# ---- fetch_pc_gen ----
### src/rtl/fetch_pc_gen_pkg.sv
`default_nettype none
// ============================================================================
// Module   : fetch_pc_gen_pkg
// Brief    : Shared constants, output-queue entry type and address helpers
//            for the fetch PC generator.
// Revision : 1.0
// ============================================================================
package fetch_pc_gen_pkg;

    localparam logic [31:0] c_RESET_PC    = 32'h1c00_0000;
    localparam int          c_FETCH_BYTES = 8;

    typedef struct packed {
        logic [31:0] pc;
        logic [63:0] inst;
        logic [1:0]  mask;
    } fetch_entry_t;

    function automatic logic [31:0] pair_addr(input logic [31:0] pc);
        return {pc[31:3], 3'b000};
    endfunction

    // A PC in the upper word of a pair leaves only slot a (the upper inst) valid.
    function automatic logic [1:0] slot_mask(input logic [31:0] pc);
        return pc[2] ? 2'b01 : 2'b11;
    endfunction

endpackage
`default_nettype wire

### src/rtl/fetch_fifo.sv
`default_nettype none
// ============================================================================
// Module   : fetch_fifo
// Brief    : Small synchronous FIFO with push/pop/flush and occupancy count.
//            DEPTH must be a power of two.
// Revision : 1.0
// ============================================================================
module fetch_fifo #(
    parameter int WIDTH = 32,
    parameter int DEPTH = 2
) (
    input  logic                   clk,
    input  logic                   resetn,
    input  logic                   push,
    input  logic [WIDTH-1:0]       push_data,
    input  logic                   pop,
    input  logic                   flush,
    output logic [WIDTH-1:0]       head,
    output logic [$clog2(DEPTH):0] count,
    output logic                   empty,
    output logic                   full
);

    localparam int              c_AW   = $clog2(DEPTH);
    localparam logic [c_AW:0]   c_FULL = (c_AW+1)'(DEPTH);

    logic [WIDTH-1:0] r_mem [DEPTH];
    logic [c_AW-1:0]  r_wptr;
    logic [c_AW-1:0]  r_rptr;
    logic [c_AW:0]    r_count;
    logic             w_push;
    logic             w_pop;

    assign empty  = (r_count == '0);
    assign full   = (r_count == c_FULL);
    assign w_pop  = pop & ~empty & ~flush;
    assign w_push = push & ~flush & (~full | w_pop);
    assign head   = r_mem[r_rptr];
    assign count  = r_count;

    always_ff @(posedge clk) begin
        if (w_push) begin
            r_mem[r_wptr] <= push_data;
        end
    end

    always_ff @(posedge clk or negedge resetn) begin
        if (!resetn) begin
            r_wptr  <= '0;
            r_rptr  <= '0;
            r_count <= '0;
        end else if (flush) begin
            r_wptr  <= '0;
            r_rptr  <= '0;
            r_count <= '0;
        end else begin
            if (w_push) r_wptr <= r_wptr + c_AW'(1);
            if (w_pop)  r_rptr <= r_rptr + c_AW'(1);
            r_count <= r_count + (c_AW+1)'(w_push) - (c_AW+1)'(w_pop);
        end
    end

endmodule
`default_nettype wire

### src/rtl/fetch_pc_gen.sv
`default_nettype none
// ============================================================================
// Module   : fetch_pc_gen
// Brief    : Owns the fetch PC, issues 8-byte pair requests to the icache,
//            drops redirect-stale responses and queues pairs for the ibuf.
//            Define FETCH_PERF_CNT_EN to add redirect/drop counters.
// Revision : 1.0
// ============================================================================
module fetch_pc_gen
    import fetch_pc_gen_pkg::*;
#(
    parameter logic [31:0] RESET_PC     = c_RESET_PC,
    parameter int          MAX_INFLIGHT = 2
) (
    input  logic        clk,
    input  logic        resetn,
    input  logic        branch_mistaken,
    input  logic [31:0] correct_target,
    output logic        icache_req_valid,
    input  logic        icache_req_ready,
    output logic [31:0] icache_req_addr,
    input  logic        icache_resp_valid,
    input  logic [63:0] icache_resp_data,
    output logic        ibuf_valid,
    input  logic        ibuf_ready,
    output logic [31:0] ibuf_pc,
    output logic [63:0] ibuf_inst,
    output logic [1:0]  ibuf_mask
`ifdef FETCH_PERF_CNT_EN
    ,
    output logic [31:0] perf_redirect_cnt,
    output logic [31:0] perf_drop_cnt
`endif
);

    localparam int              c_CW         = $clog2(MAX_INFLIGHT) + 1;
    localparam logic [c_CW-1:0] c_MAX_INF    = c_CW'(MAX_INFLIGHT);
    localparam logic [c_CW:0]   c_MAX_OCC    = (c_CW+1)'(MAX_INFLIGHT);
    localparam logic [31:0]     c_FETCH_STEP = 32'(c_FETCH_BYTES);

    logic [31:0]     r_pc;
    logic [c_CW-1:0] r_inflight;
    logic [c_CW-1:0] r_drop_cnt;

    logic            w_redirect;
    logic [31:0]     w_tgt;
    logic [31:0]     w_req_tag;
    logic            w_req_valid;
    logic            w_req_fire;
    logic            w_resp_fire;
    logic            w_dropping;
    logic [c_CW-1:0] w_live;
    logic [c_CW:0]   w_occupancy;

    logic [31:0]     w_tag_head;
    logic [c_CW-1:0] w_tag_count;
    logic            w_tag_empty;
    logic            w_tag_full;

    fetch_entry_t    w_oq_in;
    fetch_entry_t    w_oq_head;
    logic [c_CW-1:0] w_oq_count;
    logic            w_oq_empty;
    logic            w_oq_full;
    logic            w_oq_push;
    logic            w_oq_pop;

    assign w_redirect  = branch_mistaken;
    assign w_tgt       = correct_target & ~32'h3;
    assign w_req_tag   = w_redirect ? w_tgt : r_pc;
    assign w_dropping  = (r_drop_cnt != '0);
    assign w_live      = r_inflight - r_drop_cnt;
    assign w_occupancy = {1'b0, w_live} + {1'b0, w_oq_count};

    // Outstanding live requests plus queued pairs never exceed the queue depth,
    // so every accepted response has a slot waiting for it.
    assign w_req_valid = resetn & (w_occupancy < c_MAX_OCC) & (r_inflight < c_MAX_INF);
    assign w_req_fire  = w_req_valid & icache_req_ready;
    assign w_resp_fire = icache_resp_valid;

    assign icache_req_valid = w_req_valid;
    assign icache_req_addr  = resetn ? pair_addr(w_req_tag) : '0;

    always_ff @(posedge clk or negedge resetn) begin
        if (!resetn) begin
            r_pc       <= RESET_PC;
            r_inflight <= '0;
            r_drop_cnt <= '0;
        end else begin
            r_inflight <= r_inflight + c_CW'(w_req_fire) - c_CW'(w_resp_fire);
            if (w_redirect) begin
                // A response landing this cycle is already stale; a request issued this cycle is not.
                r_pc       <= w_req_fire ? pair_addr(w_tgt) + c_FETCH_STEP : w_tgt;
                r_drop_cnt <= r_inflight - c_CW'(w_resp_fire);
            end else begin
                if (w_req_fire) r_pc <= pair_addr(r_pc) + c_FETCH_STEP;
                if (w_resp_fire && w_dropping) r_drop_cnt <= r_drop_cnt - c_CW'(1);
            end
        end
    end

    fetch_fifo #(
        .WIDTH (32),
        .DEPTH (MAX_INFLIGHT)
    ) u_tag_fifo (
        .clk       (clk),
        .resetn    (resetn),
        .push      (w_req_fire),
        .push_data (w_req_tag),
        .pop       (w_resp_fire),
        .flush     (1'b0),
        .head      (w_tag_head),
        .count     (w_tag_count),
        .empty     (w_tag_empty),
        .full      (w_tag_full)
    );

    assign w_oq_in   = '{pc: w_tag_head, inst: icache_resp_data, mask: slot_mask(w_tag_head)};
    assign w_oq_push = w_resp_fire & ~w_dropping & ~w_redirect;
    assign w_oq_pop  = ibuf_valid & ibuf_ready;

    fetch_fifo #(
        .WIDTH ($bits(fetch_entry_t)),
        .DEPTH (MAX_INFLIGHT)
    ) u_out_queue (
        .clk       (clk),
        .resetn    (resetn),
        .push      (w_oq_push),
        .push_data (w_oq_in),
        .pop       (w_oq_pop),
        .flush     (w_redirect),
        .head      (w_oq_head),
        .count     (w_oq_count),
        .empty     (w_oq_empty),
        .full      (w_oq_full)
    );

    assign ibuf_valid = ~w_oq_empty & ~w_redirect;
    assign ibuf_pc    = w_oq_empty ? '0 : w_oq_head.pc;
    assign ibuf_inst  = w_oq_empty ? '0 : w_oq_head.inst;
    assign ibuf_mask  = w_oq_empty ? '0 : w_oq_head.mask;

`ifdef FETCH_PERF_CNT_EN
    logic [31:0] r_perf_redirect_cnt;
    logic [31:0] r_perf_drop_cnt;

    always_ff @(posedge clk or negedge resetn) begin
        if (!resetn) begin
            r_perf_redirect_cnt <= '0;
            r_perf_drop_cnt     <= '0;
        end else begin
            if (w_redirect) r_perf_redirect_cnt <= r_perf_redirect_cnt + 32'd1;
            if (w_resp_fire && (w_redirect || w_dropping)) r_perf_drop_cnt <= r_perf_drop_cnt + 32'd1;
        end
    end

    assign perf_redirect_cnt = r_perf_redirect_cnt;
    assign perf_drop_cnt     = r_perf_drop_cnt;
`endif

    a_oq_no_overflow: assert property (@(posedge clk) disable iff (!resetn)
        !(w_oq_push && w_oq_full && !w_oq_pop));
    a_tag_tracks_inflight: assert property (@(posedge clk) disable iff (!resetn)
        (w_tag_count == r_inflight));
    a_resp_has_tag: assert property (@(posedge clk) disable iff (!resetn)
        !(w_resp_fire && w_tag_empty));
    a_tag_no_overflow: assert property (@(posedge clk) disable iff (!resetn)
        !(w_req_fire && w_tag_full && !w_resp_fire));

endmodule
`default_nettype wire

### config.mk
export PLATFORM = sky130hd
export DESIGN_NAME = fetch_pc_gen
export DESIGN_NICKNAME = d
export VERILOG_FILES = /design/src/rtl/fetch_pc_gen_pkg.sv /design/src/rtl/fetch_fifo.sv /design/src/rtl/fetch_pc_gen.sv
export SDC_FILE = /design/constraint.sdc
export NUM_CORES = 1
export LEC_CHECK = 0
export CAP_MARGIN = 20
export CORE_UTILIZATION = 58
export CTS_CLUSTER_DIAMETER = 100
export DETAILED_ROUTE_END_ITERATION = 10
export PLACE_DENSITY = 0.9
export SYNTH_ARGS = -nofsm -noshare
export SYNTH_HDL_FRONTEND = slang
export SYNTH_HIERARCHICAL = 1
export SYNTH_SLANG_ARGS = --single-unit
### constraint.sdc
create_clock -name clk -period 16.59 [get_ports clk]
set_input_delay 3.318 -clock clk [delete_from_list [all_inputs] [get_ports clk]]
set_output_delay 3.318 -clock clk [all_outputs]
set_load 0.01 [all_outputs]
# ---- conv2d_dilated_window_feeder ----
$ cat config.mk
export PLATFORM = sky130hd
export DESIGN_NAME = conv2d_dilated_window_feeder
export DESIGN_NICKNAME = d
export VERILOG_FILES = /design/src/rtl/conv2d_pkg.sv /design/src/rtl/conv2d_tap_addr_gen.sv /design/src/rtl/conv2d_dilated_window_feeder.sv
export SDC_FILE = /design/constraint.sdc
export NUM_CORES = 2
export LEC_CHECK = 0
export CAP_MARGIN = 20
export CORE_MARGIN = 4
export CORE_UTILIZATION = 67
export CTS_CLUSTER_SIZE = 16
export DETAILED_ROUTE_END_ITERATION = 12
export PLACE_DENSITY_LB_ADDON = 0.25
export SYNTH_ARGS = -nofsm -noshare
export SYNTH_HDL_FRONTEND = slang
export SYNTH_SLANG_ARGS = --single-unit
$ cat constraint.sdc
create_clock -name clk -period 7.6 [get_ports clk]
set_clock_uncertainty 0.15 [all_clocks]
set_input_delay 1.52 -clock clk [delete_from_list [all_inputs] [get_ports clk]]
set_output_delay 1.52 -clock clk [all_outputs]
set_load 0.01 [all_outputs]
$ cat src/rtl/conv2d_pkg.sv
// Shared types and elaboration-time helpers for the dilated conv2d window feeder.
package conv2d_pkg;

  typedef enum logic [1:0] {
    ST_LOAD = 2'd0,
    ST_EMIT = 2'd1,
    ST_DONE = 2'd2
  } state_e;

  // Ceiling log2, never below 1 so single-value counters still get a bit.
  function automatic int clog2_min1(input int v);
    int r;
    r = 0;
    for (int i = 0; i < 31; i++) begin
      if ((1 << i) < v) r = i + 1;
    end
    return (r < 1) ? 1 : r;
  endfunction

  // Output extent of a stride-1 dilated, padded convolution along one axis.
  function automatic int out_dim(input int in_dim, input int pad, input int dil, input int k);
    return in_dim + 2 * pad - dil * (k - 1);
  endfunction

  function automatic int max_int(input int a, input int b);
    return (a > b) ? a : b;
  endfunction

endpackage

$ cat src/rtl/conv2d_tap_addr_gen.sv
// Walks oy/ox/ky/kx in raster-of-windows order and maps each tap to a source pixel or padding.
module conv2d_tap_addr_gen
  import conv2d_pkg::*;
#(
  parameter int H     = 8,
  parameter int KH    = 3,
  parameter int KW    = 5,
  parameter int PAD_H = 2,
  parameter int PAD_W = 4,
  parameter int DIL_H = 2,
  parameter int DIL_W = 3,
  parameter int AW    = clog2_min1(H),
  parameter int KYW   = clog2_min1(KH),
  parameter int KXW   = clog2_min1(KW)
) (
  input  logic           clk,
  input  logic           rst_n,
  input  logic           adv_i,
  output logic [AW-1:0]  iy_o,
  output logic [AW-1:0]  ix_o,
  output logic [KYW-1:0] ky_o,
  output logic [KXW-1:0] kx_o,
  output logic           pad_o,
  output logic           last_o,
  output logic           final_o
);

  localparam int OH  = out_dim(H, PAD_H, DIL_H, KH);
  localparam int OW  = out_dim(H, PAD_W, DIL_W, KW);
  localparam int OYW = clog2_min1(OH);
  localparam int OXW = clog2_min1(OW);
  localparam int SW  = clog2_min1(H + 2 * max_int(PAD_H, PAD_W)) + 2;

  localparam logic [OYW-1:0]      OY_LAST = OYW'(OH - 1);
  localparam logic [OXW-1:0]      OX_LAST = OXW'(OW - 1);
  localparam logic [KYW-1:0]      KY_LAST = KYW'(KH - 1);
  localparam logic [KXW-1:0]      KX_LAST = KXW'(KW - 1);
  localparam logic signed [SW-1:0] H_S    = SW'(H);

  logic [OYW-1:0] oy_q, oy_d;
  logic [OXW-1:0] ox_q, ox_d;
  logic [KYW-1:0] ky_q, ky_d;
  logic [KXW-1:0] kx_q, kx_d;
  logic signed [SW-1:0] iy_s, ix_s;

  always_ff @(posedge clk or negedge rst_n) begin
    if (!rst_n) begin
      oy_q <= '0;
      ox_q <= '0;
      ky_q <= '0;
      kx_q <= '0;
    end else begin
      oy_q <= oy_d;
      ox_q <= ox_d;
      ky_q <= ky_d;
      kx_q <= kx_d;
    end
  end

  // kx is innermost; the final advance wraps everything back to the first tap.
  always_comb begin
    oy_d = oy_q;
    ox_d = ox_q;
    ky_d = ky_q;
    kx_d = kx_q;
    if (adv_i) begin
      if (kx_q == KX_LAST) begin
        kx_d = '0;
        if (ky_q == KY_LAST) begin
          ky_d = '0;
          if (ox_q == OX_LAST) begin
            ox_d = '0;
            oy_d = (oy_q == OY_LAST) ? '0 : oy_q + OYW'(1);
          end else begin
            ox_d = ox_q + OXW'(1);
          end
        end else begin
          ky_d = ky_q + KYW'(1);
        end
      end else begin
        kx_d = kx_q + KXW'(1);
      end
    end
  end

  // SW leaves room for the sign, so negative indices show up as a set MSB.
  always_comb begin
    iy_s = $signed(SW'(oy_q) + SW'(ky_q) * SW'(DIL_H) - SW'(PAD_H));
    ix_s = $signed(SW'(ox_q) + SW'(kx_q) * SW'(DIL_W) - SW'(PAD_W));
  end

  assign pad_o   = iy_s[SW-1] || (iy_s >= H_S) || ix_s[SW-1] || (ix_s >= H_S);
  assign iy_o    = iy_s[AW-1:0];
  assign ix_o    = ix_s[AW-1:0];
  assign ky_o    = ky_q;
  assign kx_o    = kx_q;
  assign last_o  = (ky_q == KY_LAST) && (kx_q == KX_LAST);
  assign final_o = last_o && (oy_q == OY_LAST) && (ox_q == OX_LAST);

endmodule

$ cat src/rtl/conv2d_dilated_window_feeder.sv
// Buffers one HxH frame and a KHxKW weight set, then streams every (pixel, weight) tap per output position.
module conv2d_dilated_window_feeder
  import conv2d_pkg::*;
#(
  parameter int DATA_W = 32,
  parameter int H      = 8,
  parameter int KH     = 3,
  parameter int KW     = 5,
  parameter int PAD_H  = 2,
  parameter int PAD_W  = 4,
  parameter int DIL_H  = 2,
  parameter int DIL_W  = 3
) (
  input  logic                          clk,
  input  logic                          rst_n,
  input  logic                          pix_valid,
  output logic                          pix_ready,
  input  logic [DATA_W-1:0]             pix_data,
  input  logic                          wgt_we,
  input  logic [clog2_min1(KH*KW)-1:0]  wgt_addr,
  input  logic [DATA_W-1:0]             wgt_data,
  output logic                          tap_valid,
  input  logic                          tap_ready,
  output logic [DATA_W-1:0]             input_data,
  output logic [DATA_W-1:0]             weight_data,
  output logic                          tap_last,
  output logic                          frame_done,
  output state_e                        dbg_state_o
);

  localparam int OH  = out_dim(H, PAD_H, DIL_H, KH);
  localparam int OW  = out_dim(H, PAD_W, DIL_W, KW);
  localparam int AW  = clog2_min1(H);
  localparam int KYW = clog2_min1(KH);
  localparam int KXW = clog2_min1(KW);
  localparam int WAW = clog2_min1(KH * KW);

  if (OH < 1 || OW < 1) begin : g_bad_geometry
    $error("conv2d_dilated_window_feeder: kernel span exceeds padded input");
  end

  state_e state_q, state_d;

  logic [DATA_W-1:0] frame_mem [H][H];
  logic [DATA_W-1:0] wgt_mem [KH*KW];

  logic [AW-1:0]     px_x_q, px_y_q;
  logic              tap_valid_q, tap_last_q, tap_final_q, issued_final_q;
  logic [DATA_W-1:0] input_data_q, weight_data_q;

  logic              load_en, accept, pix_fire;
  logic [AW-1:0]     iy, ix;
  logic [KYW-1:0]    ky;
  logic [KXW-1:0]    kx;
  logic              pad, last, final_tap;
  logic [WAW-1:0]    w_idx;

  conv2d_tap_addr_gen #(
    .H(H), .KH(KH), .KW(KW), .PAD_H(PAD_H), .PAD_W(PAD_W), .DIL_H(DIL_H), .DIL_W(DIL_W),
    .AW(AW), .KYW(KYW), .KXW(KXW)
  ) u_addr_gen (
    .clk     (clk),
    .rst_n   (rst_n),
    .adv_i   (load_en),
    .iy_o    (iy),
    .ix_o    (ix),
    .ky_o    (ky),
    .kx_o    (kx),
    .pad_o   (pad),
    .last_o  (last),
    .final_o (final_tap)
  );

  // Handshake: a tap transfers on a clock edge where tap_valid && tap_ready. The output
  // register reloads only when empty or transferring, so a stalled tap holds all fields.
  assign accept   = tap_valid_q && tap_ready;
  assign load_en  = (state_q == ST_EMIT) && !issued_final_q && (!tap_valid_q || tap_ready);
  assign pix_fire = pix_valid && (state_q == ST_LOAD);
  assign w_idx    = WAW'(ky) * WAW'(KW) + WAW'(kx);

  always_ff @(posedge clk or negedge rst_n) begin
    if (!rst_n) state_q <= ST_LOAD;
    else        state_q <= state_d;
  end

  always_comb begin
    state_d    = state_q;
    pix_ready  = 1'b0;
    frame_done = 1'b0;
    case (state_q)
      ST_LOAD: begin
        pix_ready = 1'b1;
        if (pix_fire && px_x_q == AW'(H - 1) && px_y_q == AW'(H - 1)) state_d = ST_EMIT;
      end
      ST_EMIT: begin
        if (accept && tap_final_q) state_d = ST_DONE;
      end
      ST_DONE: begin
        frame_done = 1'b1;
        state_d    = ST_LOAD;
      end
      default: state_d = ST_LOAD;
    endcase
  end

  always_ff @(posedge clk or negedge rst_n) begin
    if (!rst_n) begin
      px_x_q <= '0;
      px_y_q <= '0;
    end else if (pix_fire) begin
      if (px_x_q == AW'(H - 1)) begin
        px_x_q <= '0;
        px_y_q <= (px_y_q == AW'(H - 1)) ? '0 : px_y_q + AW'(1);
      end else begin
        px_x_q <= px_x_q + AW'(1);
      end
    end
  end

  // Storage arrays carry no reset; weights must be rewritten after rst_n.
  always_ff @(posedge clk) begin
    if (pix_fire) frame_mem[px_y_q][px_x_q] <= pix_data;
    if (wgt_we && state_q != ST_EMIT && int'(wgt_addr) < KH * KW) wgt_mem[wgt_addr] <= wgt_data;
  end

  always_ff @(posedge clk or negedge rst_n) begin
    if (!rst_n) begin
      tap_valid_q    <= 1'b0;
      tap_last_q     <= 1'b0;
      tap_final_q    <= 1'b0;
      issued_final_q <= 1'b0;
      input_data_q   <= '0;
      weight_data_q  <= '0;
    end else begin
      if (load_en) begin
        tap_valid_q   <= 1'b1;
        tap_last_q    <= last;
        tap_final_q   <= final_tap;
        input_data_q  <= pad ? '0 : frame_mem[iy][ix];
        weight_data_q <= wgt_mem[w_idx];
      end else if (accept) begin
        tap_valid_q <= 1'b0;
      end
      if (load_en && final_tap)  issued_final_q <= 1'b1;
      else if (state_q == ST_DONE) issued_final_q <= 1'b0;
    end
  end

  assign tap_valid   = tap_valid_q;
  assign tap_last    = tap_last_q;
  assign input_data  = input_data_q;
  assign weight_data = weight_data_q;
  assign dbg_state_o = state_q;

endmodule

# ---- prog_sequence_generator_flat ----
[src/rtl/prog_sequence_generator_pkg.sv]
// Shared types and reset-time table contents for the programmable sequence generator.
package seq_gen_pkg;

  typedef enum logic [1:0] {StIdle, StRun, StDone} state_e;

  // Index 0 sits in the low byte, so SEQ_DEFAULT[0] = 8'hAF.
  localparam logic [7:0][7:0] SEQ_DEFAULT = {
    8'h8D, 8'h0B, 8'hE2, 8'hFF, 8'h78, 8'hE2, 8'hBC, 8'hAF
  };

  function automatic logic [7:0] default_word(int unsigned i);
    logic [2:0] k;
    k = i[2:0];
    return SEQ_DEFAULT[k];
  endfunction

endpackage

[src/rtl/prog_sequence_generator_if.sv]
// Control, configuration and stream-output bundle of the sequence generator.
interface prog_sequence_generator_if #(
  parameter int unsigned DATA_W = 8,
  parameter int unsigned DEPTH  = 8
);
  localparam int unsigned ADDR_W = $clog2(DEPTH);

  logic              start;
  logic              mode;
  logic [ADDR_W:0]   len;
  logic              enable;
  logic              ready;
  logic              cfg_we;
  logic [ADDR_W-1:0] cfg_addr;
  logic [DATA_W-1:0] cfg_wdata;
  logic [DATA_W-1:0] data;
  logic              valid;
  logic              last;
  logic              done;
  logic              busy;

  modport master (
    output start, mode, len, enable, ready, cfg_we, cfg_addr, cfg_wdata,
    input  data, valid, last, done, busy
  );

  modport slave (
    input  start, mode, len, enable, ready, cfg_we, cfg_addr, cfg_wdata,
    output data, valid, last, done, busy
  );
endinterface

[src/rtl/prog_sequence_generator_seq_table.sv]
// Pattern table: DEPTH x DATA_W registers, async reset to the default pattern,
// one write port and one combinational read port.
module seq_table
  import seq_gen_pkg::*;
#(
  parameter int unsigned DATA_W = 8,
  parameter int unsigned DEPTH  = 8
) (
  input  logic                       clk,
  input  logic                       reset,
  input  logic                       we,
  input  logic [$clog2(DEPTH)-1:0]   waddr,
  input  logic [DATA_W-1:0]          wdata,
  input  logic [$clog2(DEPTH)-1:0]   raddr,
  output logic [DATA_W-1:0]          rdata
);

  logic [DATA_W-1:0] mem_q [DEPTH];
  logic [DATA_W-1:0] mem_d [DEPTH];

  always_comb begin
    mem_d = mem_q;
    if (we && (32'(waddr) < DEPTH)) begin
      mem_d[waddr] = wdata;
    end
  end

  always_ff @(posedge clk or posedge reset) begin
    if (reset) begin
      for (int i = 0; i < int'(DEPTH); i++) begin
        mem_q[i] <= DATA_W'(default_word(i));
      end
    end else begin
      mem_q <= mem_d;
    end
  end

  assign rdata = mem_q[raddr];

endmodule

[src/rtl/prog_sequence_generator.sv]
// Programmable pattern source: replays the table in loop or one-shot mode over a
// valid/ready stream, with run-time programmable active length.
module prog_sequence_generator
  import seq_gen_pkg::*;
#(
  parameter int unsigned DATA_W = 8,
  parameter int unsigned DEPTH  = 8
) (
  input logic                      clk,
  input logic                      reset,
  prog_sequence_generator_if.slave bus
);

  localparam int unsigned ADDR_W = $clog2(DEPTH);
  localparam logic [ADDR_W:0] LenMax = (ADDR_W + 1)'(DEPTH);

  state_e            state_q, state_d;
  logic [ADDR_W-1:0] idx_q, idx_d;
  logic [ADDR_W:0]   len_q, len_d;
  logic              mode_q, mode_d;

  logic [ADDR_W:0]   len_norm;
  logic              at_last;
  logic              adv;
  logic [DATA_W-1:0] rdata;

  assign len_norm = ((bus.len == '0) || (bus.len > LenMax)) ? LenMax : bus.len;
  assign at_last  = ({1'b0, idx_q} == (len_q - 1'b1));
  assign adv      = (state_q == StRun) && bus.ready && bus.enable;

  // Writes are locked out while busy so presented data stays stable.
  seq_table #(
    .DATA_W (DATA_W),
    .DEPTH  (DEPTH)
  ) u_table (
    .clk   (clk),
    .reset (reset),
    .we    (bus.cfg_we && (state_q == StIdle)),
    .waddr (bus.cfg_addr),
    .wdata (bus.cfg_wdata),
    .raddr (idx_q),
    .rdata (rdata)
  );

  always_ff @(posedge clk or posedge reset) begin
    if (reset) begin
      state_q <= StIdle;
      idx_q   <= '0;
      len_q   <= LenMax;
      mode_q  <= 1'b0;
    end else begin
      state_q <= state_d;
      idx_q   <= idx_d;
      len_q   <= len_d;
      mode_q  <= mode_d;
    end
  end

  always_comb begin
    state_d = state_q;
    idx_d   = idx_q;
    len_d   = len_q;
    mode_d  = mode_q;
    if (bus.start) begin
      state_d = StRun;
      idx_d   = '0;
      len_d   = len_norm;
      mode_d  = bus.mode;
    end else begin
      case (state_q)
        StRun: begin
          if (adv) begin
            if (at_last) begin
              idx_d = '0;
              if (mode_q) state_d = StDone;
            end else begin
              idx_d = idx_q + 1'b1;
            end
          end
        end
        StDone: begin
          state_d = StIdle;
          idx_d   = '0;
        end
        default: ;
      endcase
    end
  end

  always_comb begin
    bus.data  = rdata;
    bus.valid = (state_q == StRun);
    bus.last  = (state_q == StRun) && at_last;
    bus.done  = (state_q == StDone);
    bus.busy  = (state_q != StIdle);
  end

endmodule

[src/flat_wrapper.sv]
// flat-port wrapper written by rule: the top's interface ports become plain ports
module prog_sequence_generator_flat import seq_gen_pkg::*;
#(
  parameter int unsigned DATA_W = 8,
  parameter int unsigned DEPTH  = 8
)
  (clk, reset, bus_start, bus_mode, bus_len, bus_enable, bus_ready, bus_cfg_we, bus_cfg_addr, bus_cfg_wdata, bus_data, bus_valid, bus_last, bus_done, bus_busy);
  prog_sequence_generator_if #(.DATA_W(DATA_W), .DEPTH(DEPTH)) bus_i ();
  input logic clk;
  input logic reset;
  input wire logic [$bits(bus_i.start)-1:0] bus_start;
  input wire logic [$bits(bus_i.mode)-1:0] bus_mode;
  input wire logic [$bits(bus_i.len)-1:0] bus_len;
  input wire logic [$bits(bus_i.enable)-1:0] bus_enable;
  input wire logic [$bits(bus_i.ready)-1:0] bus_ready;
  input wire logic [$bits(bus_i.cfg_we)-1:0] bus_cfg_we;
  input wire logic [$bits(bus_i.cfg_addr)-1:0] bus_cfg_addr;
  input wire logic [$bits(bus_i.cfg_wdata)-1:0] bus_cfg_wdata;
  output wire logic [$bits(bus_i.data)-1:0] bus_data;
  output wire logic [$bits(bus_i.valid)-1:0] bus_valid;
  output wire logic [$bits(bus_i.last)-1:0] bus_last;
  output wire logic [$bits(bus_i.done)-1:0] bus_done;
  output wire logic [$bits(bus_i.busy)-1:0] bus_busy;
  assign bus_i.start = bus_start;
  assign bus_i.mode = bus_mode;
  assign bus_i.len = bus_len;
  assign bus_i.enable = bus_enable;
  assign bus_i.ready = bus_ready;
  assign bus_i.cfg_we = bus_cfg_we;
  assign bus_i.cfg_addr = bus_cfg_addr;
  assign bus_i.cfg_wdata = bus_cfg_wdata;
  assign bus_data = bus_i.data;
  assign bus_valid = bus_i.valid;
  assign bus_last = bus_i.last;
  assign bus_done = bus_i.done;
  assign bus_busy = bus_i.busy;
  prog_sequence_generator #(.DATA_W(DATA_W), .DEPTH(DEPTH)) u_core (.clk(clk), .reset(reset), .bus(bus_i));
endmodule
[config.mk]
export PLATFORM = sky130hd
export DESIGN_NAME = prog_sequence_generator_flat
export DESIGN_NICKNAME = d
export VERILOG_FILES = /design/src/rtl/prog_sequence_generator_pkg.sv /design/src/rtl/prog_sequence_generator_if.sv /design/src/rtl/prog_sequence_generator_seq_table.sv /design/src/rtl/prog_sequence_generator.sv /design/src/flat_wrapper.sv
export SDC_FILE = /design/constraint.sdc
export NUM_CORES = 1
export LEC_CHECK = 0
export ABC_AREA = 1
export CORE_AREA = 4 4 114 116
export DETAILED_ROUTE_END_ITERATION = 16
export DIE_AREA = 0 0 118 120
export PLACE_DENSITY_LB_ADDON = 0.25
export SETUP_SLACK_MARGIN = 0.02
export SLEW_MARGIN = 20
export SYNTH_ARGS = -nofsm -noshare
export SYNTH_HDL_FRONTEND = slang
export SYNTH_SLANG_ARGS = --single-unit
[constraint.sdc]
create_clock -name clk -period 2.5 [get_ports clk]
set_input_delay 0.625 -clock clk [delete_from_list [all_inputs] [get_ports clk]]
set_output_delay 0.625 -clock clk [all_outputs]
set_load 0.01 [all_outputs]
# ---- mem_port_arbiter ----
[src/rtl/mem_port_arbiter.sv]
// Shares one single-ported, variable-latency memory between instruction fetch and data access.
// Data requests always win; the fetched word is held in a one-entry buffer for the IF stage.
module mem_port_arbiter #(
  parameter int ADDR_W  = 32,
  parameter int DATA_W  = 32,
  parameter int TIMEOUT = 255
) (
  input  logic                clk,
  input  logic                rst,
  input  logic                if_req,
  input  logic [ADDR_W-1:0]   if_addr,
  input  logic                hold_f,
  input  logic                flush_f,
  output logic [DATA_W-1:0]   if_rdata,
  output logic                ibuf_valid,
  output logic                mem_stall_f,
  input  logic                dm_req,
  input  logic                dm_we,
  input  logic [ADDR_W-1:0]   dm_addr,
  input  logic [DATA_W-1:0]   dm_wdata,
  input  logic [DATA_W/8-1:0] dm_be,
  output logic [DATA_W-1:0]   dm_rdata,
  output logic                dm_valid,
  output logic                mem_stall_all,
  output logic                mem_req,
  output logic                mem_we,
  output logic [ADDR_W-1:0]   mem_addr,
  output logic [DATA_W-1:0]   mem_wdata,
  output logic [DATA_W/8-1:0] mem_be,
  input  logic                mem_ack,
  input  logic [DATA_W-1:0]   mem_rdata,
  output logic                bus_err,
  output logic [1:0]          dbgState
);
  localparam int CNT_W = $clog2(TIMEOUT);

  typedef enum logic [1:0] {IDLE, FETCH, DATA, DDONE} stateT;

  stateT              state, nextState;
  logic               grantData, grantFetch;
  logic               timeoutHit, xferDone, fetchDone, dataDone;
  logic               dropFetch;
  logic [CNT_W-1:0]   waitCnt;
  logic [DATA_W-1:0]  rdataEff;

  // Handshake: mem_req rises at grant and holds mem_* stable until the cycle
  // mem_ack is sampled high (or the wait counter expires); mem_ack is ignored
  // while mem_req is low. ibuf_valid / dm_valid tell the pipeline its word is ready.
  assign timeoutHit = mem_req & ~mem_ack & (waitCnt == CNT_W'(TIMEOUT - 1));
  assign xferDone   = mem_req & (mem_ack | timeoutHit);
  assign fetchDone  = (state == FETCH) & xferDone;
  assign dataDone   = (state == DATA) & xferDone;
  assign rdataEff   = mem_ack ? mem_rdata : '0;

  assign mem_stall_f   = if_req & ~ibuf_valid;
  assign mem_stall_all = dm_req & ~dm_valid;
  assign dbgState      = state;

  always_ff @(posedge clk) begin
    if (rst) state <= IDLE;
    else     state <= nextState;
  end

  always_comb begin
    nextState  = state;
    grantData  = 1'b0;
    grantFetch = 1'b0;
    case (state)
      IDLE: begin
        if (dm_req) begin
          nextState = DATA;
          grantData = 1'b1;
        end else if (if_req & ~ibuf_valid & ~flush_f) begin
          nextState  = FETCH;
          grantFetch = 1'b1;
        end
      end
      FETCH:   if (xferDone) nextState = IDLE;
      DATA:    if (xferDone) nextState = DDONE;
      DDONE:   nextState = IDLE;
      default: nextState = IDLE;
    endcase
  end

  always_ff @(posedge clk) begin
    if (rst) begin
      mem_req    <= 1'b0;
      mem_we     <= 1'b0;
      mem_addr   <= '0;
      mem_wdata  <= '0;
      mem_be     <= '0;
      waitCnt    <= '0;
      bus_err    <= 1'b0;
      dm_rdata   <= '0;
      dm_valid   <= 1'b0;
      dropFetch  <= 1'b0;
      if_rdata   <= '0;
      ibuf_valid <= 1'b0;
    end else begin
      if (grantData) begin
        mem_req   <= 1'b1;
        mem_we    <= dm_we;
        mem_addr  <= dm_addr;
        mem_wdata <= dm_wdata;
        mem_be    <= dm_be;
      end else if (grantFetch) begin
        mem_req   <= 1'b1;
        mem_we    <= 1'b0;
        mem_addr  <= if_addr;
        mem_wdata <= '0;
        mem_be    <= '1;
      end else if (xferDone) begin
        mem_req <= 1'b0;
      end

      if (grantData | grantFetch)  waitCnt <= '0;
      else if (mem_req & ~mem_ack) waitCnt <= waitCnt + CNT_W'(1);

      if (timeoutHit) bus_err <= 1'b1;

      // Stores complete with zero read data so the W stage never sees stale bus values.
      dm_valid <= dataDone;
      if (dataDone) dm_rdata <= mem_we ? '0 : rdataEff;

      // A redirect while the fetch is outstanding poisons that fetch until its ack.
      if (state == FETCH) begin
        if (xferDone)     dropFetch <= 1'b0;
        else if (flush_f) dropFetch <= 1'b1;
      end

      if (flush_f) begin
        ibuf_valid <= 1'b0;
      end else if (fetchDone & ~dropFetch) begin
        ibuf_valid <= 1'b1;
        if_rdata   <= rdataEff;
      end else if (ibuf_valid & ~hold_f & ~mem_stall_all) begin
        ibuf_valid <= 1'b0;
      end
    end
  end
endmodule

[config.mk]
export PLATFORM = sky130hd
export DESIGN_NAME = mem_port_arbiter
export DESIGN_NICKNAME = d
export VERILOG_FILES = /design/src/rtl/mem_port_arbiter.sv
export SDC_FILE = /design/constraint.sdc
export NUM_CORES = 1
export LEC_CHECK = 0
export CAP_MARGIN = 0
export CORE_MARGIN = 3
export CORE_UTILIZATION = 43
export CTS_CLUSTER_SIZE = 25
export DETAILED_ROUTE_END_ITERATION = 7
export MAX_ROUTING_LAYER = met4
export PLACE_DENSITY = 0.81
export REMOVE_ABC_BUFFERS = 1
export SLEW_MARGIN = 30
export SYNTH_ARGS = -nofsm -noshare
export SYNTH_HDL_FRONTEND = slang
export SYNTH_SLANG_ARGS = --single-unit
[constraint.sdc]
create_clock -name clk -period 2.3 [get_ports clk]
set_input_delay 0.345 -clock clk [delete_from_list [all_inputs] [get_ports clk]]
set_output_delay 0.345 -clock clk [all_outputs]
set_load 0.01 [all_outputs]
conv2d_dilated_window_feeder, the metal 3 layer:
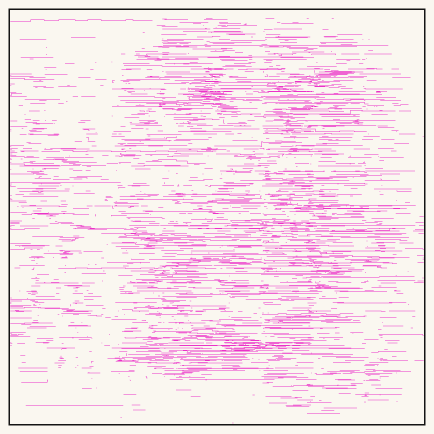
share of all routed wire	12%
main direction	horizontal
wire length on this layer	32.8 mm
nets with wire on the layer	891
longest straight run	195 um

==> out/qor.yml, conv2d_dilated_window_feeder <==
status:
  outcome: "finished clean"
setup_path:
  crit_buf_inv: 1
  critical_path.startpoint_type: "register"
cts:
  cts_tree: "done"
  ctsHoldBuffers: 0
  ctsHtreeMaxLevel: 5
final_layout:
  seq_area_frac: 0.687
  regArea_sq_mm: 0.0781
  final_common_cell: "edfxtp_1"
yosys:
  yosysChipArea_sq_mm: 0.100
  synth_top_area_share: 0.758
  synth.area.top_cells: "edfxtp_1 76%, mux4_2 16%, dfrtp_1 2.1%, mux2i_1 1.0%, nand2_1 0.97%"
  synthMuxAreaShare: 0.170
  syn-num-nets: 4494
floorplan:
  taps: 1930
  std_cell_rows: 141
power_and_ir_drop:
  design_power_total_mw: 30.4
  ir_worst_vdd_mv: 0.251
  combPwrFrac: 0.044
  internal_power_mw: 23.9
sta:
  final_hold_viol_count: 0
global_route:
  grt_usage: 0.350
  grt_max_degree: 161
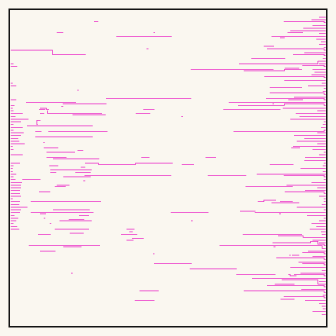
fetch_pc_gen: the metal 3 layer
wire length on this layer	2660 um
longest straight run	50.6 um

==> out/qor.yml, fetch_pc_gen <==
global_route:
  met1_usage: 0.311
  grt_antenna_before_repair: 0
setup_path:
  setup.worst_path.end: "icache_req_valid"
  startpoint: "resetn"
  crit_type: "in2out"
  path_cells: "buf_2 -> buf_4 -> nand4b_1 -> inv_1 -> clkdlybuf4s50_1"
final_layout:
  buffer_area_frac: 0.136
  seq_area_frac: 0.511
  syn_to_final_growth_pct: 25.8
  drive_gt1_frac: 0.174
  final_cells: 1507
  buffers: 239
  regArea_sq_mm: 0.00887
hold_path:
  hp-class: "reg2reg"
cts:
  cts_root_buf: "clkbuf_16"
  numCtsBuffers: 30
  cts_tree: "done"
placed_design:
  gp_congestion: 0.955
sta:
  tns_ns: 0
  clock-skew-final_ns: 0.0202
  slew_headroom: 0.261
power_and_ir_drop:
  powerDensity_mw_per_mm2: 105
yosys:
  synth_warnings: 6
drt:
  vias_per_cell: 5.50
  met3_wirelength_um: 2660
  top_layer: "met4"
floorplan:
  ios: 234
  dieHeight_um: 156
  core_sq_mm: 0.0234
status:
  outcome: "finished clean"
mem_port_arbiter, cell outlines without signal wires:
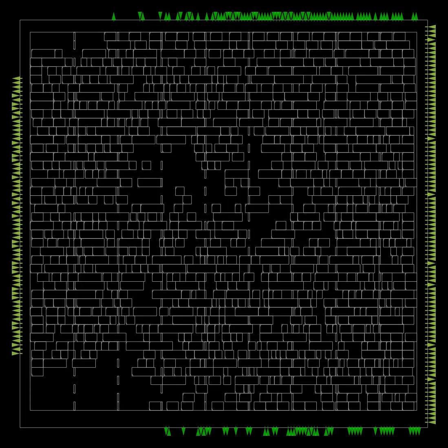
Taps Inserted: 184
non-filler cells, final: 1155

mem_port_arbiter, the metal 3 layer:
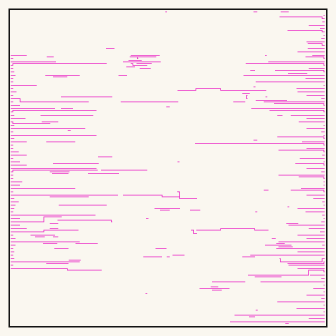
main direction	horizontal
longest straight run	52.4 um
nets with wire on the layer	209
wire length on this layer	2280 um
share of all routed wire	9.5%

==> out/qor.yml, mem_port_arbiter <==
floorplan:
  dieHeight_um: 129
  std_cell_rows: 44
  chipArea_sq_mm: 0.0166
  ios: 281
  core_sq_mm: 0.0146
final_layout:
  comb_share: 0.313
  nMultiInputCombCells: 475
  design_area_sq_mm: 0.0101
  clkbuf_count: 17
  final-clk-cell-share: 0.0625
yosys:
  synth.distinct_cells: 48
  synthAdderAreaFrac: 0.00385
  ys.flops: 148
  ys_seq_frac: 0.456
  syn_area_per_cell_sq_um: 9.20
  synth-cells-yosys: 707
global_route:
  met1_usage: 0.350
  grt_remaining_overflow: 0
setup_path:
  crit_type: "reg2out"
  r2r_start: "dbgState[0]"
cts:
  cts_root_buf: "clkbuf_16"
  clock_sinks: 148
power_and_ir_drop:
  powerSeq_mw: 2.81
  power.leakage_nw: 3.72
drt:
  wl_met1_um: 9920
  wl_per_cell_um: 20.8
  drt_iter0_markers: 538
status:
  outcome: "finished clean"
prog_sequence_generator_flat, routed clock nets over the placement:
Scale bar: 20 um.
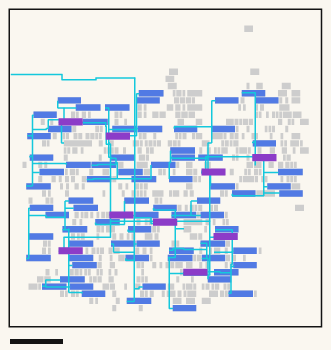
[purple] clock-net drivers | count: 9
[blue] flip-flops | count: 74
[cyan] clock wires | length: 1030 um
routed clock nets	10

==> out/qor.yml, prog_sequence_generator_flat <==
power_and_ir_drop:
  ir_worst_vdd_mv: 0.429
  seqPwrFrac: 0.463
  combinationalPower_mw: 0.885
  combPwrFrac: 0.217
hold_path:
  hp-class: "reg2reg"
final_layout:
  mostFrequentLayoutCells: "97 x nand2_1, 94 x o21ai_0, 45 x inv_1, 40 x nor2_1, 39 x dfstp_2"
  syn_to_final_growth_pct: 25.4
  regMostFlops: "u_core.u_table.mem_q"
  seq_area_frac: 0.428
  design_area_sq_mm: 0.00444
sta:
  finalCriticalPeriod_ns: 2.34
  fmax_ghz: 0.427
  tns_ns: 0
yosys:
  syn_area_per_cell_sq_um: 8.26
  simple_gate_area_frac: 0.180
  synthMuxAreaShare: 0
  ys_seq_frac: 0.536
floorplan:
  die_x_um: 118
  chipArea_sq_mm: 0.0142
status:
  outcome: "finished clean"
setup_path:
  cp_num_cells: 8
  r2r_cells: 12
  endpoint_kind: "output port"
cts:
  ctsHoldBuffers: 0
  postCtsSetupRepairBufs: 0
  ctsHtreeMaxLevel: 3
global_route:
  gr-usage-met2: 0.203

# ---- decoder_bus_arbiter_flat ----
**src/rtl/decoder_bus_arbiter_if.sv**
```systemverilog
// Bus bundle between the four requesters and the chip-select arbiter.
// The master side drives En/Req; the slave side (arbiter) drives grants and decoder selects.
interface decoder_bus_arbiter_if;
  logic       En;
  logic [3:0] Req;
  logic [3:0] Gnt;
  logic       Cs;
  logic       A1;
  logic       A0;
  logic       Busy;
  logic       TimeoutErr;

  modport master (
    output En, Req,
    input  Gnt, Cs, A1, A0, Busy, TimeoutErr
  );

  modport slave (
    input  En, Req,
    output Gnt, Cs, A1, A0, Busy, TimeoutErr
  );
endinterface

```
**src/rtl/decoder_bus_arbiter.sv**
```systemverilog
// Round-robin owner selection for a shared peripheral bus behind a 2-4 chip-select decoder.
// state | meaning
// IDLE  | no owner; decoder disabled, address parked at 0
// GRANT | one owner selected; hold counter running toward forced release
// TURN  | single dead cycle after a release; arbitrates for the next owner
module decoder_bus_arbiter #(
  parameter int MAX_HOLD = 16,
  parameter int CNT_W    = 5
) (
  input  logic Clk,
  input  logic Rst,
  decoder_bus_arbiter_if.slave bus
);

  typedef enum logic [1:0] {IDLE, GRANT, TURN} state_t;

  localparam logic [CNT_W-1:0] HOLD_LAST = CNT_W'(MAX_HOLD - 1);

  state_t           state_q, state_d;
  logic [1:0]       ptr_q, ptr_d;
  logic [1:0]       addr_q, addr_d;
  logic [CNT_W-1:0] hold_q, hold_d;
  logic [3:0]       gnt_q, gnt_d;
  logic             cs_q, cs_d;
  logic             busy_q, busy_d;
  logic             terr_q, terr_d;

  logic             found;
  logic [1:0]       win;
  logic [1:0]       cand;

  // First requester at or after the round-robin pointer.
  always_comb begin
    found = 1'b0;
    win   = ptr_q;
    cand  = ptr_q;
    for (int i = 0; i < 4; i++) begin
      cand = ptr_q + 2'(i);
      if (!found && bus.Req[cand]) begin
        found = 1'b1;
        win   = cand;
      end
    end
  end

  always_comb begin
    state_d = state_q;
    ptr_d   = ptr_q;
    addr_d  = addr_q;
    hold_d  = hold_q;
    gnt_d   = gnt_q;
    cs_d    = cs_q;
    busy_d  = busy_q;
    terr_d  = 1'b0;
    case (state_q)
      IDLE, TURN: begin
        if (bus.En && found) begin
          state_d = GRANT;
          gnt_d   = 4'b0001 << win;
          cs_d    = 1'b0;
          addr_d  = win;
          busy_d  = 1'b1;
          hold_d  = '0;
        end else begin
          state_d = IDLE;
          gnt_d   = 4'b0000;
          cs_d    = 1'b1;
          addr_d  = 2'b00;
          busy_d  = 1'b0;
          hold_d  = '0;
        end
      end
      GRANT: begin
        hold_d = hold_q + 1'b1;
        // A voluntary drop wins over a coincident timeout, so TimeoutErr follows Req.
        if (!bus.Req[addr_q] || hold_q == HOLD_LAST) begin
          state_d = TURN;
          terr_d  = bus.Req[addr_q];
          gnt_d   = 4'b0000;
          cs_d    = 1'b1;
          busy_d  = 1'b0;
          ptr_d   = addr_q + 2'd1;
          hold_d  = '0;
        end
      end
      default: state_d = IDLE;
    endcase
  end

  always_ff @(posedge Clk) begin
    if (Rst) begin
      state_q <= IDLE;
      ptr_q   <= 2'b00;
      addr_q  <= 2'b00;
      hold_q  <= '0;
      gnt_q   <= 4'b0000;
      cs_q    <= 1'b1;
      busy_q  <= 1'b0;
      terr_q  <= 1'b0;
    end else begin
      state_q <= state_d;
      ptr_q   <= ptr_d;
      addr_q  <= addr_d;
      hold_q  <= hold_d;
      gnt_q   <= gnt_d;
      cs_q    <= cs_d;
      busy_q  <= busy_d;
      terr_q  <= terr_d;
    end
  end

  assign bus.Gnt        = gnt_q;
  assign bus.Cs         = cs_q;
  assign bus.A1         = addr_q[1];
  assign bus.A0         = addr_q[0];
  assign bus.Busy       = busy_q;
  assign bus.TimeoutErr = terr_q;

endmodule

```
**src/flat_wrapper.sv**
```systemverilog
// flat-port wrapper written by rule: the top's interface ports become plain ports
module decoder_bus_arbiter_flat 
#(
  parameter int MAX_HOLD = 16,
  parameter int CNT_W    = 5
)
  (Clk, Rst, bus_En, bus_Req, bus_Gnt, bus_Cs, bus_A1, bus_A0, bus_Busy, bus_TimeoutErr);
  decoder_bus_arbiter_if bus_i ();
  input  logic Clk;
  input  logic Rst;
  input wire logic [$bits(bus_i.En)-1:0] bus_En;
  input wire logic [$bits(bus_i.Req)-1:0] bus_Req;
  output wire logic [$bits(bus_i.Gnt)-1:0] bus_Gnt;
  output wire logic [$bits(bus_i.Cs)-1:0] bus_Cs;
  output wire logic [$bits(bus_i.A1)-1:0] bus_A1;
  output wire logic [$bits(bus_i.A0)-1:0] bus_A0;
  output wire logic [$bits(bus_i.Busy)-1:0] bus_Busy;
  output wire logic [$bits(bus_i.TimeoutErr)-1:0] bus_TimeoutErr;
  assign bus_i.En = bus_En;
  assign bus_i.Req = bus_Req;
  assign bus_Gnt = bus_i.Gnt;
  assign bus_Cs = bus_i.Cs;
  assign bus_A1 = bus_i.A1;
  assign bus_A0 = bus_i.A0;
  assign bus_Busy = bus_i.Busy;
  assign bus_TimeoutErr = bus_i.TimeoutErr;
  decoder_bus_arbiter #(.MAX_HOLD(MAX_HOLD), .CNT_W(CNT_W)) u_core (.Clk(Clk), .Rst(Rst), .bus(bus_i));
endmodule
```
**config.mk**
```make
export PLATFORM = sky130hd
export DESIGN_NAME = decoder_bus_arbiter_flat
export DESIGN_NICKNAME = d
export VERILOG_FILES = /design/src/rtl/decoder_bus_arbiter_if.sv /design/src/rtl/decoder_bus_arbiter.sv /design/src/flat_wrapper.sv
export SDC_FILE = /design/constraint.sdc
export NUM_CORES = 1
export LEC_CHECK = 0
export ABC_AREA = 1
export CORE_MARGIN = 2
export CORE_UTILIZATION = 50
export CTS_CLUSTER_SIZE = 8
export DETAILED_ROUTE_END_ITERATION = 7
export GPL_TIMING_DRIVEN = 0
export PLACE_DENSITY = 0.81
export SETUP_SLACK_MARGIN = 0.15
export SLEW_MARGIN = 30
export SYNTH_ARGS = -nofsm -noshare
export SYNTH_HDL_FRONTEND = slang
export SYNTH_SLANG_ARGS = --single-unit
```
**constraint.sdc**
```tcl
create_clock -name Clk -period 3.5 [get_ports Clk]
set_clock_uncertainty 0.05 [all_clocks]
set_input_delay 0.35 -clock Clk [delete_from_list [all_inputs] [get_ports Clk]]
set_output_delay 0.35 -clock Clk [all_outputs]
set_load 0.03 [all_outputs]
```
# ---- float_class_pipe ----
File: config.mk
export PLATFORM = sky130hd
export DESIGN_NAME = float_class_pipe
export DESIGN_NICKNAME = d
export VERILOG_FILES = /design/src/rtl/float_class_pipe.sv
export SDC_FILE = /design/constraint.sdc
export NUM_CORES = 1
export LEC_CHECK = 0
export CAP_MARGIN = 5
export CORE_MARGIN = 8
export CORE_UTILIZATION = 35
export CTS_BUF_LIST = sky130_fd_sc_hd__clkbuf_8 sky130_fd_sc_hd__clkbuf_16
export DETAILED_ROUTE_END_ITERATION = 6
export GPL_ROUTABILITY_DRIVEN = 1
export PLACE_DENSITY = 0.71
export SLEW_MARGIN = 20
export SYNTH_ARGS = -nofsm -noshare
export SYNTH_HDL_FRONTEND = slang
export SYNTH_SLANG_ARGS = --single-unit
File: constraint.sdc
create_clock -name Clk -period 3.5 [get_ports Clk]
set_input_delay 0.7 -clock Clk [delete_from_list [all_inputs] [get_ports Clk]]
set_output_delay 0.7 -clock Clk [all_outputs]
set_load 0.01 [all_outputs]
File: src/rtl/float_class_pipe.sv
// Two-stage IEEE-754 special-case classifier with valid/ready flow control,
// sticky exception flags and a saturating exception counter.
module float_class_pipe #(
    parameter int EXPONENTBITS = 8,
    parameter int MANTISSABITS = 23,
    localparam int FLOATSIZE = EXPONENTBITS + MANTISSABITS + 1,
    parameter int CNTBITS = 16
) (
    input  logic                 Clk,
    input  logic                 Rst,
    input  logic                 InValid,
    output logic                 InReady,
    input  logic [FLOATSIZE-1:0] InFloat,
    input  logic                 InDaz,
    output logic                 OutValid,
    input  logic                 OutReady,
    output logic                 OutSign,
    output logic [5:0]           OutClass,
    output logic                 OutZero,
    output logic                 OutNormal,
    output logic                 OutException,
    input  logic                 FlagClr,
    output logic                 FlagInvalid,
    output logic                 FlagInf,
    output logic                 FlagDenorm,
    output logic [CNTBITS-1:0]   ExcCount
);

    localparam logic [5:0] CLS_ZERO = 6'b000001;
    localparam logic [5:0] CLS_SUB  = 6'b000010;
    localparam logic [5:0] CLS_NORM = 6'b000100;
    localparam logic [5:0] CLS_INF  = 6'b001000;
    localparam logic [5:0] CLS_QNAN = 6'b010000;
    localparam logic [5:0] CLS_SNAN = 6'b100000;

    function automatic logic [5:0] classify(
        input logic [EXPONENTBITS-1:0] e,
        input logic [MANTISSABITS-1:0] m,
        input logic                    daz
    );
        logic [5:0] c;
        if (e == '0) begin
            c = ((m == '0) || daz) ? CLS_ZERO : CLS_SUB;
        end else if (&e) begin
            if (m == '0)                  c = CLS_INF;
            else if (m[MANTISSABITS-1])   c = CLS_QNAN;
            else                          c = CLS_SNAN;
        end else begin
            c = CLS_NORM;
        end
        return c;
    endfunction

    function automatic logic [CNTBITS-1:0] sat_inc(input logic [CNTBITS-1:0] v);
        return (&v) ? v : v + 1'b1;
    endfunction

    logic                    s1_vld_q, s1_vld_d;
    logic                    s1_sign_q, s1_sign_d;
    logic [EXPONENTBITS-1:0] s1_exp_q, s1_exp_d;
    logic [MANTISSABITS-1:0] s1_man_q, s1_man_d;
    logic                    s1_daz_q, s1_daz_d;

    logic       s2_vld_q, s2_vld_d;
    logic       s2_sign_q, s2_sign_d;
    logic [5:0] s2_cls_q, s2_cls_d;
    logic       s2_zero_q, s2_zero_d;
    logic       s2_norm_q, s2_norm_d;
    logic       s2_exc_q, s2_exc_d;
    logic       s2_rawsub_q, s2_rawsub_d;

    logic               f_inv_q, f_inv_d;
    logic               f_inf_q, f_inf_d;
    logic               f_den_q, f_den_d;
    logic [CNTBITS-1:0] cnt_q, cnt_d;

    logic accept, xfer, s2_load;
    logic [5:0] s1_cls;
    logic s1_rawsub;

    assign InReady = ~Rst & (~s1_vld_q | ~s2_vld_q | OutReady);
    assign accept  = InValid & InReady;
    assign s2_load = ~s2_vld_q | OutReady;
    assign xfer    = s2_vld_q & OutReady;

    assign s1_cls    = classify(s1_exp_q, s1_man_q, s1_daz_q);
    assign s1_rawsub = (s1_exp_q == '0) && (s1_man_q != '0);

    // Stage 1: capture the raw fields on accept; drain when stage 2 takes the item.
    always_comb begin
        s1_vld_d  = s1_vld_q;
        s1_sign_d = s1_sign_q;
        s1_exp_d  = s1_exp_q;
        s1_man_d  = s1_man_q;
        s1_daz_d  = s1_daz_q;
        if (accept) begin
            s1_vld_d  = 1'b1;
            s1_sign_d = InFloat[FLOATSIZE-1];
            s1_exp_d  = InFloat[FLOATSIZE-2 -: EXPONENTBITS];
            s1_man_d  = InFloat[MANTISSABITS-1:0];
            s1_daz_d  = InDaz;
        end else if (s2_load) begin
            s1_vld_d = 1'b0;
        end
    end

    // Stage 2: classified result, driven straight onto the output ports.
    always_comb begin
        s2_vld_d    = s2_vld_q;
        s2_sign_d   = s2_sign_q;
        s2_cls_d    = s2_cls_q;
        s2_zero_d   = s2_zero_q;
        s2_norm_d   = s2_norm_q;
        s2_exc_d    = s2_exc_q;
        s2_rawsub_d = s2_rawsub_q;
        if (s2_load) begin
            s2_vld_d = s1_vld_q;
            if (s1_vld_q) begin
                s2_sign_d   = s1_sign_q;
                s2_cls_d    = s1_cls;
                s2_zero_d   = s1_cls[0] | s1_cls[3] | s1_cls[4] | s1_cls[5];
                s2_exc_d    = s1_cls[3] | s1_cls[4] | s1_cls[5];
                s2_norm_d   = ~(s1_rawsub & ~s1_daz_q);
                s2_rawsub_d = s1_rawsub;
            end
        end
    end

    // Clear is applied first so a coincident setting transfer wins.
    always_comb begin
        f_inv_d = FlagClr ? 1'b0 : f_inv_q;
        f_inf_d = FlagClr ? 1'b0 : f_inf_q;
        f_den_d = FlagClr ? 1'b0 : f_den_q;
        cnt_d   = FlagClr ? '0 : cnt_q;
        if (xfer) begin
            if (s2_cls_q[5]) f_inv_d = 1'b1;
            if (s2_cls_q[3]) f_inf_d = 1'b1;
            if (s2_rawsub_q) f_den_d = 1'b1;
            if (s2_exc_q)    cnt_d   = sat_inc(cnt_d);
        end
    end

    always_ff @(posedge Clk) begin
        s1_sign_q <= s1_sign_d;
        s1_exp_q  <= s1_exp_d;
        s1_man_q  <= s1_man_d;
        s1_daz_q  <= s1_daz_d;
    end

    always_ff @(posedge Clk) begin
        if (Rst) begin
            s1_vld_q    <= 1'b0;
            s2_vld_q    <= 1'b0;
            s2_sign_q   <= 1'b0;
            s2_cls_q    <= '0;
            s2_zero_q   <= 1'b0;
            s2_norm_q   <= 1'b0;
            s2_exc_q    <= 1'b0;
            s2_rawsub_q <= 1'b0;
            f_inv_q     <= 1'b0;
            f_inf_q     <= 1'b0;
            f_den_q     <= 1'b0;
            cnt_q       <= '0;
        end else begin
            s1_vld_q    <= s1_vld_d;
            s2_vld_q    <= s2_vld_d;
            s2_sign_q   <= s2_sign_d;
            s2_cls_q    <= s2_cls_d;
            s2_zero_q   <= s2_zero_d;
            s2_norm_q   <= s2_norm_d;
            s2_exc_q    <= s2_exc_d;
            s2_rawsub_q <= s2_rawsub_d;
            f_inv_q     <= f_inv_d;
            f_inf_q     <= f_inf_d;
            f_den_q     <= f_den_d;
            cnt_q       <= cnt_d;
        end
    end

    assign OutValid     = s2_vld_q;
    assign OutSign      = s2_sign_q;
    assign OutClass     = s2_cls_q;
    assign OutZero      = s2_zero_q;
    assign OutNormal    = s2_norm_q;
    assign OutException = s2_exc_q;
    assign FlagInvalid  = f_inv_q;
    assign FlagInf      = f_inf_q;
    assign FlagDenorm   = f_den_q;
    assign ExcCount     = cnt_q;

endmodule

# ---- tpu_cfg_bridge_flat ----
### config.mk
export PLATFORM = sky130hd
export DESIGN_NAME = tpu_cfg_bridge_flat
export DESIGN_NICKNAME = d
export VERILOG_FILES = /design/src/rtl/tpu_bridge_pkg.sv /design/src/rtl/tpu_cfg_bridge_if.sv /design/src/rtl/tpu_cfg_regs.sv /design/src/rtl/tpu_cfg_bridge.sv /design/src/flat_wrapper.sv
export SDC_FILE = /design/constraint.sdc
export NUM_CORES = 1
export LEC_CHECK = 0
export ABC_AREA = 1
export CORE_ASPECT_RATIO = 1.25
export CORE_MARGIN = 10
export CORE_UTILIZATION = 47
export DETAILED_ROUTE_END_ITERATION = 12
export PLACE_DENSITY = 0.8
export SYNTH_ARGS = -nofsm -noshare
export SYNTH_HDL_FRONTEND = slang
export SYNTH_SLANG_ARGS = --single-unit
### constraint.sdc
create_clock -name clk -period 1.5 [get_ports clk]
set_clock_uncertainty 0.1 [all_clocks]
set_input_delay 0.225 -clock clk [delete_from_list [all_inputs] [get_ports clk]]
set_output_delay 0.225 -clock clk [all_outputs]
set_load 0.02 [all_outputs]
### src/rtl/tpu_bridge_pkg.sv
// Shared types and constants for the TPU config bridge: FSM states, config
// register map, config bank layout and the MLP status encodings.
package tpu_bridge_pkg;

  typedef enum logic [1:0] {
    B_IDLE  = 2'd0,
    B_APPLY = 2'd1,
    B_START = 2'd2,
    B_RUN   = 2'd3
  } bridge_state_e;

  localparam logic [2:0] CFG_ADDR_GAIN      = 3'd0;
  localparam logic [2:0] CFG_ADDR_BIAS      = 3'd1;
  localparam logic [2:0] CFG_ADDR_SHIFT     = 3'd2;
  localparam logic [2:0] CFG_ADDR_INV_SCALE = 3'd3;
  localparam logic [2:0] CFG_ADDR_ZERO_PT   = 3'd4;
  localparam logic [2:0] CFG_ADDR_COMMIT    = 3'd5;

  // Encodings must track mlp_top's state register.
  localparam logic [3:0] MLP_ST_IDLE = 4'd0;
  localparam logic [3:0] MLP_ST_DONE = 4'd7;

  typedef struct packed {
    logic signed [15:0] gain;
    logic signed [31:0] bias;
    logic        [4:0]  shift;
    logic signed [15:0] inv_scale;
    logic signed [7:0]  zero_pt;
  } cfg_t;

  // Q8 identity: x * 256 >> 8, unit requantisation scale, no offset.
  localparam cfg_t CFG_RESET = '{
    gain:      16'sd256,
    bias:      32'sd0,
    shift:     5'd8,
    inv_scale: 16'sd256,
    zero_pt:   8'sd0
  };

endpackage

### src/rtl/tpu_cfg_bridge_if.sv
// Controller-side and MLP-side signal bundle of the config bridge.
// The bridge uses the slave view; the controller/MLP environment uses master.
interface tpu_cfg_bridge_if #(
  parameter int N_COLS = 2,
  parameter int DATA_W = 8,
  parameter int ACT_W  = 16,
  parameter int ACC_W  = 32
);
  import tpu_bridge_pkg::*;

  localparam int COL_W = $clog2(N_COLS);

  // Controller side
  logic              ctrl_wf_push;
  logic [COL_W-1:0]  ctrl_wf_col;
  logic [DATA_W-1:0] ctrl_wf_data_in;
  logic              ctrl_wf_reset;
  logic              ctrl_init_act_valid;
  logic [ACT_W-1:0]  ctrl_init_act_data;
  logic              ctrl_weights_ready;
  logic              ctrl_start_mlp;
  logic              ctrl_cfg_we;
  logic [2:0]        ctrl_cfg_addr;
  logic [31:0]       ctrl_cfg_wdata;
  logic [COL_W-1:0]  ctrl_res_sel;
  logic              ctrl_res_ack;
  logic              ctrl_busy;
  logic              ctrl_cfg_pending;
  logic              ctrl_res_valid;
  logic [ACC_W-1:0]  ctrl_res_data;
  logic [3:0]        ctrl_mlp_state;
  logic [4:0]        ctrl_mlp_cycle_cnt;

  // MLP side
  logic [N_COLS-1:0]       mlp_wf_push;
  logic [DATA_W-1:0]       mlp_wf_data_in;
  logic                    mlp_wf_reset;
  logic                    mlp_init_act_valid;
  logic [ACT_W-1:0]        mlp_init_act_data;
  logic                    mlp_start_mlp;
  logic                    mlp_weights_ready;
  logic signed [15:0]      mlp_norm_gain;
  logic signed [31:0]      mlp_norm_bias;
  logic [4:0]              mlp_norm_shift;
  logic signed [15:0]      mlp_q_inv_scale;
  logic signed [7:0]       mlp_q_zero_point;
  logic [3:0]              mlp_state_in;
  logic [4:0]              mlp_cycle_cnt_in;
  logic [N_COLS*ACC_W-1:0] mlp_acc_in;

  // Debug view of the bridge FSM
  bridge_state_e bridge_state;

  modport slave (
    input  ctrl_wf_push, ctrl_wf_col, ctrl_wf_data_in, ctrl_wf_reset,
           ctrl_init_act_valid, ctrl_init_act_data, ctrl_weights_ready,
           ctrl_start_mlp, ctrl_cfg_we, ctrl_cfg_addr, ctrl_cfg_wdata,
           ctrl_res_sel, ctrl_res_ack,
           mlp_state_in, mlp_cycle_cnt_in, mlp_acc_in,
    output ctrl_busy, ctrl_cfg_pending, ctrl_res_valid, ctrl_res_data,
           ctrl_mlp_state, ctrl_mlp_cycle_cnt,
           mlp_wf_push, mlp_wf_data_in, mlp_wf_reset, mlp_init_act_valid,
           mlp_init_act_data, mlp_start_mlp, mlp_weights_ready,
           mlp_norm_gain, mlp_norm_bias, mlp_norm_shift,
           mlp_q_inv_scale, mlp_q_zero_point, bridge_state
  );

  modport master (
    output ctrl_wf_push, ctrl_wf_col, ctrl_wf_data_in, ctrl_wf_reset,
           ctrl_init_act_valid, ctrl_init_act_data, ctrl_weights_ready,
           ctrl_start_mlp, ctrl_cfg_we, ctrl_cfg_addr, ctrl_cfg_wdata,
           ctrl_res_sel, ctrl_res_ack,
           mlp_state_in, mlp_cycle_cnt_in, mlp_acc_in,
    input  ctrl_busy, ctrl_cfg_pending, ctrl_res_valid, ctrl_res_data,
           ctrl_mlp_state, ctrl_mlp_cycle_cnt,
           mlp_wf_push, mlp_wf_data_in, mlp_wf_reset, mlp_init_act_valid,
           mlp_init_act_data, mlp_start_mlp, mlp_weights_ready,
           mlp_norm_gain, mlp_norm_bias, mlp_norm_shift,
           mlp_q_inv_scale, mlp_q_zero_point, bridge_state
  );

endinterface

### src/rtl/tpu_cfg_regs.sv
// Activation-pipeline config: shadow bank written any time, active bank
// loaded from shadow only when the bridge FSM pulses apply_i.
module tpu_cfg_regs
  import tpu_bridge_pkg::*;
(
  input  logic        clk,
  input  logic        rst_n,
  input  logic        cfg_we_i,
  input  logic [2:0]  cfg_addr_i,
  input  logic [31:0] cfg_wdata_i,
  input  logic        apply_i,
  output cfg_t        active_o,
  output logic        pending_o
);

  cfg_t shadow_q, shadow_d;
  cfg_t active_q, active_d;
  logic pending_q, pending_d;
  logic commit;

  assign commit = cfg_we_i && (cfg_addr_i == CFG_ADDR_COMMIT);

  always_comb begin
    shadow_d  = shadow_q;
    active_d  = active_q;
    pending_d = pending_q;
    if (cfg_we_i) begin
      case (cfg_addr_i)
        CFG_ADDR_GAIN:      shadow_d.gain      = cfg_wdata_i[15:0];
        CFG_ADDR_BIAS:      shadow_d.bias      = cfg_wdata_i;
        CFG_ADDR_SHIFT:     shadow_d.shift     = cfg_wdata_i[4:0];
        CFG_ADDR_INV_SCALE: shadow_d.inv_scale = cfg_wdata_i[15:0];
        CFG_ADDR_ZERO_PT:   shadow_d.zero_pt   = cfg_wdata_i[7:0];
        default: ;
      endcase
    end
    if (apply_i) begin
      active_d  = shadow_q;
      pending_d = 1'b0;
    end
    // A commit landing on the apply cycle is kept so it is not lost.
    if (commit) pending_d = 1'b1;
  end

  always_ff @(posedge clk or negedge rst_n) begin
    if (!rst_n) begin
      shadow_q  <= CFG_RESET;
      active_q  <= CFG_RESET;
      pending_q <= 1'b0;
    end else begin
      shadow_q  <= shadow_d;
      active_q  <= active_d;
      pending_q <= pending_d;
    end
  end

  assign active_o  = active_q;
  assign pending_o = pending_q;

endmodule

### src/rtl/tpu_cfg_bridge.sv
// Controller <-> MLP bridge: registered weight/activation forwarding, MLP
// start sequencing with config commit, and a per-column result buffer.
module tpu_cfg_bridge
  import tpu_bridge_pkg::*;
#(
  parameter int N_COLS = 2,
  parameter int DATA_W = 8,
  parameter int ACT_W  = 16,
  parameter int ACC_W  = 32
) (
  input logic             clk,
  input logic             rst_n,
  tpu_cfg_bridge_if.slave bus
);

  localparam int COL_W = $clog2(N_COLS);

  bridge_state_e state_q, state_d;
  logic          launched_q, launched_d;
  logic          apply;
  logic          capture;
  logic          commit_now;
  logic          busy;
  cfg_t          active_cfg;
  logic          pending;

  logic [N_COLS-1:0] wf_push_q, wf_push_d;
  logic [DATA_W-1:0] wf_data_q;
  logic              wf_reset_q;
  logic              init_valid_q;
  logic [ACT_W-1:0]  init_data_q;
  logic              weights_ready_q;

  logic [ACC_W-1:0]  res_q [N_COLS];
  logic              res_valid_q, res_valid_d;
  logic [ACC_W-1:0]  res_data;

  tpu_cfg_regs u_cfg_regs (
    .clk         (clk),
    .rst_n       (rst_n),
    .cfg_we_i    (bus.ctrl_cfg_we),
    .cfg_addr_i  (bus.ctrl_cfg_addr),
    .cfg_wdata_i (bus.ctrl_cfg_wdata),
    .apply_i     (apply),
    .active_o    (active_cfg),
    .pending_o   (pending)
  );

  assign commit_now = bus.ctrl_cfg_we && (bus.ctrl_cfg_addr == CFG_ADDR_COMMIT);
  assign busy       = (state_q != B_IDLE);

  // launched_q remembers whether APPLY was entered by a start request.
  always_comb begin
    state_d    = state_q;
    launched_d = launched_q;
    apply      = 1'b0;
    capture    = 1'b0;
    case (state_q)
      B_IDLE: begin
        if (bus.ctrl_start_mlp && bus.ctrl_weights_ready) begin
          launched_d = 1'b1;
          state_d    = (pending || commit_now) ? B_APPLY : B_START;
        end else if (pending && !bus.ctrl_start_mlp) begin
          launched_d = 1'b0;
          state_d    = B_APPLY;
        end
      end
      B_APPLY: begin
        apply   = 1'b1;
        state_d = launched_q ? B_START : B_IDLE;
      end
      B_START: state_d = B_RUN;
      B_RUN: begin
        if (bus.mlp_state_in == MLP_ST_DONE) begin
          capture = 1'b1;
          state_d = B_IDLE;
        end
      end
      default: state_d = B_IDLE;
    endcase
  end

  always_ff @(posedge clk or negedge rst_n) begin
    if (!rst_n) begin
      state_q    <= B_IDLE;
      launched_q <= 1'b0;
    end else begin
      state_q    <= state_d;
      launched_q <= launched_d;
    end
  end

  always_comb begin
    wf_push_d = '0;
    if (bus.ctrl_wf_push && !busy && (int'(bus.ctrl_wf_col) < N_COLS))
      wf_push_d = {{(N_COLS-1){1'b0}}, 1'b1} << bus.ctrl_wf_col;
  end

  always_ff @(posedge clk or negedge rst_n) begin
    if (!rst_n) begin
      wf_push_q       <= '0;
      wf_data_q       <= '0;
      wf_reset_q      <= 1'b0;
      init_valid_q    <= 1'b0;
      init_data_q     <= '0;
      weights_ready_q <= 1'b0;
    end else begin
      wf_push_q       <= wf_push_d;
      wf_data_q       <= bus.ctrl_wf_data_in;
      wf_reset_q      <= bus.ctrl_wf_reset;
      init_valid_q    <= bus.ctrl_init_act_valid && !busy;
      init_data_q     <= bus.ctrl_init_act_data;
      weights_ready_q <= bus.ctrl_weights_ready;
    end
  end

  // Result handshake: ctrl_res_valid rises on capture and holds until the
  // controller pulses ctrl_res_ack; a capture in the ack cycle wins and
  // a capture while still valid overwrites the unread result.
  always_comb begin
    res_valid_d = res_valid_q;
    if (bus.ctrl_res_ack) res_valid_d = 1'b0;
    if (capture)          res_valid_d = 1'b1;
  end

  always_ff @(posedge clk or negedge rst_n) begin
    if (!rst_n) begin
      res_valid_q <= 1'b0;
      for (int c = 0; c < N_COLS; c++) res_q[c] <= '0;
    end else begin
      res_valid_q <= res_valid_d;
      if (capture) begin
        for (int c = 0; c < N_COLS; c++) res_q[c] <= bus.mlp_acc_in[c*ACC_W +: ACC_W];
      end
    end
  end

  always_comb begin
    res_data = '0;
    if (int'(bus.ctrl_res_sel) < N_COLS) res_data = res_q[bus.ctrl_res_sel];
  end

  assign bus.ctrl_busy          = busy;
  assign bus.ctrl_cfg_pending   = pending;
  assign bus.ctrl_res_valid     = res_valid_q;
  assign bus.ctrl_res_data      = res_data;
  assign bus.ctrl_mlp_state     = bus.mlp_state_in;
  assign bus.ctrl_mlp_cycle_cnt = bus.mlp_cycle_cnt_in;

  assign bus.mlp_wf_push        = wf_push_q;
  assign bus.mlp_wf_data_in     = wf_data_q;
  assign bus.mlp_wf_reset       = wf_reset_q;
  assign bus.mlp_init_act_valid = init_valid_q;
  assign bus.mlp_init_act_data  = init_data_q;
  assign bus.mlp_start_mlp      = (state_q == B_START);
  assign bus.mlp_weights_ready  = weights_ready_q;
  assign bus.mlp_norm_gain      = active_cfg.gain;
  assign bus.mlp_norm_bias      = active_cfg.bias;
  assign bus.mlp_norm_shift     = active_cfg.shift;
  assign bus.mlp_q_inv_scale    = active_cfg.inv_scale;
  assign bus.mlp_q_zero_point   = active_cfg.zero_pt;
  assign bus.bridge_state       = state_q;

endmodule
### src/flat_wrapper.sv
// flat-port wrapper written by rule: the top's interface ports become plain ports
module tpu_cfg_bridge_flat import tpu_bridge_pkg::*;
#(
  parameter int N_COLS = 2,
  parameter int DATA_W = 8,
  parameter int ACT_W  = 16,
  parameter int ACC_W  = 32
)
  (clk, rst_n, bus_ctrl_wf_push, bus_ctrl_wf_col, bus_ctrl_wf_data_in, bus_ctrl_wf_reset, bus_ctrl_init_act_valid, bus_ctrl_init_act_data, bus_ctrl_weights_ready, bus_ctrl_start_mlp, bus_ctrl_cfg_we, bus_ctrl_cfg_addr, bus_ctrl_cfg_wdata, bus_ctrl_res_sel, bus_ctrl_res_ack, bus_mlp_state_in, bus_mlp_cycle_cnt_in, bus_mlp_acc_in, bus_ctrl_busy, bus_ctrl_cfg_pending, bus_ctrl_res_valid, bus_ctrl_res_data, bus_ctrl_mlp_state, bus_ctrl_mlp_cycle_cnt, bus_mlp_wf_push, bus_mlp_wf_data_in, bus_mlp_wf_reset, bus_mlp_init_act_valid, bus_mlp_init_act_data, bus_mlp_start_mlp, bus_mlp_weights_ready, bus_mlp_norm_gain, bus_mlp_norm_bias, bus_mlp_norm_shift, bus_mlp_q_inv_scale, bus_mlp_q_zero_point, bus_bridge_state);
  tpu_cfg_bridge_if #(.N_COLS(N_COLS), .DATA_W(DATA_W), .ACT_W(ACT_W), .ACC_W(ACC_W)) bus_i ();
  input logic clk;
  input logic rst_n;
  input wire logic [$bits(bus_i.ctrl_wf_push)-1:0] bus_ctrl_wf_push;
  input wire logic [$bits(bus_i.ctrl_wf_col)-1:0] bus_ctrl_wf_col;
  input wire logic [$bits(bus_i.ctrl_wf_data_in)-1:0] bus_ctrl_wf_data_in;
  input wire logic [$bits(bus_i.ctrl_wf_reset)-1:0] bus_ctrl_wf_reset;
  input wire logic [$bits(bus_i.ctrl_init_act_valid)-1:0] bus_ctrl_init_act_valid;
  input wire logic [$bits(bus_i.ctrl_init_act_data)-1:0] bus_ctrl_init_act_data;
  input wire logic [$bits(bus_i.ctrl_weights_ready)-1:0] bus_ctrl_weights_ready;
  input wire logic [$bits(bus_i.ctrl_start_mlp)-1:0] bus_ctrl_start_mlp;
  input wire logic [$bits(bus_i.ctrl_cfg_we)-1:0] bus_ctrl_cfg_we;
  input wire logic [$bits(bus_i.ctrl_cfg_addr)-1:0] bus_ctrl_cfg_addr;
  input wire logic [$bits(bus_i.ctrl_cfg_wdata)-1:0] bus_ctrl_cfg_wdata;
  input wire logic [$bits(bus_i.ctrl_res_sel)-1:0] bus_ctrl_res_sel;
  input wire logic [$bits(bus_i.ctrl_res_ack)-1:0] bus_ctrl_res_ack;
  input wire logic [$bits(bus_i.mlp_state_in)-1:0] bus_mlp_state_in;
  input wire logic [$bits(bus_i.mlp_cycle_cnt_in)-1:0] bus_mlp_cycle_cnt_in;
  input wire logic [$bits(bus_i.mlp_acc_in)-1:0] bus_mlp_acc_in;
  output wire logic [$bits(bus_i.ctrl_busy)-1:0] bus_ctrl_busy;
  output wire logic [$bits(bus_i.ctrl_cfg_pending)-1:0] bus_ctrl_cfg_pending;
  output wire logic [$bits(bus_i.ctrl_res_valid)-1:0] bus_ctrl_res_valid;
  output wire logic [$bits(bus_i.ctrl_res_data)-1:0] bus_ctrl_res_data;
  output wire logic [$bits(bus_i.ctrl_mlp_state)-1:0] bus_ctrl_mlp_state;
  output wire logic [$bits(bus_i.ctrl_mlp_cycle_cnt)-1:0] bus_ctrl_mlp_cycle_cnt;
  output wire logic [$bits(bus_i.mlp_wf_push)-1:0] bus_mlp_wf_push;
  output wire logic [$bits(bus_i.mlp_wf_data_in)-1:0] bus_mlp_wf_data_in;
  output wire logic [$bits(bus_i.mlp_wf_reset)-1:0] bus_mlp_wf_reset;
  output wire logic [$bits(bus_i.mlp_init_act_valid)-1:0] bus_mlp_init_act_valid;
  output wire logic [$bits(bus_i.mlp_init_act_data)-1:0] bus_mlp_init_act_data;
  output wire logic [$bits(bus_i.mlp_start_mlp)-1:0] bus_mlp_start_mlp;
  output wire logic [$bits(bus_i.mlp_weights_ready)-1:0] bus_mlp_weights_ready;
  output wire logic [$bits(bus_i.mlp_norm_gain)-1:0] bus_mlp_norm_gain;
  output wire logic [$bits(bus_i.mlp_norm_bias)-1:0] bus_mlp_norm_bias;
  output wire logic [$bits(bus_i.mlp_norm_shift)-1:0] bus_mlp_norm_shift;
  output wire logic [$bits(bus_i.mlp_q_inv_scale)-1:0] bus_mlp_q_inv_scale;
  output wire logic [$bits(bus_i.mlp_q_zero_point)-1:0] bus_mlp_q_zero_point;
  output wire logic [$bits(bus_i.bridge_state)-1:0] bus_bridge_state;
  assign bus_i.ctrl_wf_push = bus_ctrl_wf_push;
  assign bus_i.ctrl_wf_col = bus_ctrl_wf_col;
  assign bus_i.ctrl_wf_data_in = bus_ctrl_wf_data_in;
  assign bus_i.ctrl_wf_reset = bus_ctrl_wf_reset;
  assign bus_i.ctrl_init_act_valid = bus_ctrl_init_act_valid;
  assign bus_i.ctrl_init_act_data = bus_ctrl_init_act_data;
  assign bus_i.ctrl_weights_ready = bus_ctrl_weights_ready;
  assign bus_i.ctrl_start_mlp = bus_ctrl_start_mlp;
  assign bus_i.ctrl_cfg_we = bus_ctrl_cfg_we;
  assign bus_i.ctrl_cfg_addr = bus_ctrl_cfg_addr;
  assign bus_i.ctrl_cfg_wdata = bus_ctrl_cfg_wdata;
  assign bus_i.ctrl_res_sel = bus_ctrl_res_sel;
  assign bus_i.ctrl_res_ack = bus_ctrl_res_ack;
  assign bus_i.mlp_state_in = bus_mlp_state_in;
  assign bus_i.mlp_cycle_cnt_in = bus_mlp_cycle_cnt_in;
  assign bus_i.mlp_acc_in = bus_mlp_acc_in;
  assign bus_ctrl_busy = bus_i.ctrl_busy;
  assign bus_ctrl_cfg_pending = bus_i.ctrl_cfg_pending;
  assign bus_ctrl_res_valid = bus_i.ctrl_res_valid;
  assign bus_ctrl_res_data = bus_i.ctrl_res_data;
  assign bus_ctrl_mlp_state = bus_i.ctrl_mlp_state;
  assign bus_ctrl_mlp_cycle_cnt = bus_i.ctrl_mlp_cycle_cnt;
  assign bus_mlp_wf_push = bus_i.mlp_wf_push;
  assign bus_mlp_wf_data_in = bus_i.mlp_wf_data_in;
  assign bus_mlp_wf_reset = bus_i.mlp_wf_reset;
  assign bus_mlp_init_act_valid = bus_i.mlp_init_act_valid;
  assign bus_mlp_init_act_data = bus_i.mlp_init_act_data;
  assign bus_mlp_start_mlp = bus_i.mlp_start_mlp;
  assign bus_mlp_weights_ready = bus_i.mlp_weights_ready;
  assign bus_mlp_norm_gain = bus_i.mlp_norm_gain;
  assign bus_mlp_norm_bias = bus_i.mlp_norm_bias;
  assign bus_mlp_norm_shift = bus_i.mlp_norm_shift;
  assign bus_mlp_q_inv_scale = bus_i.mlp_q_inv_scale;
  assign bus_mlp_q_zero_point = bus_i.mlp_q_zero_point;
  assign bus_bridge_state = bus_i.bridge_state;
  tpu_cfg_bridge #(.N_COLS(N_COLS), .DATA_W(DATA_W), .ACT_W(ACT_W), .ACC_W(ACC_W)) u_core (.clk(clk), .rst_n(rst_n), .bus(bus_i));
endmodule

==> screenshots <==
Pin placement.
Pins as bars across the die edge, other pins in gray.
image #1
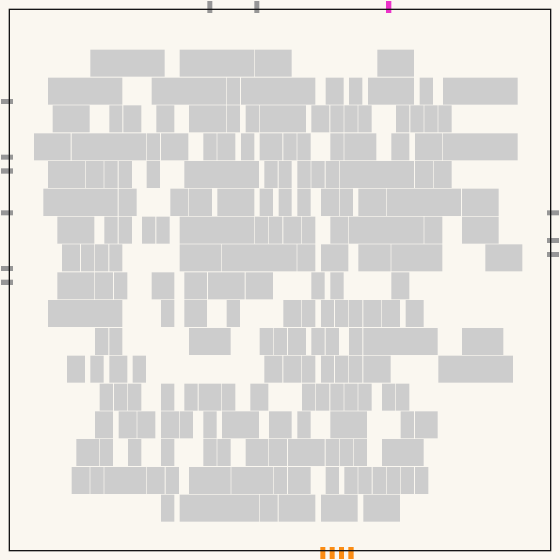
image #2
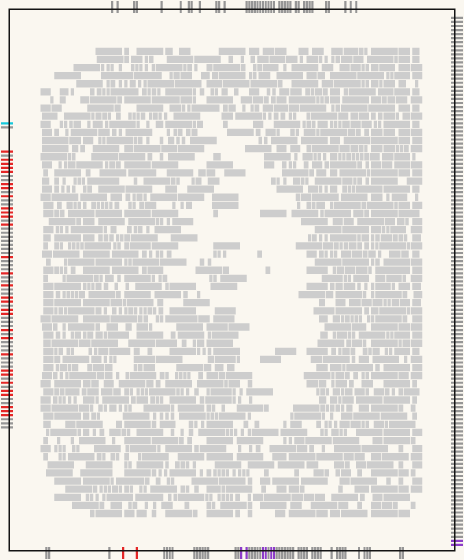
image #3
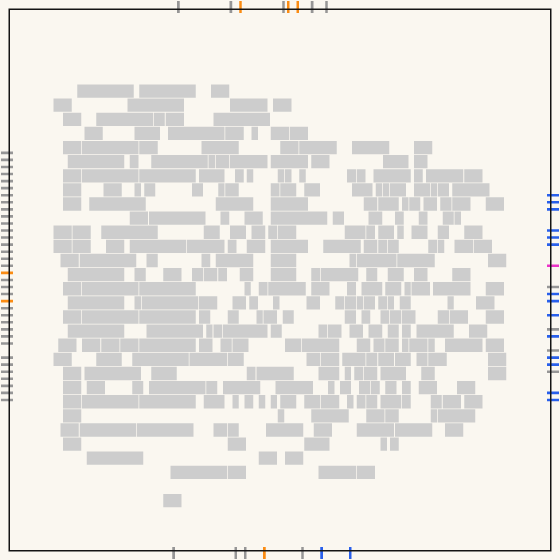
Image #2 comes from tpu_cfg_bridge_flat.
Image #1 comes from decoder_bus_arbiter_flat.
Image #3 comes from float_class_pipe.

tpu_cfg_bridge_flat, the metal 3 layer:
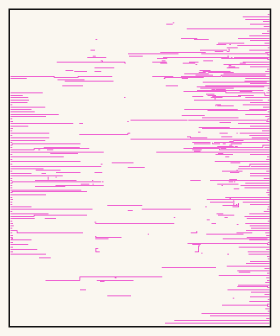
nets with wire on the layer	305
main direction	horizontal
share of all routed wire	13%
wire length on this layer	4650 um
longest straight run	78.7 um

tpu_cfg_bridge_flat, cell outlines without signal wires:
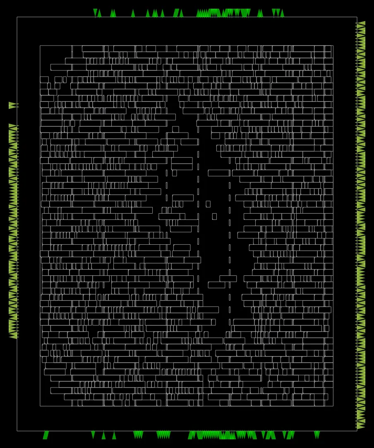
core footprint: 0.0202 sq mm
Fillers: 1325
Core Util, Final: 0.736
non-filler cells, final: 1661

==> out/qor.yml, tpu_cfg_bridge_flat <==
status:
  outcome: "finished, violations left"
  violations: "negative setup slack"
power_and_ir_drop:
  power.leakage_nw: 7.80
  power_switching_mw: 10.8
cts:
  ctsHoldBuffers: 1
  cts_root_buf: "clkbuf_16"
  clockBufferDepth: 3
drt:
  routed-wl-met2_um: 17300
yosys:
  synth.area.top_cells: "dfrtp_1 63%, nand2_1 18%, nand3_1 4.2%, mux2_2 3.7%, o21ai_0 2.8%"
hold_path:
  hold-path-endpoint: "u_core.bus.mlp_init_act_data[11]"
sta:
  final.setup.worst_slack_ns: -0.278
  setup_violations: 115
setup_path:
  cp_slowest_stage_delay_ns: 0.45
  endpoint_kind: "output port"
  r2r-end: "u_core.u_cfg_regs.active_o[65]"
  cpLargestDelayFamily: "flip-flops"
final_layout:
  inverters: 31
floorplan:
  die_x_um: 149
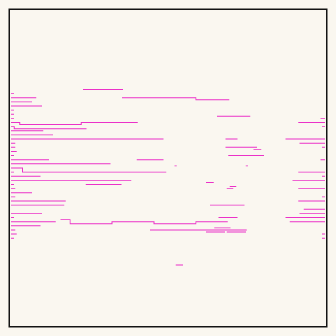
float_class_pipe: the metal 3 layer
longest straight run	49.9 um
nets with wire on the layer	69

float_class_pipe, cell outlines without signal wires:
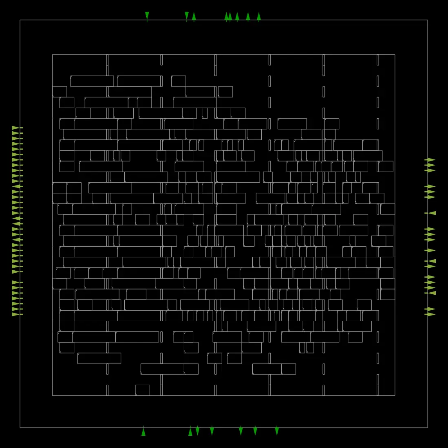
Fillers: 713
Flops: 65
core footprint: 0.00761 sq mm
Rows: 32
Core Util, Final: 0.498

==> out/qor.yml, float_class_pipe <==
final_layout:
  regMostFlops: "s1_man_q"
  largest_register_ffs: 23
hold_path:
  min_path_cells: 2
drt:
  postRouteAntennaNets: 0
setup_path:
  endpoint_kind: "output port"
  rrSetupSlack_ns: 1.27
  setup.worst_path.end: "InReady"
cts:
  cts_tree: "done"
yosys:
  simple_gate_area_frac: 0.213
global_route:
  grt_most_used_layer: "met2"
  grt_usage: 0.124
placed_design:
  placed_area_sq_mm: 0.00354
  gp_congestion: 0.843
  placed_cells: 403
floorplan:
  ios: 69
sta:
  final_hold_viol_count: 0
status:
  outcome: "finished clean"
decoder_bus_arbiter_flat, routed clock nets over the placement:
Scale bar: 20 um.
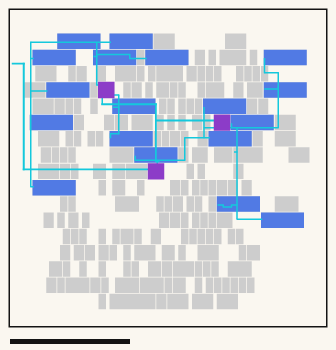
[cyan] clock wires | length: 221 um
[blue] flip-flops | count: 18
[purple] clock-net drivers | count: 3
routed clock nets	4

==> out/qor.yml, decoder_bus_arbiter_flat <==
status:
  outcome: "finished clean"
yosys:
  async_reset_ff_frac: 0
  synthMuxAreaShare: 0
  syn_area_per_cell_sq_um: 6.47
setup_path:
  r2r-end: "u_core.addr_q[1]"
  path_max_fanout: 5
  endpoint_kind: "register"
cts:
  post_cts_resized: 0
  insertion_delay_ns: 0.29
global_route:
  grt_usage: 0.220
floorplan:
  core_sq_mm: 0.00223
drt:
  routed-wl-met2_um: 1250
  wl_met1_um: 1190
placed_design:
  gp_congestion: 0.901
  place_ws_ns: 1.36
power_and_ir_drop:
  power.leakage_nw: 0.668
  powerDensity_mw_per_mm2: 463


## Gallery

Routed clock nets over the placement.
Plate I
Scale bar: 50 um.
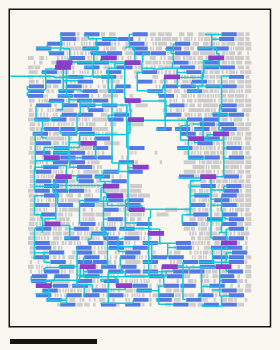
Plate II
Scale bar: 50 um.
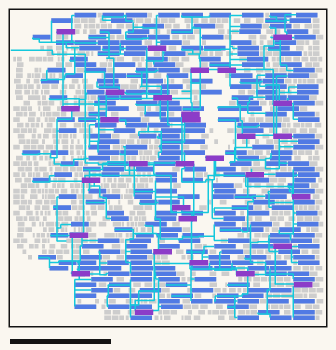
Plate III
Scale bar: 100 um.
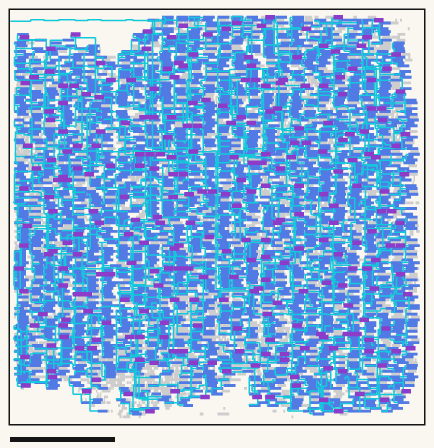
Plate IV
Scale bar: 50 um.
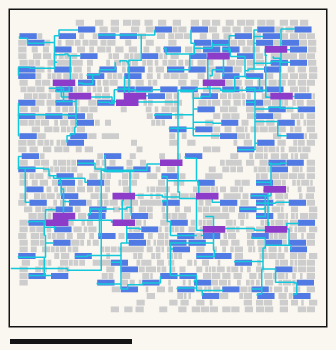
Plate V
Scale bar: 20 um.
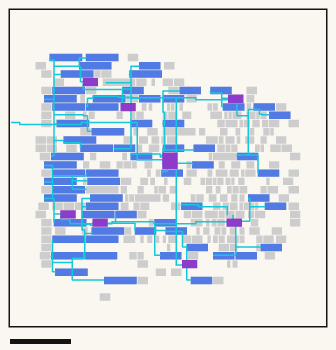
Of these, smallest die: Plate V
For mem_port_arbiter, see Plate IV.
For conv2d_dilated_window_feeder, see Plate III.
For float_class_pipe, see Plate V.
For fetch_pc_gen, see Plate II.
For tpu_cfg_bridge_flat, see Plate I.

Key to Plate III:
[purple] clock-net drivers | count: 274
[blue] flip-flops | count: 2614
[cyan] clock wires | length: 28.8 mm
flops lie	spread over the die
routed clock nets	275


==> gallery <==
Pin placement.
Pins as bars across the die edge, other pins in gray.
(a)
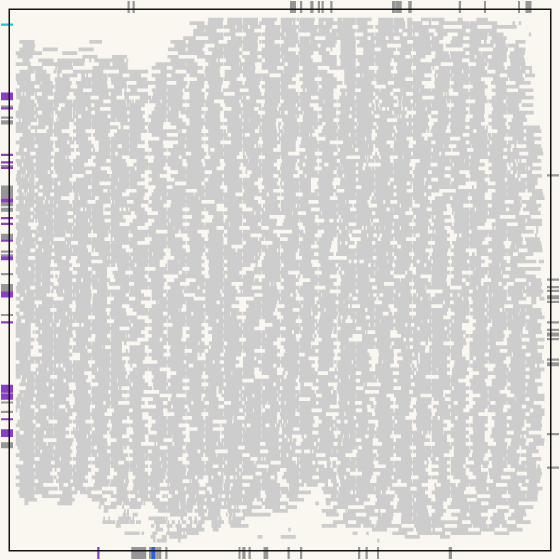
(b)
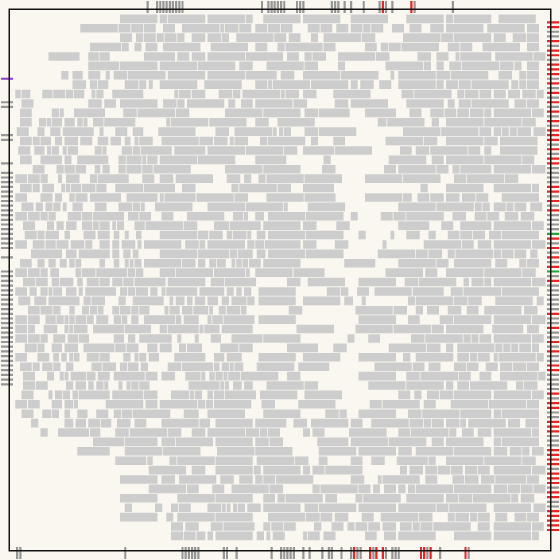
(c)
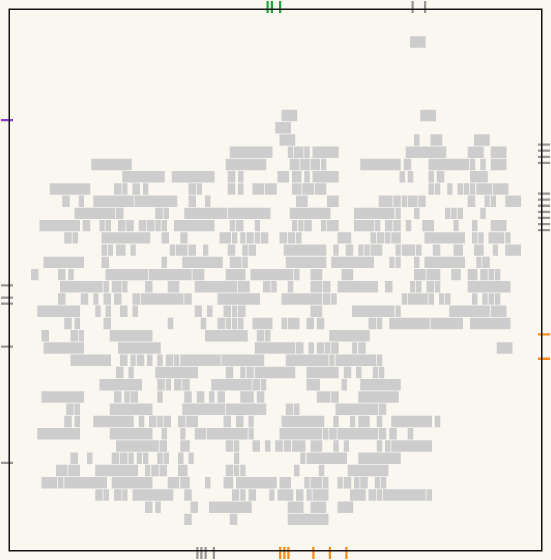
(d)
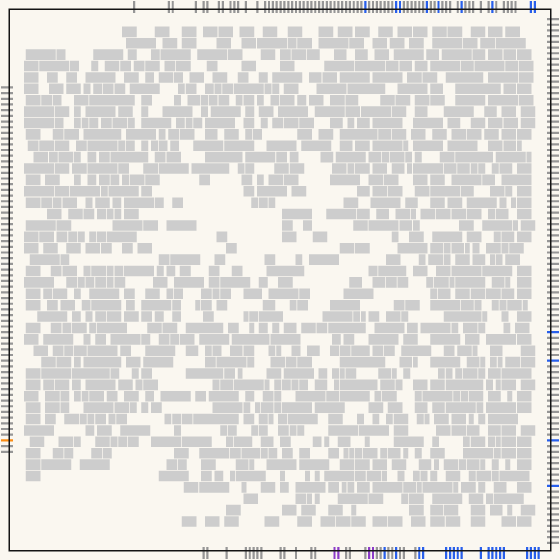
prog_sequence_generator_flat -> (c)
conv2d_dilated_window_feeder -> (a)
mem_port_arbiter -> (d)
fetch_pc_gen -> (b)
The one with the fewest pins is (c).

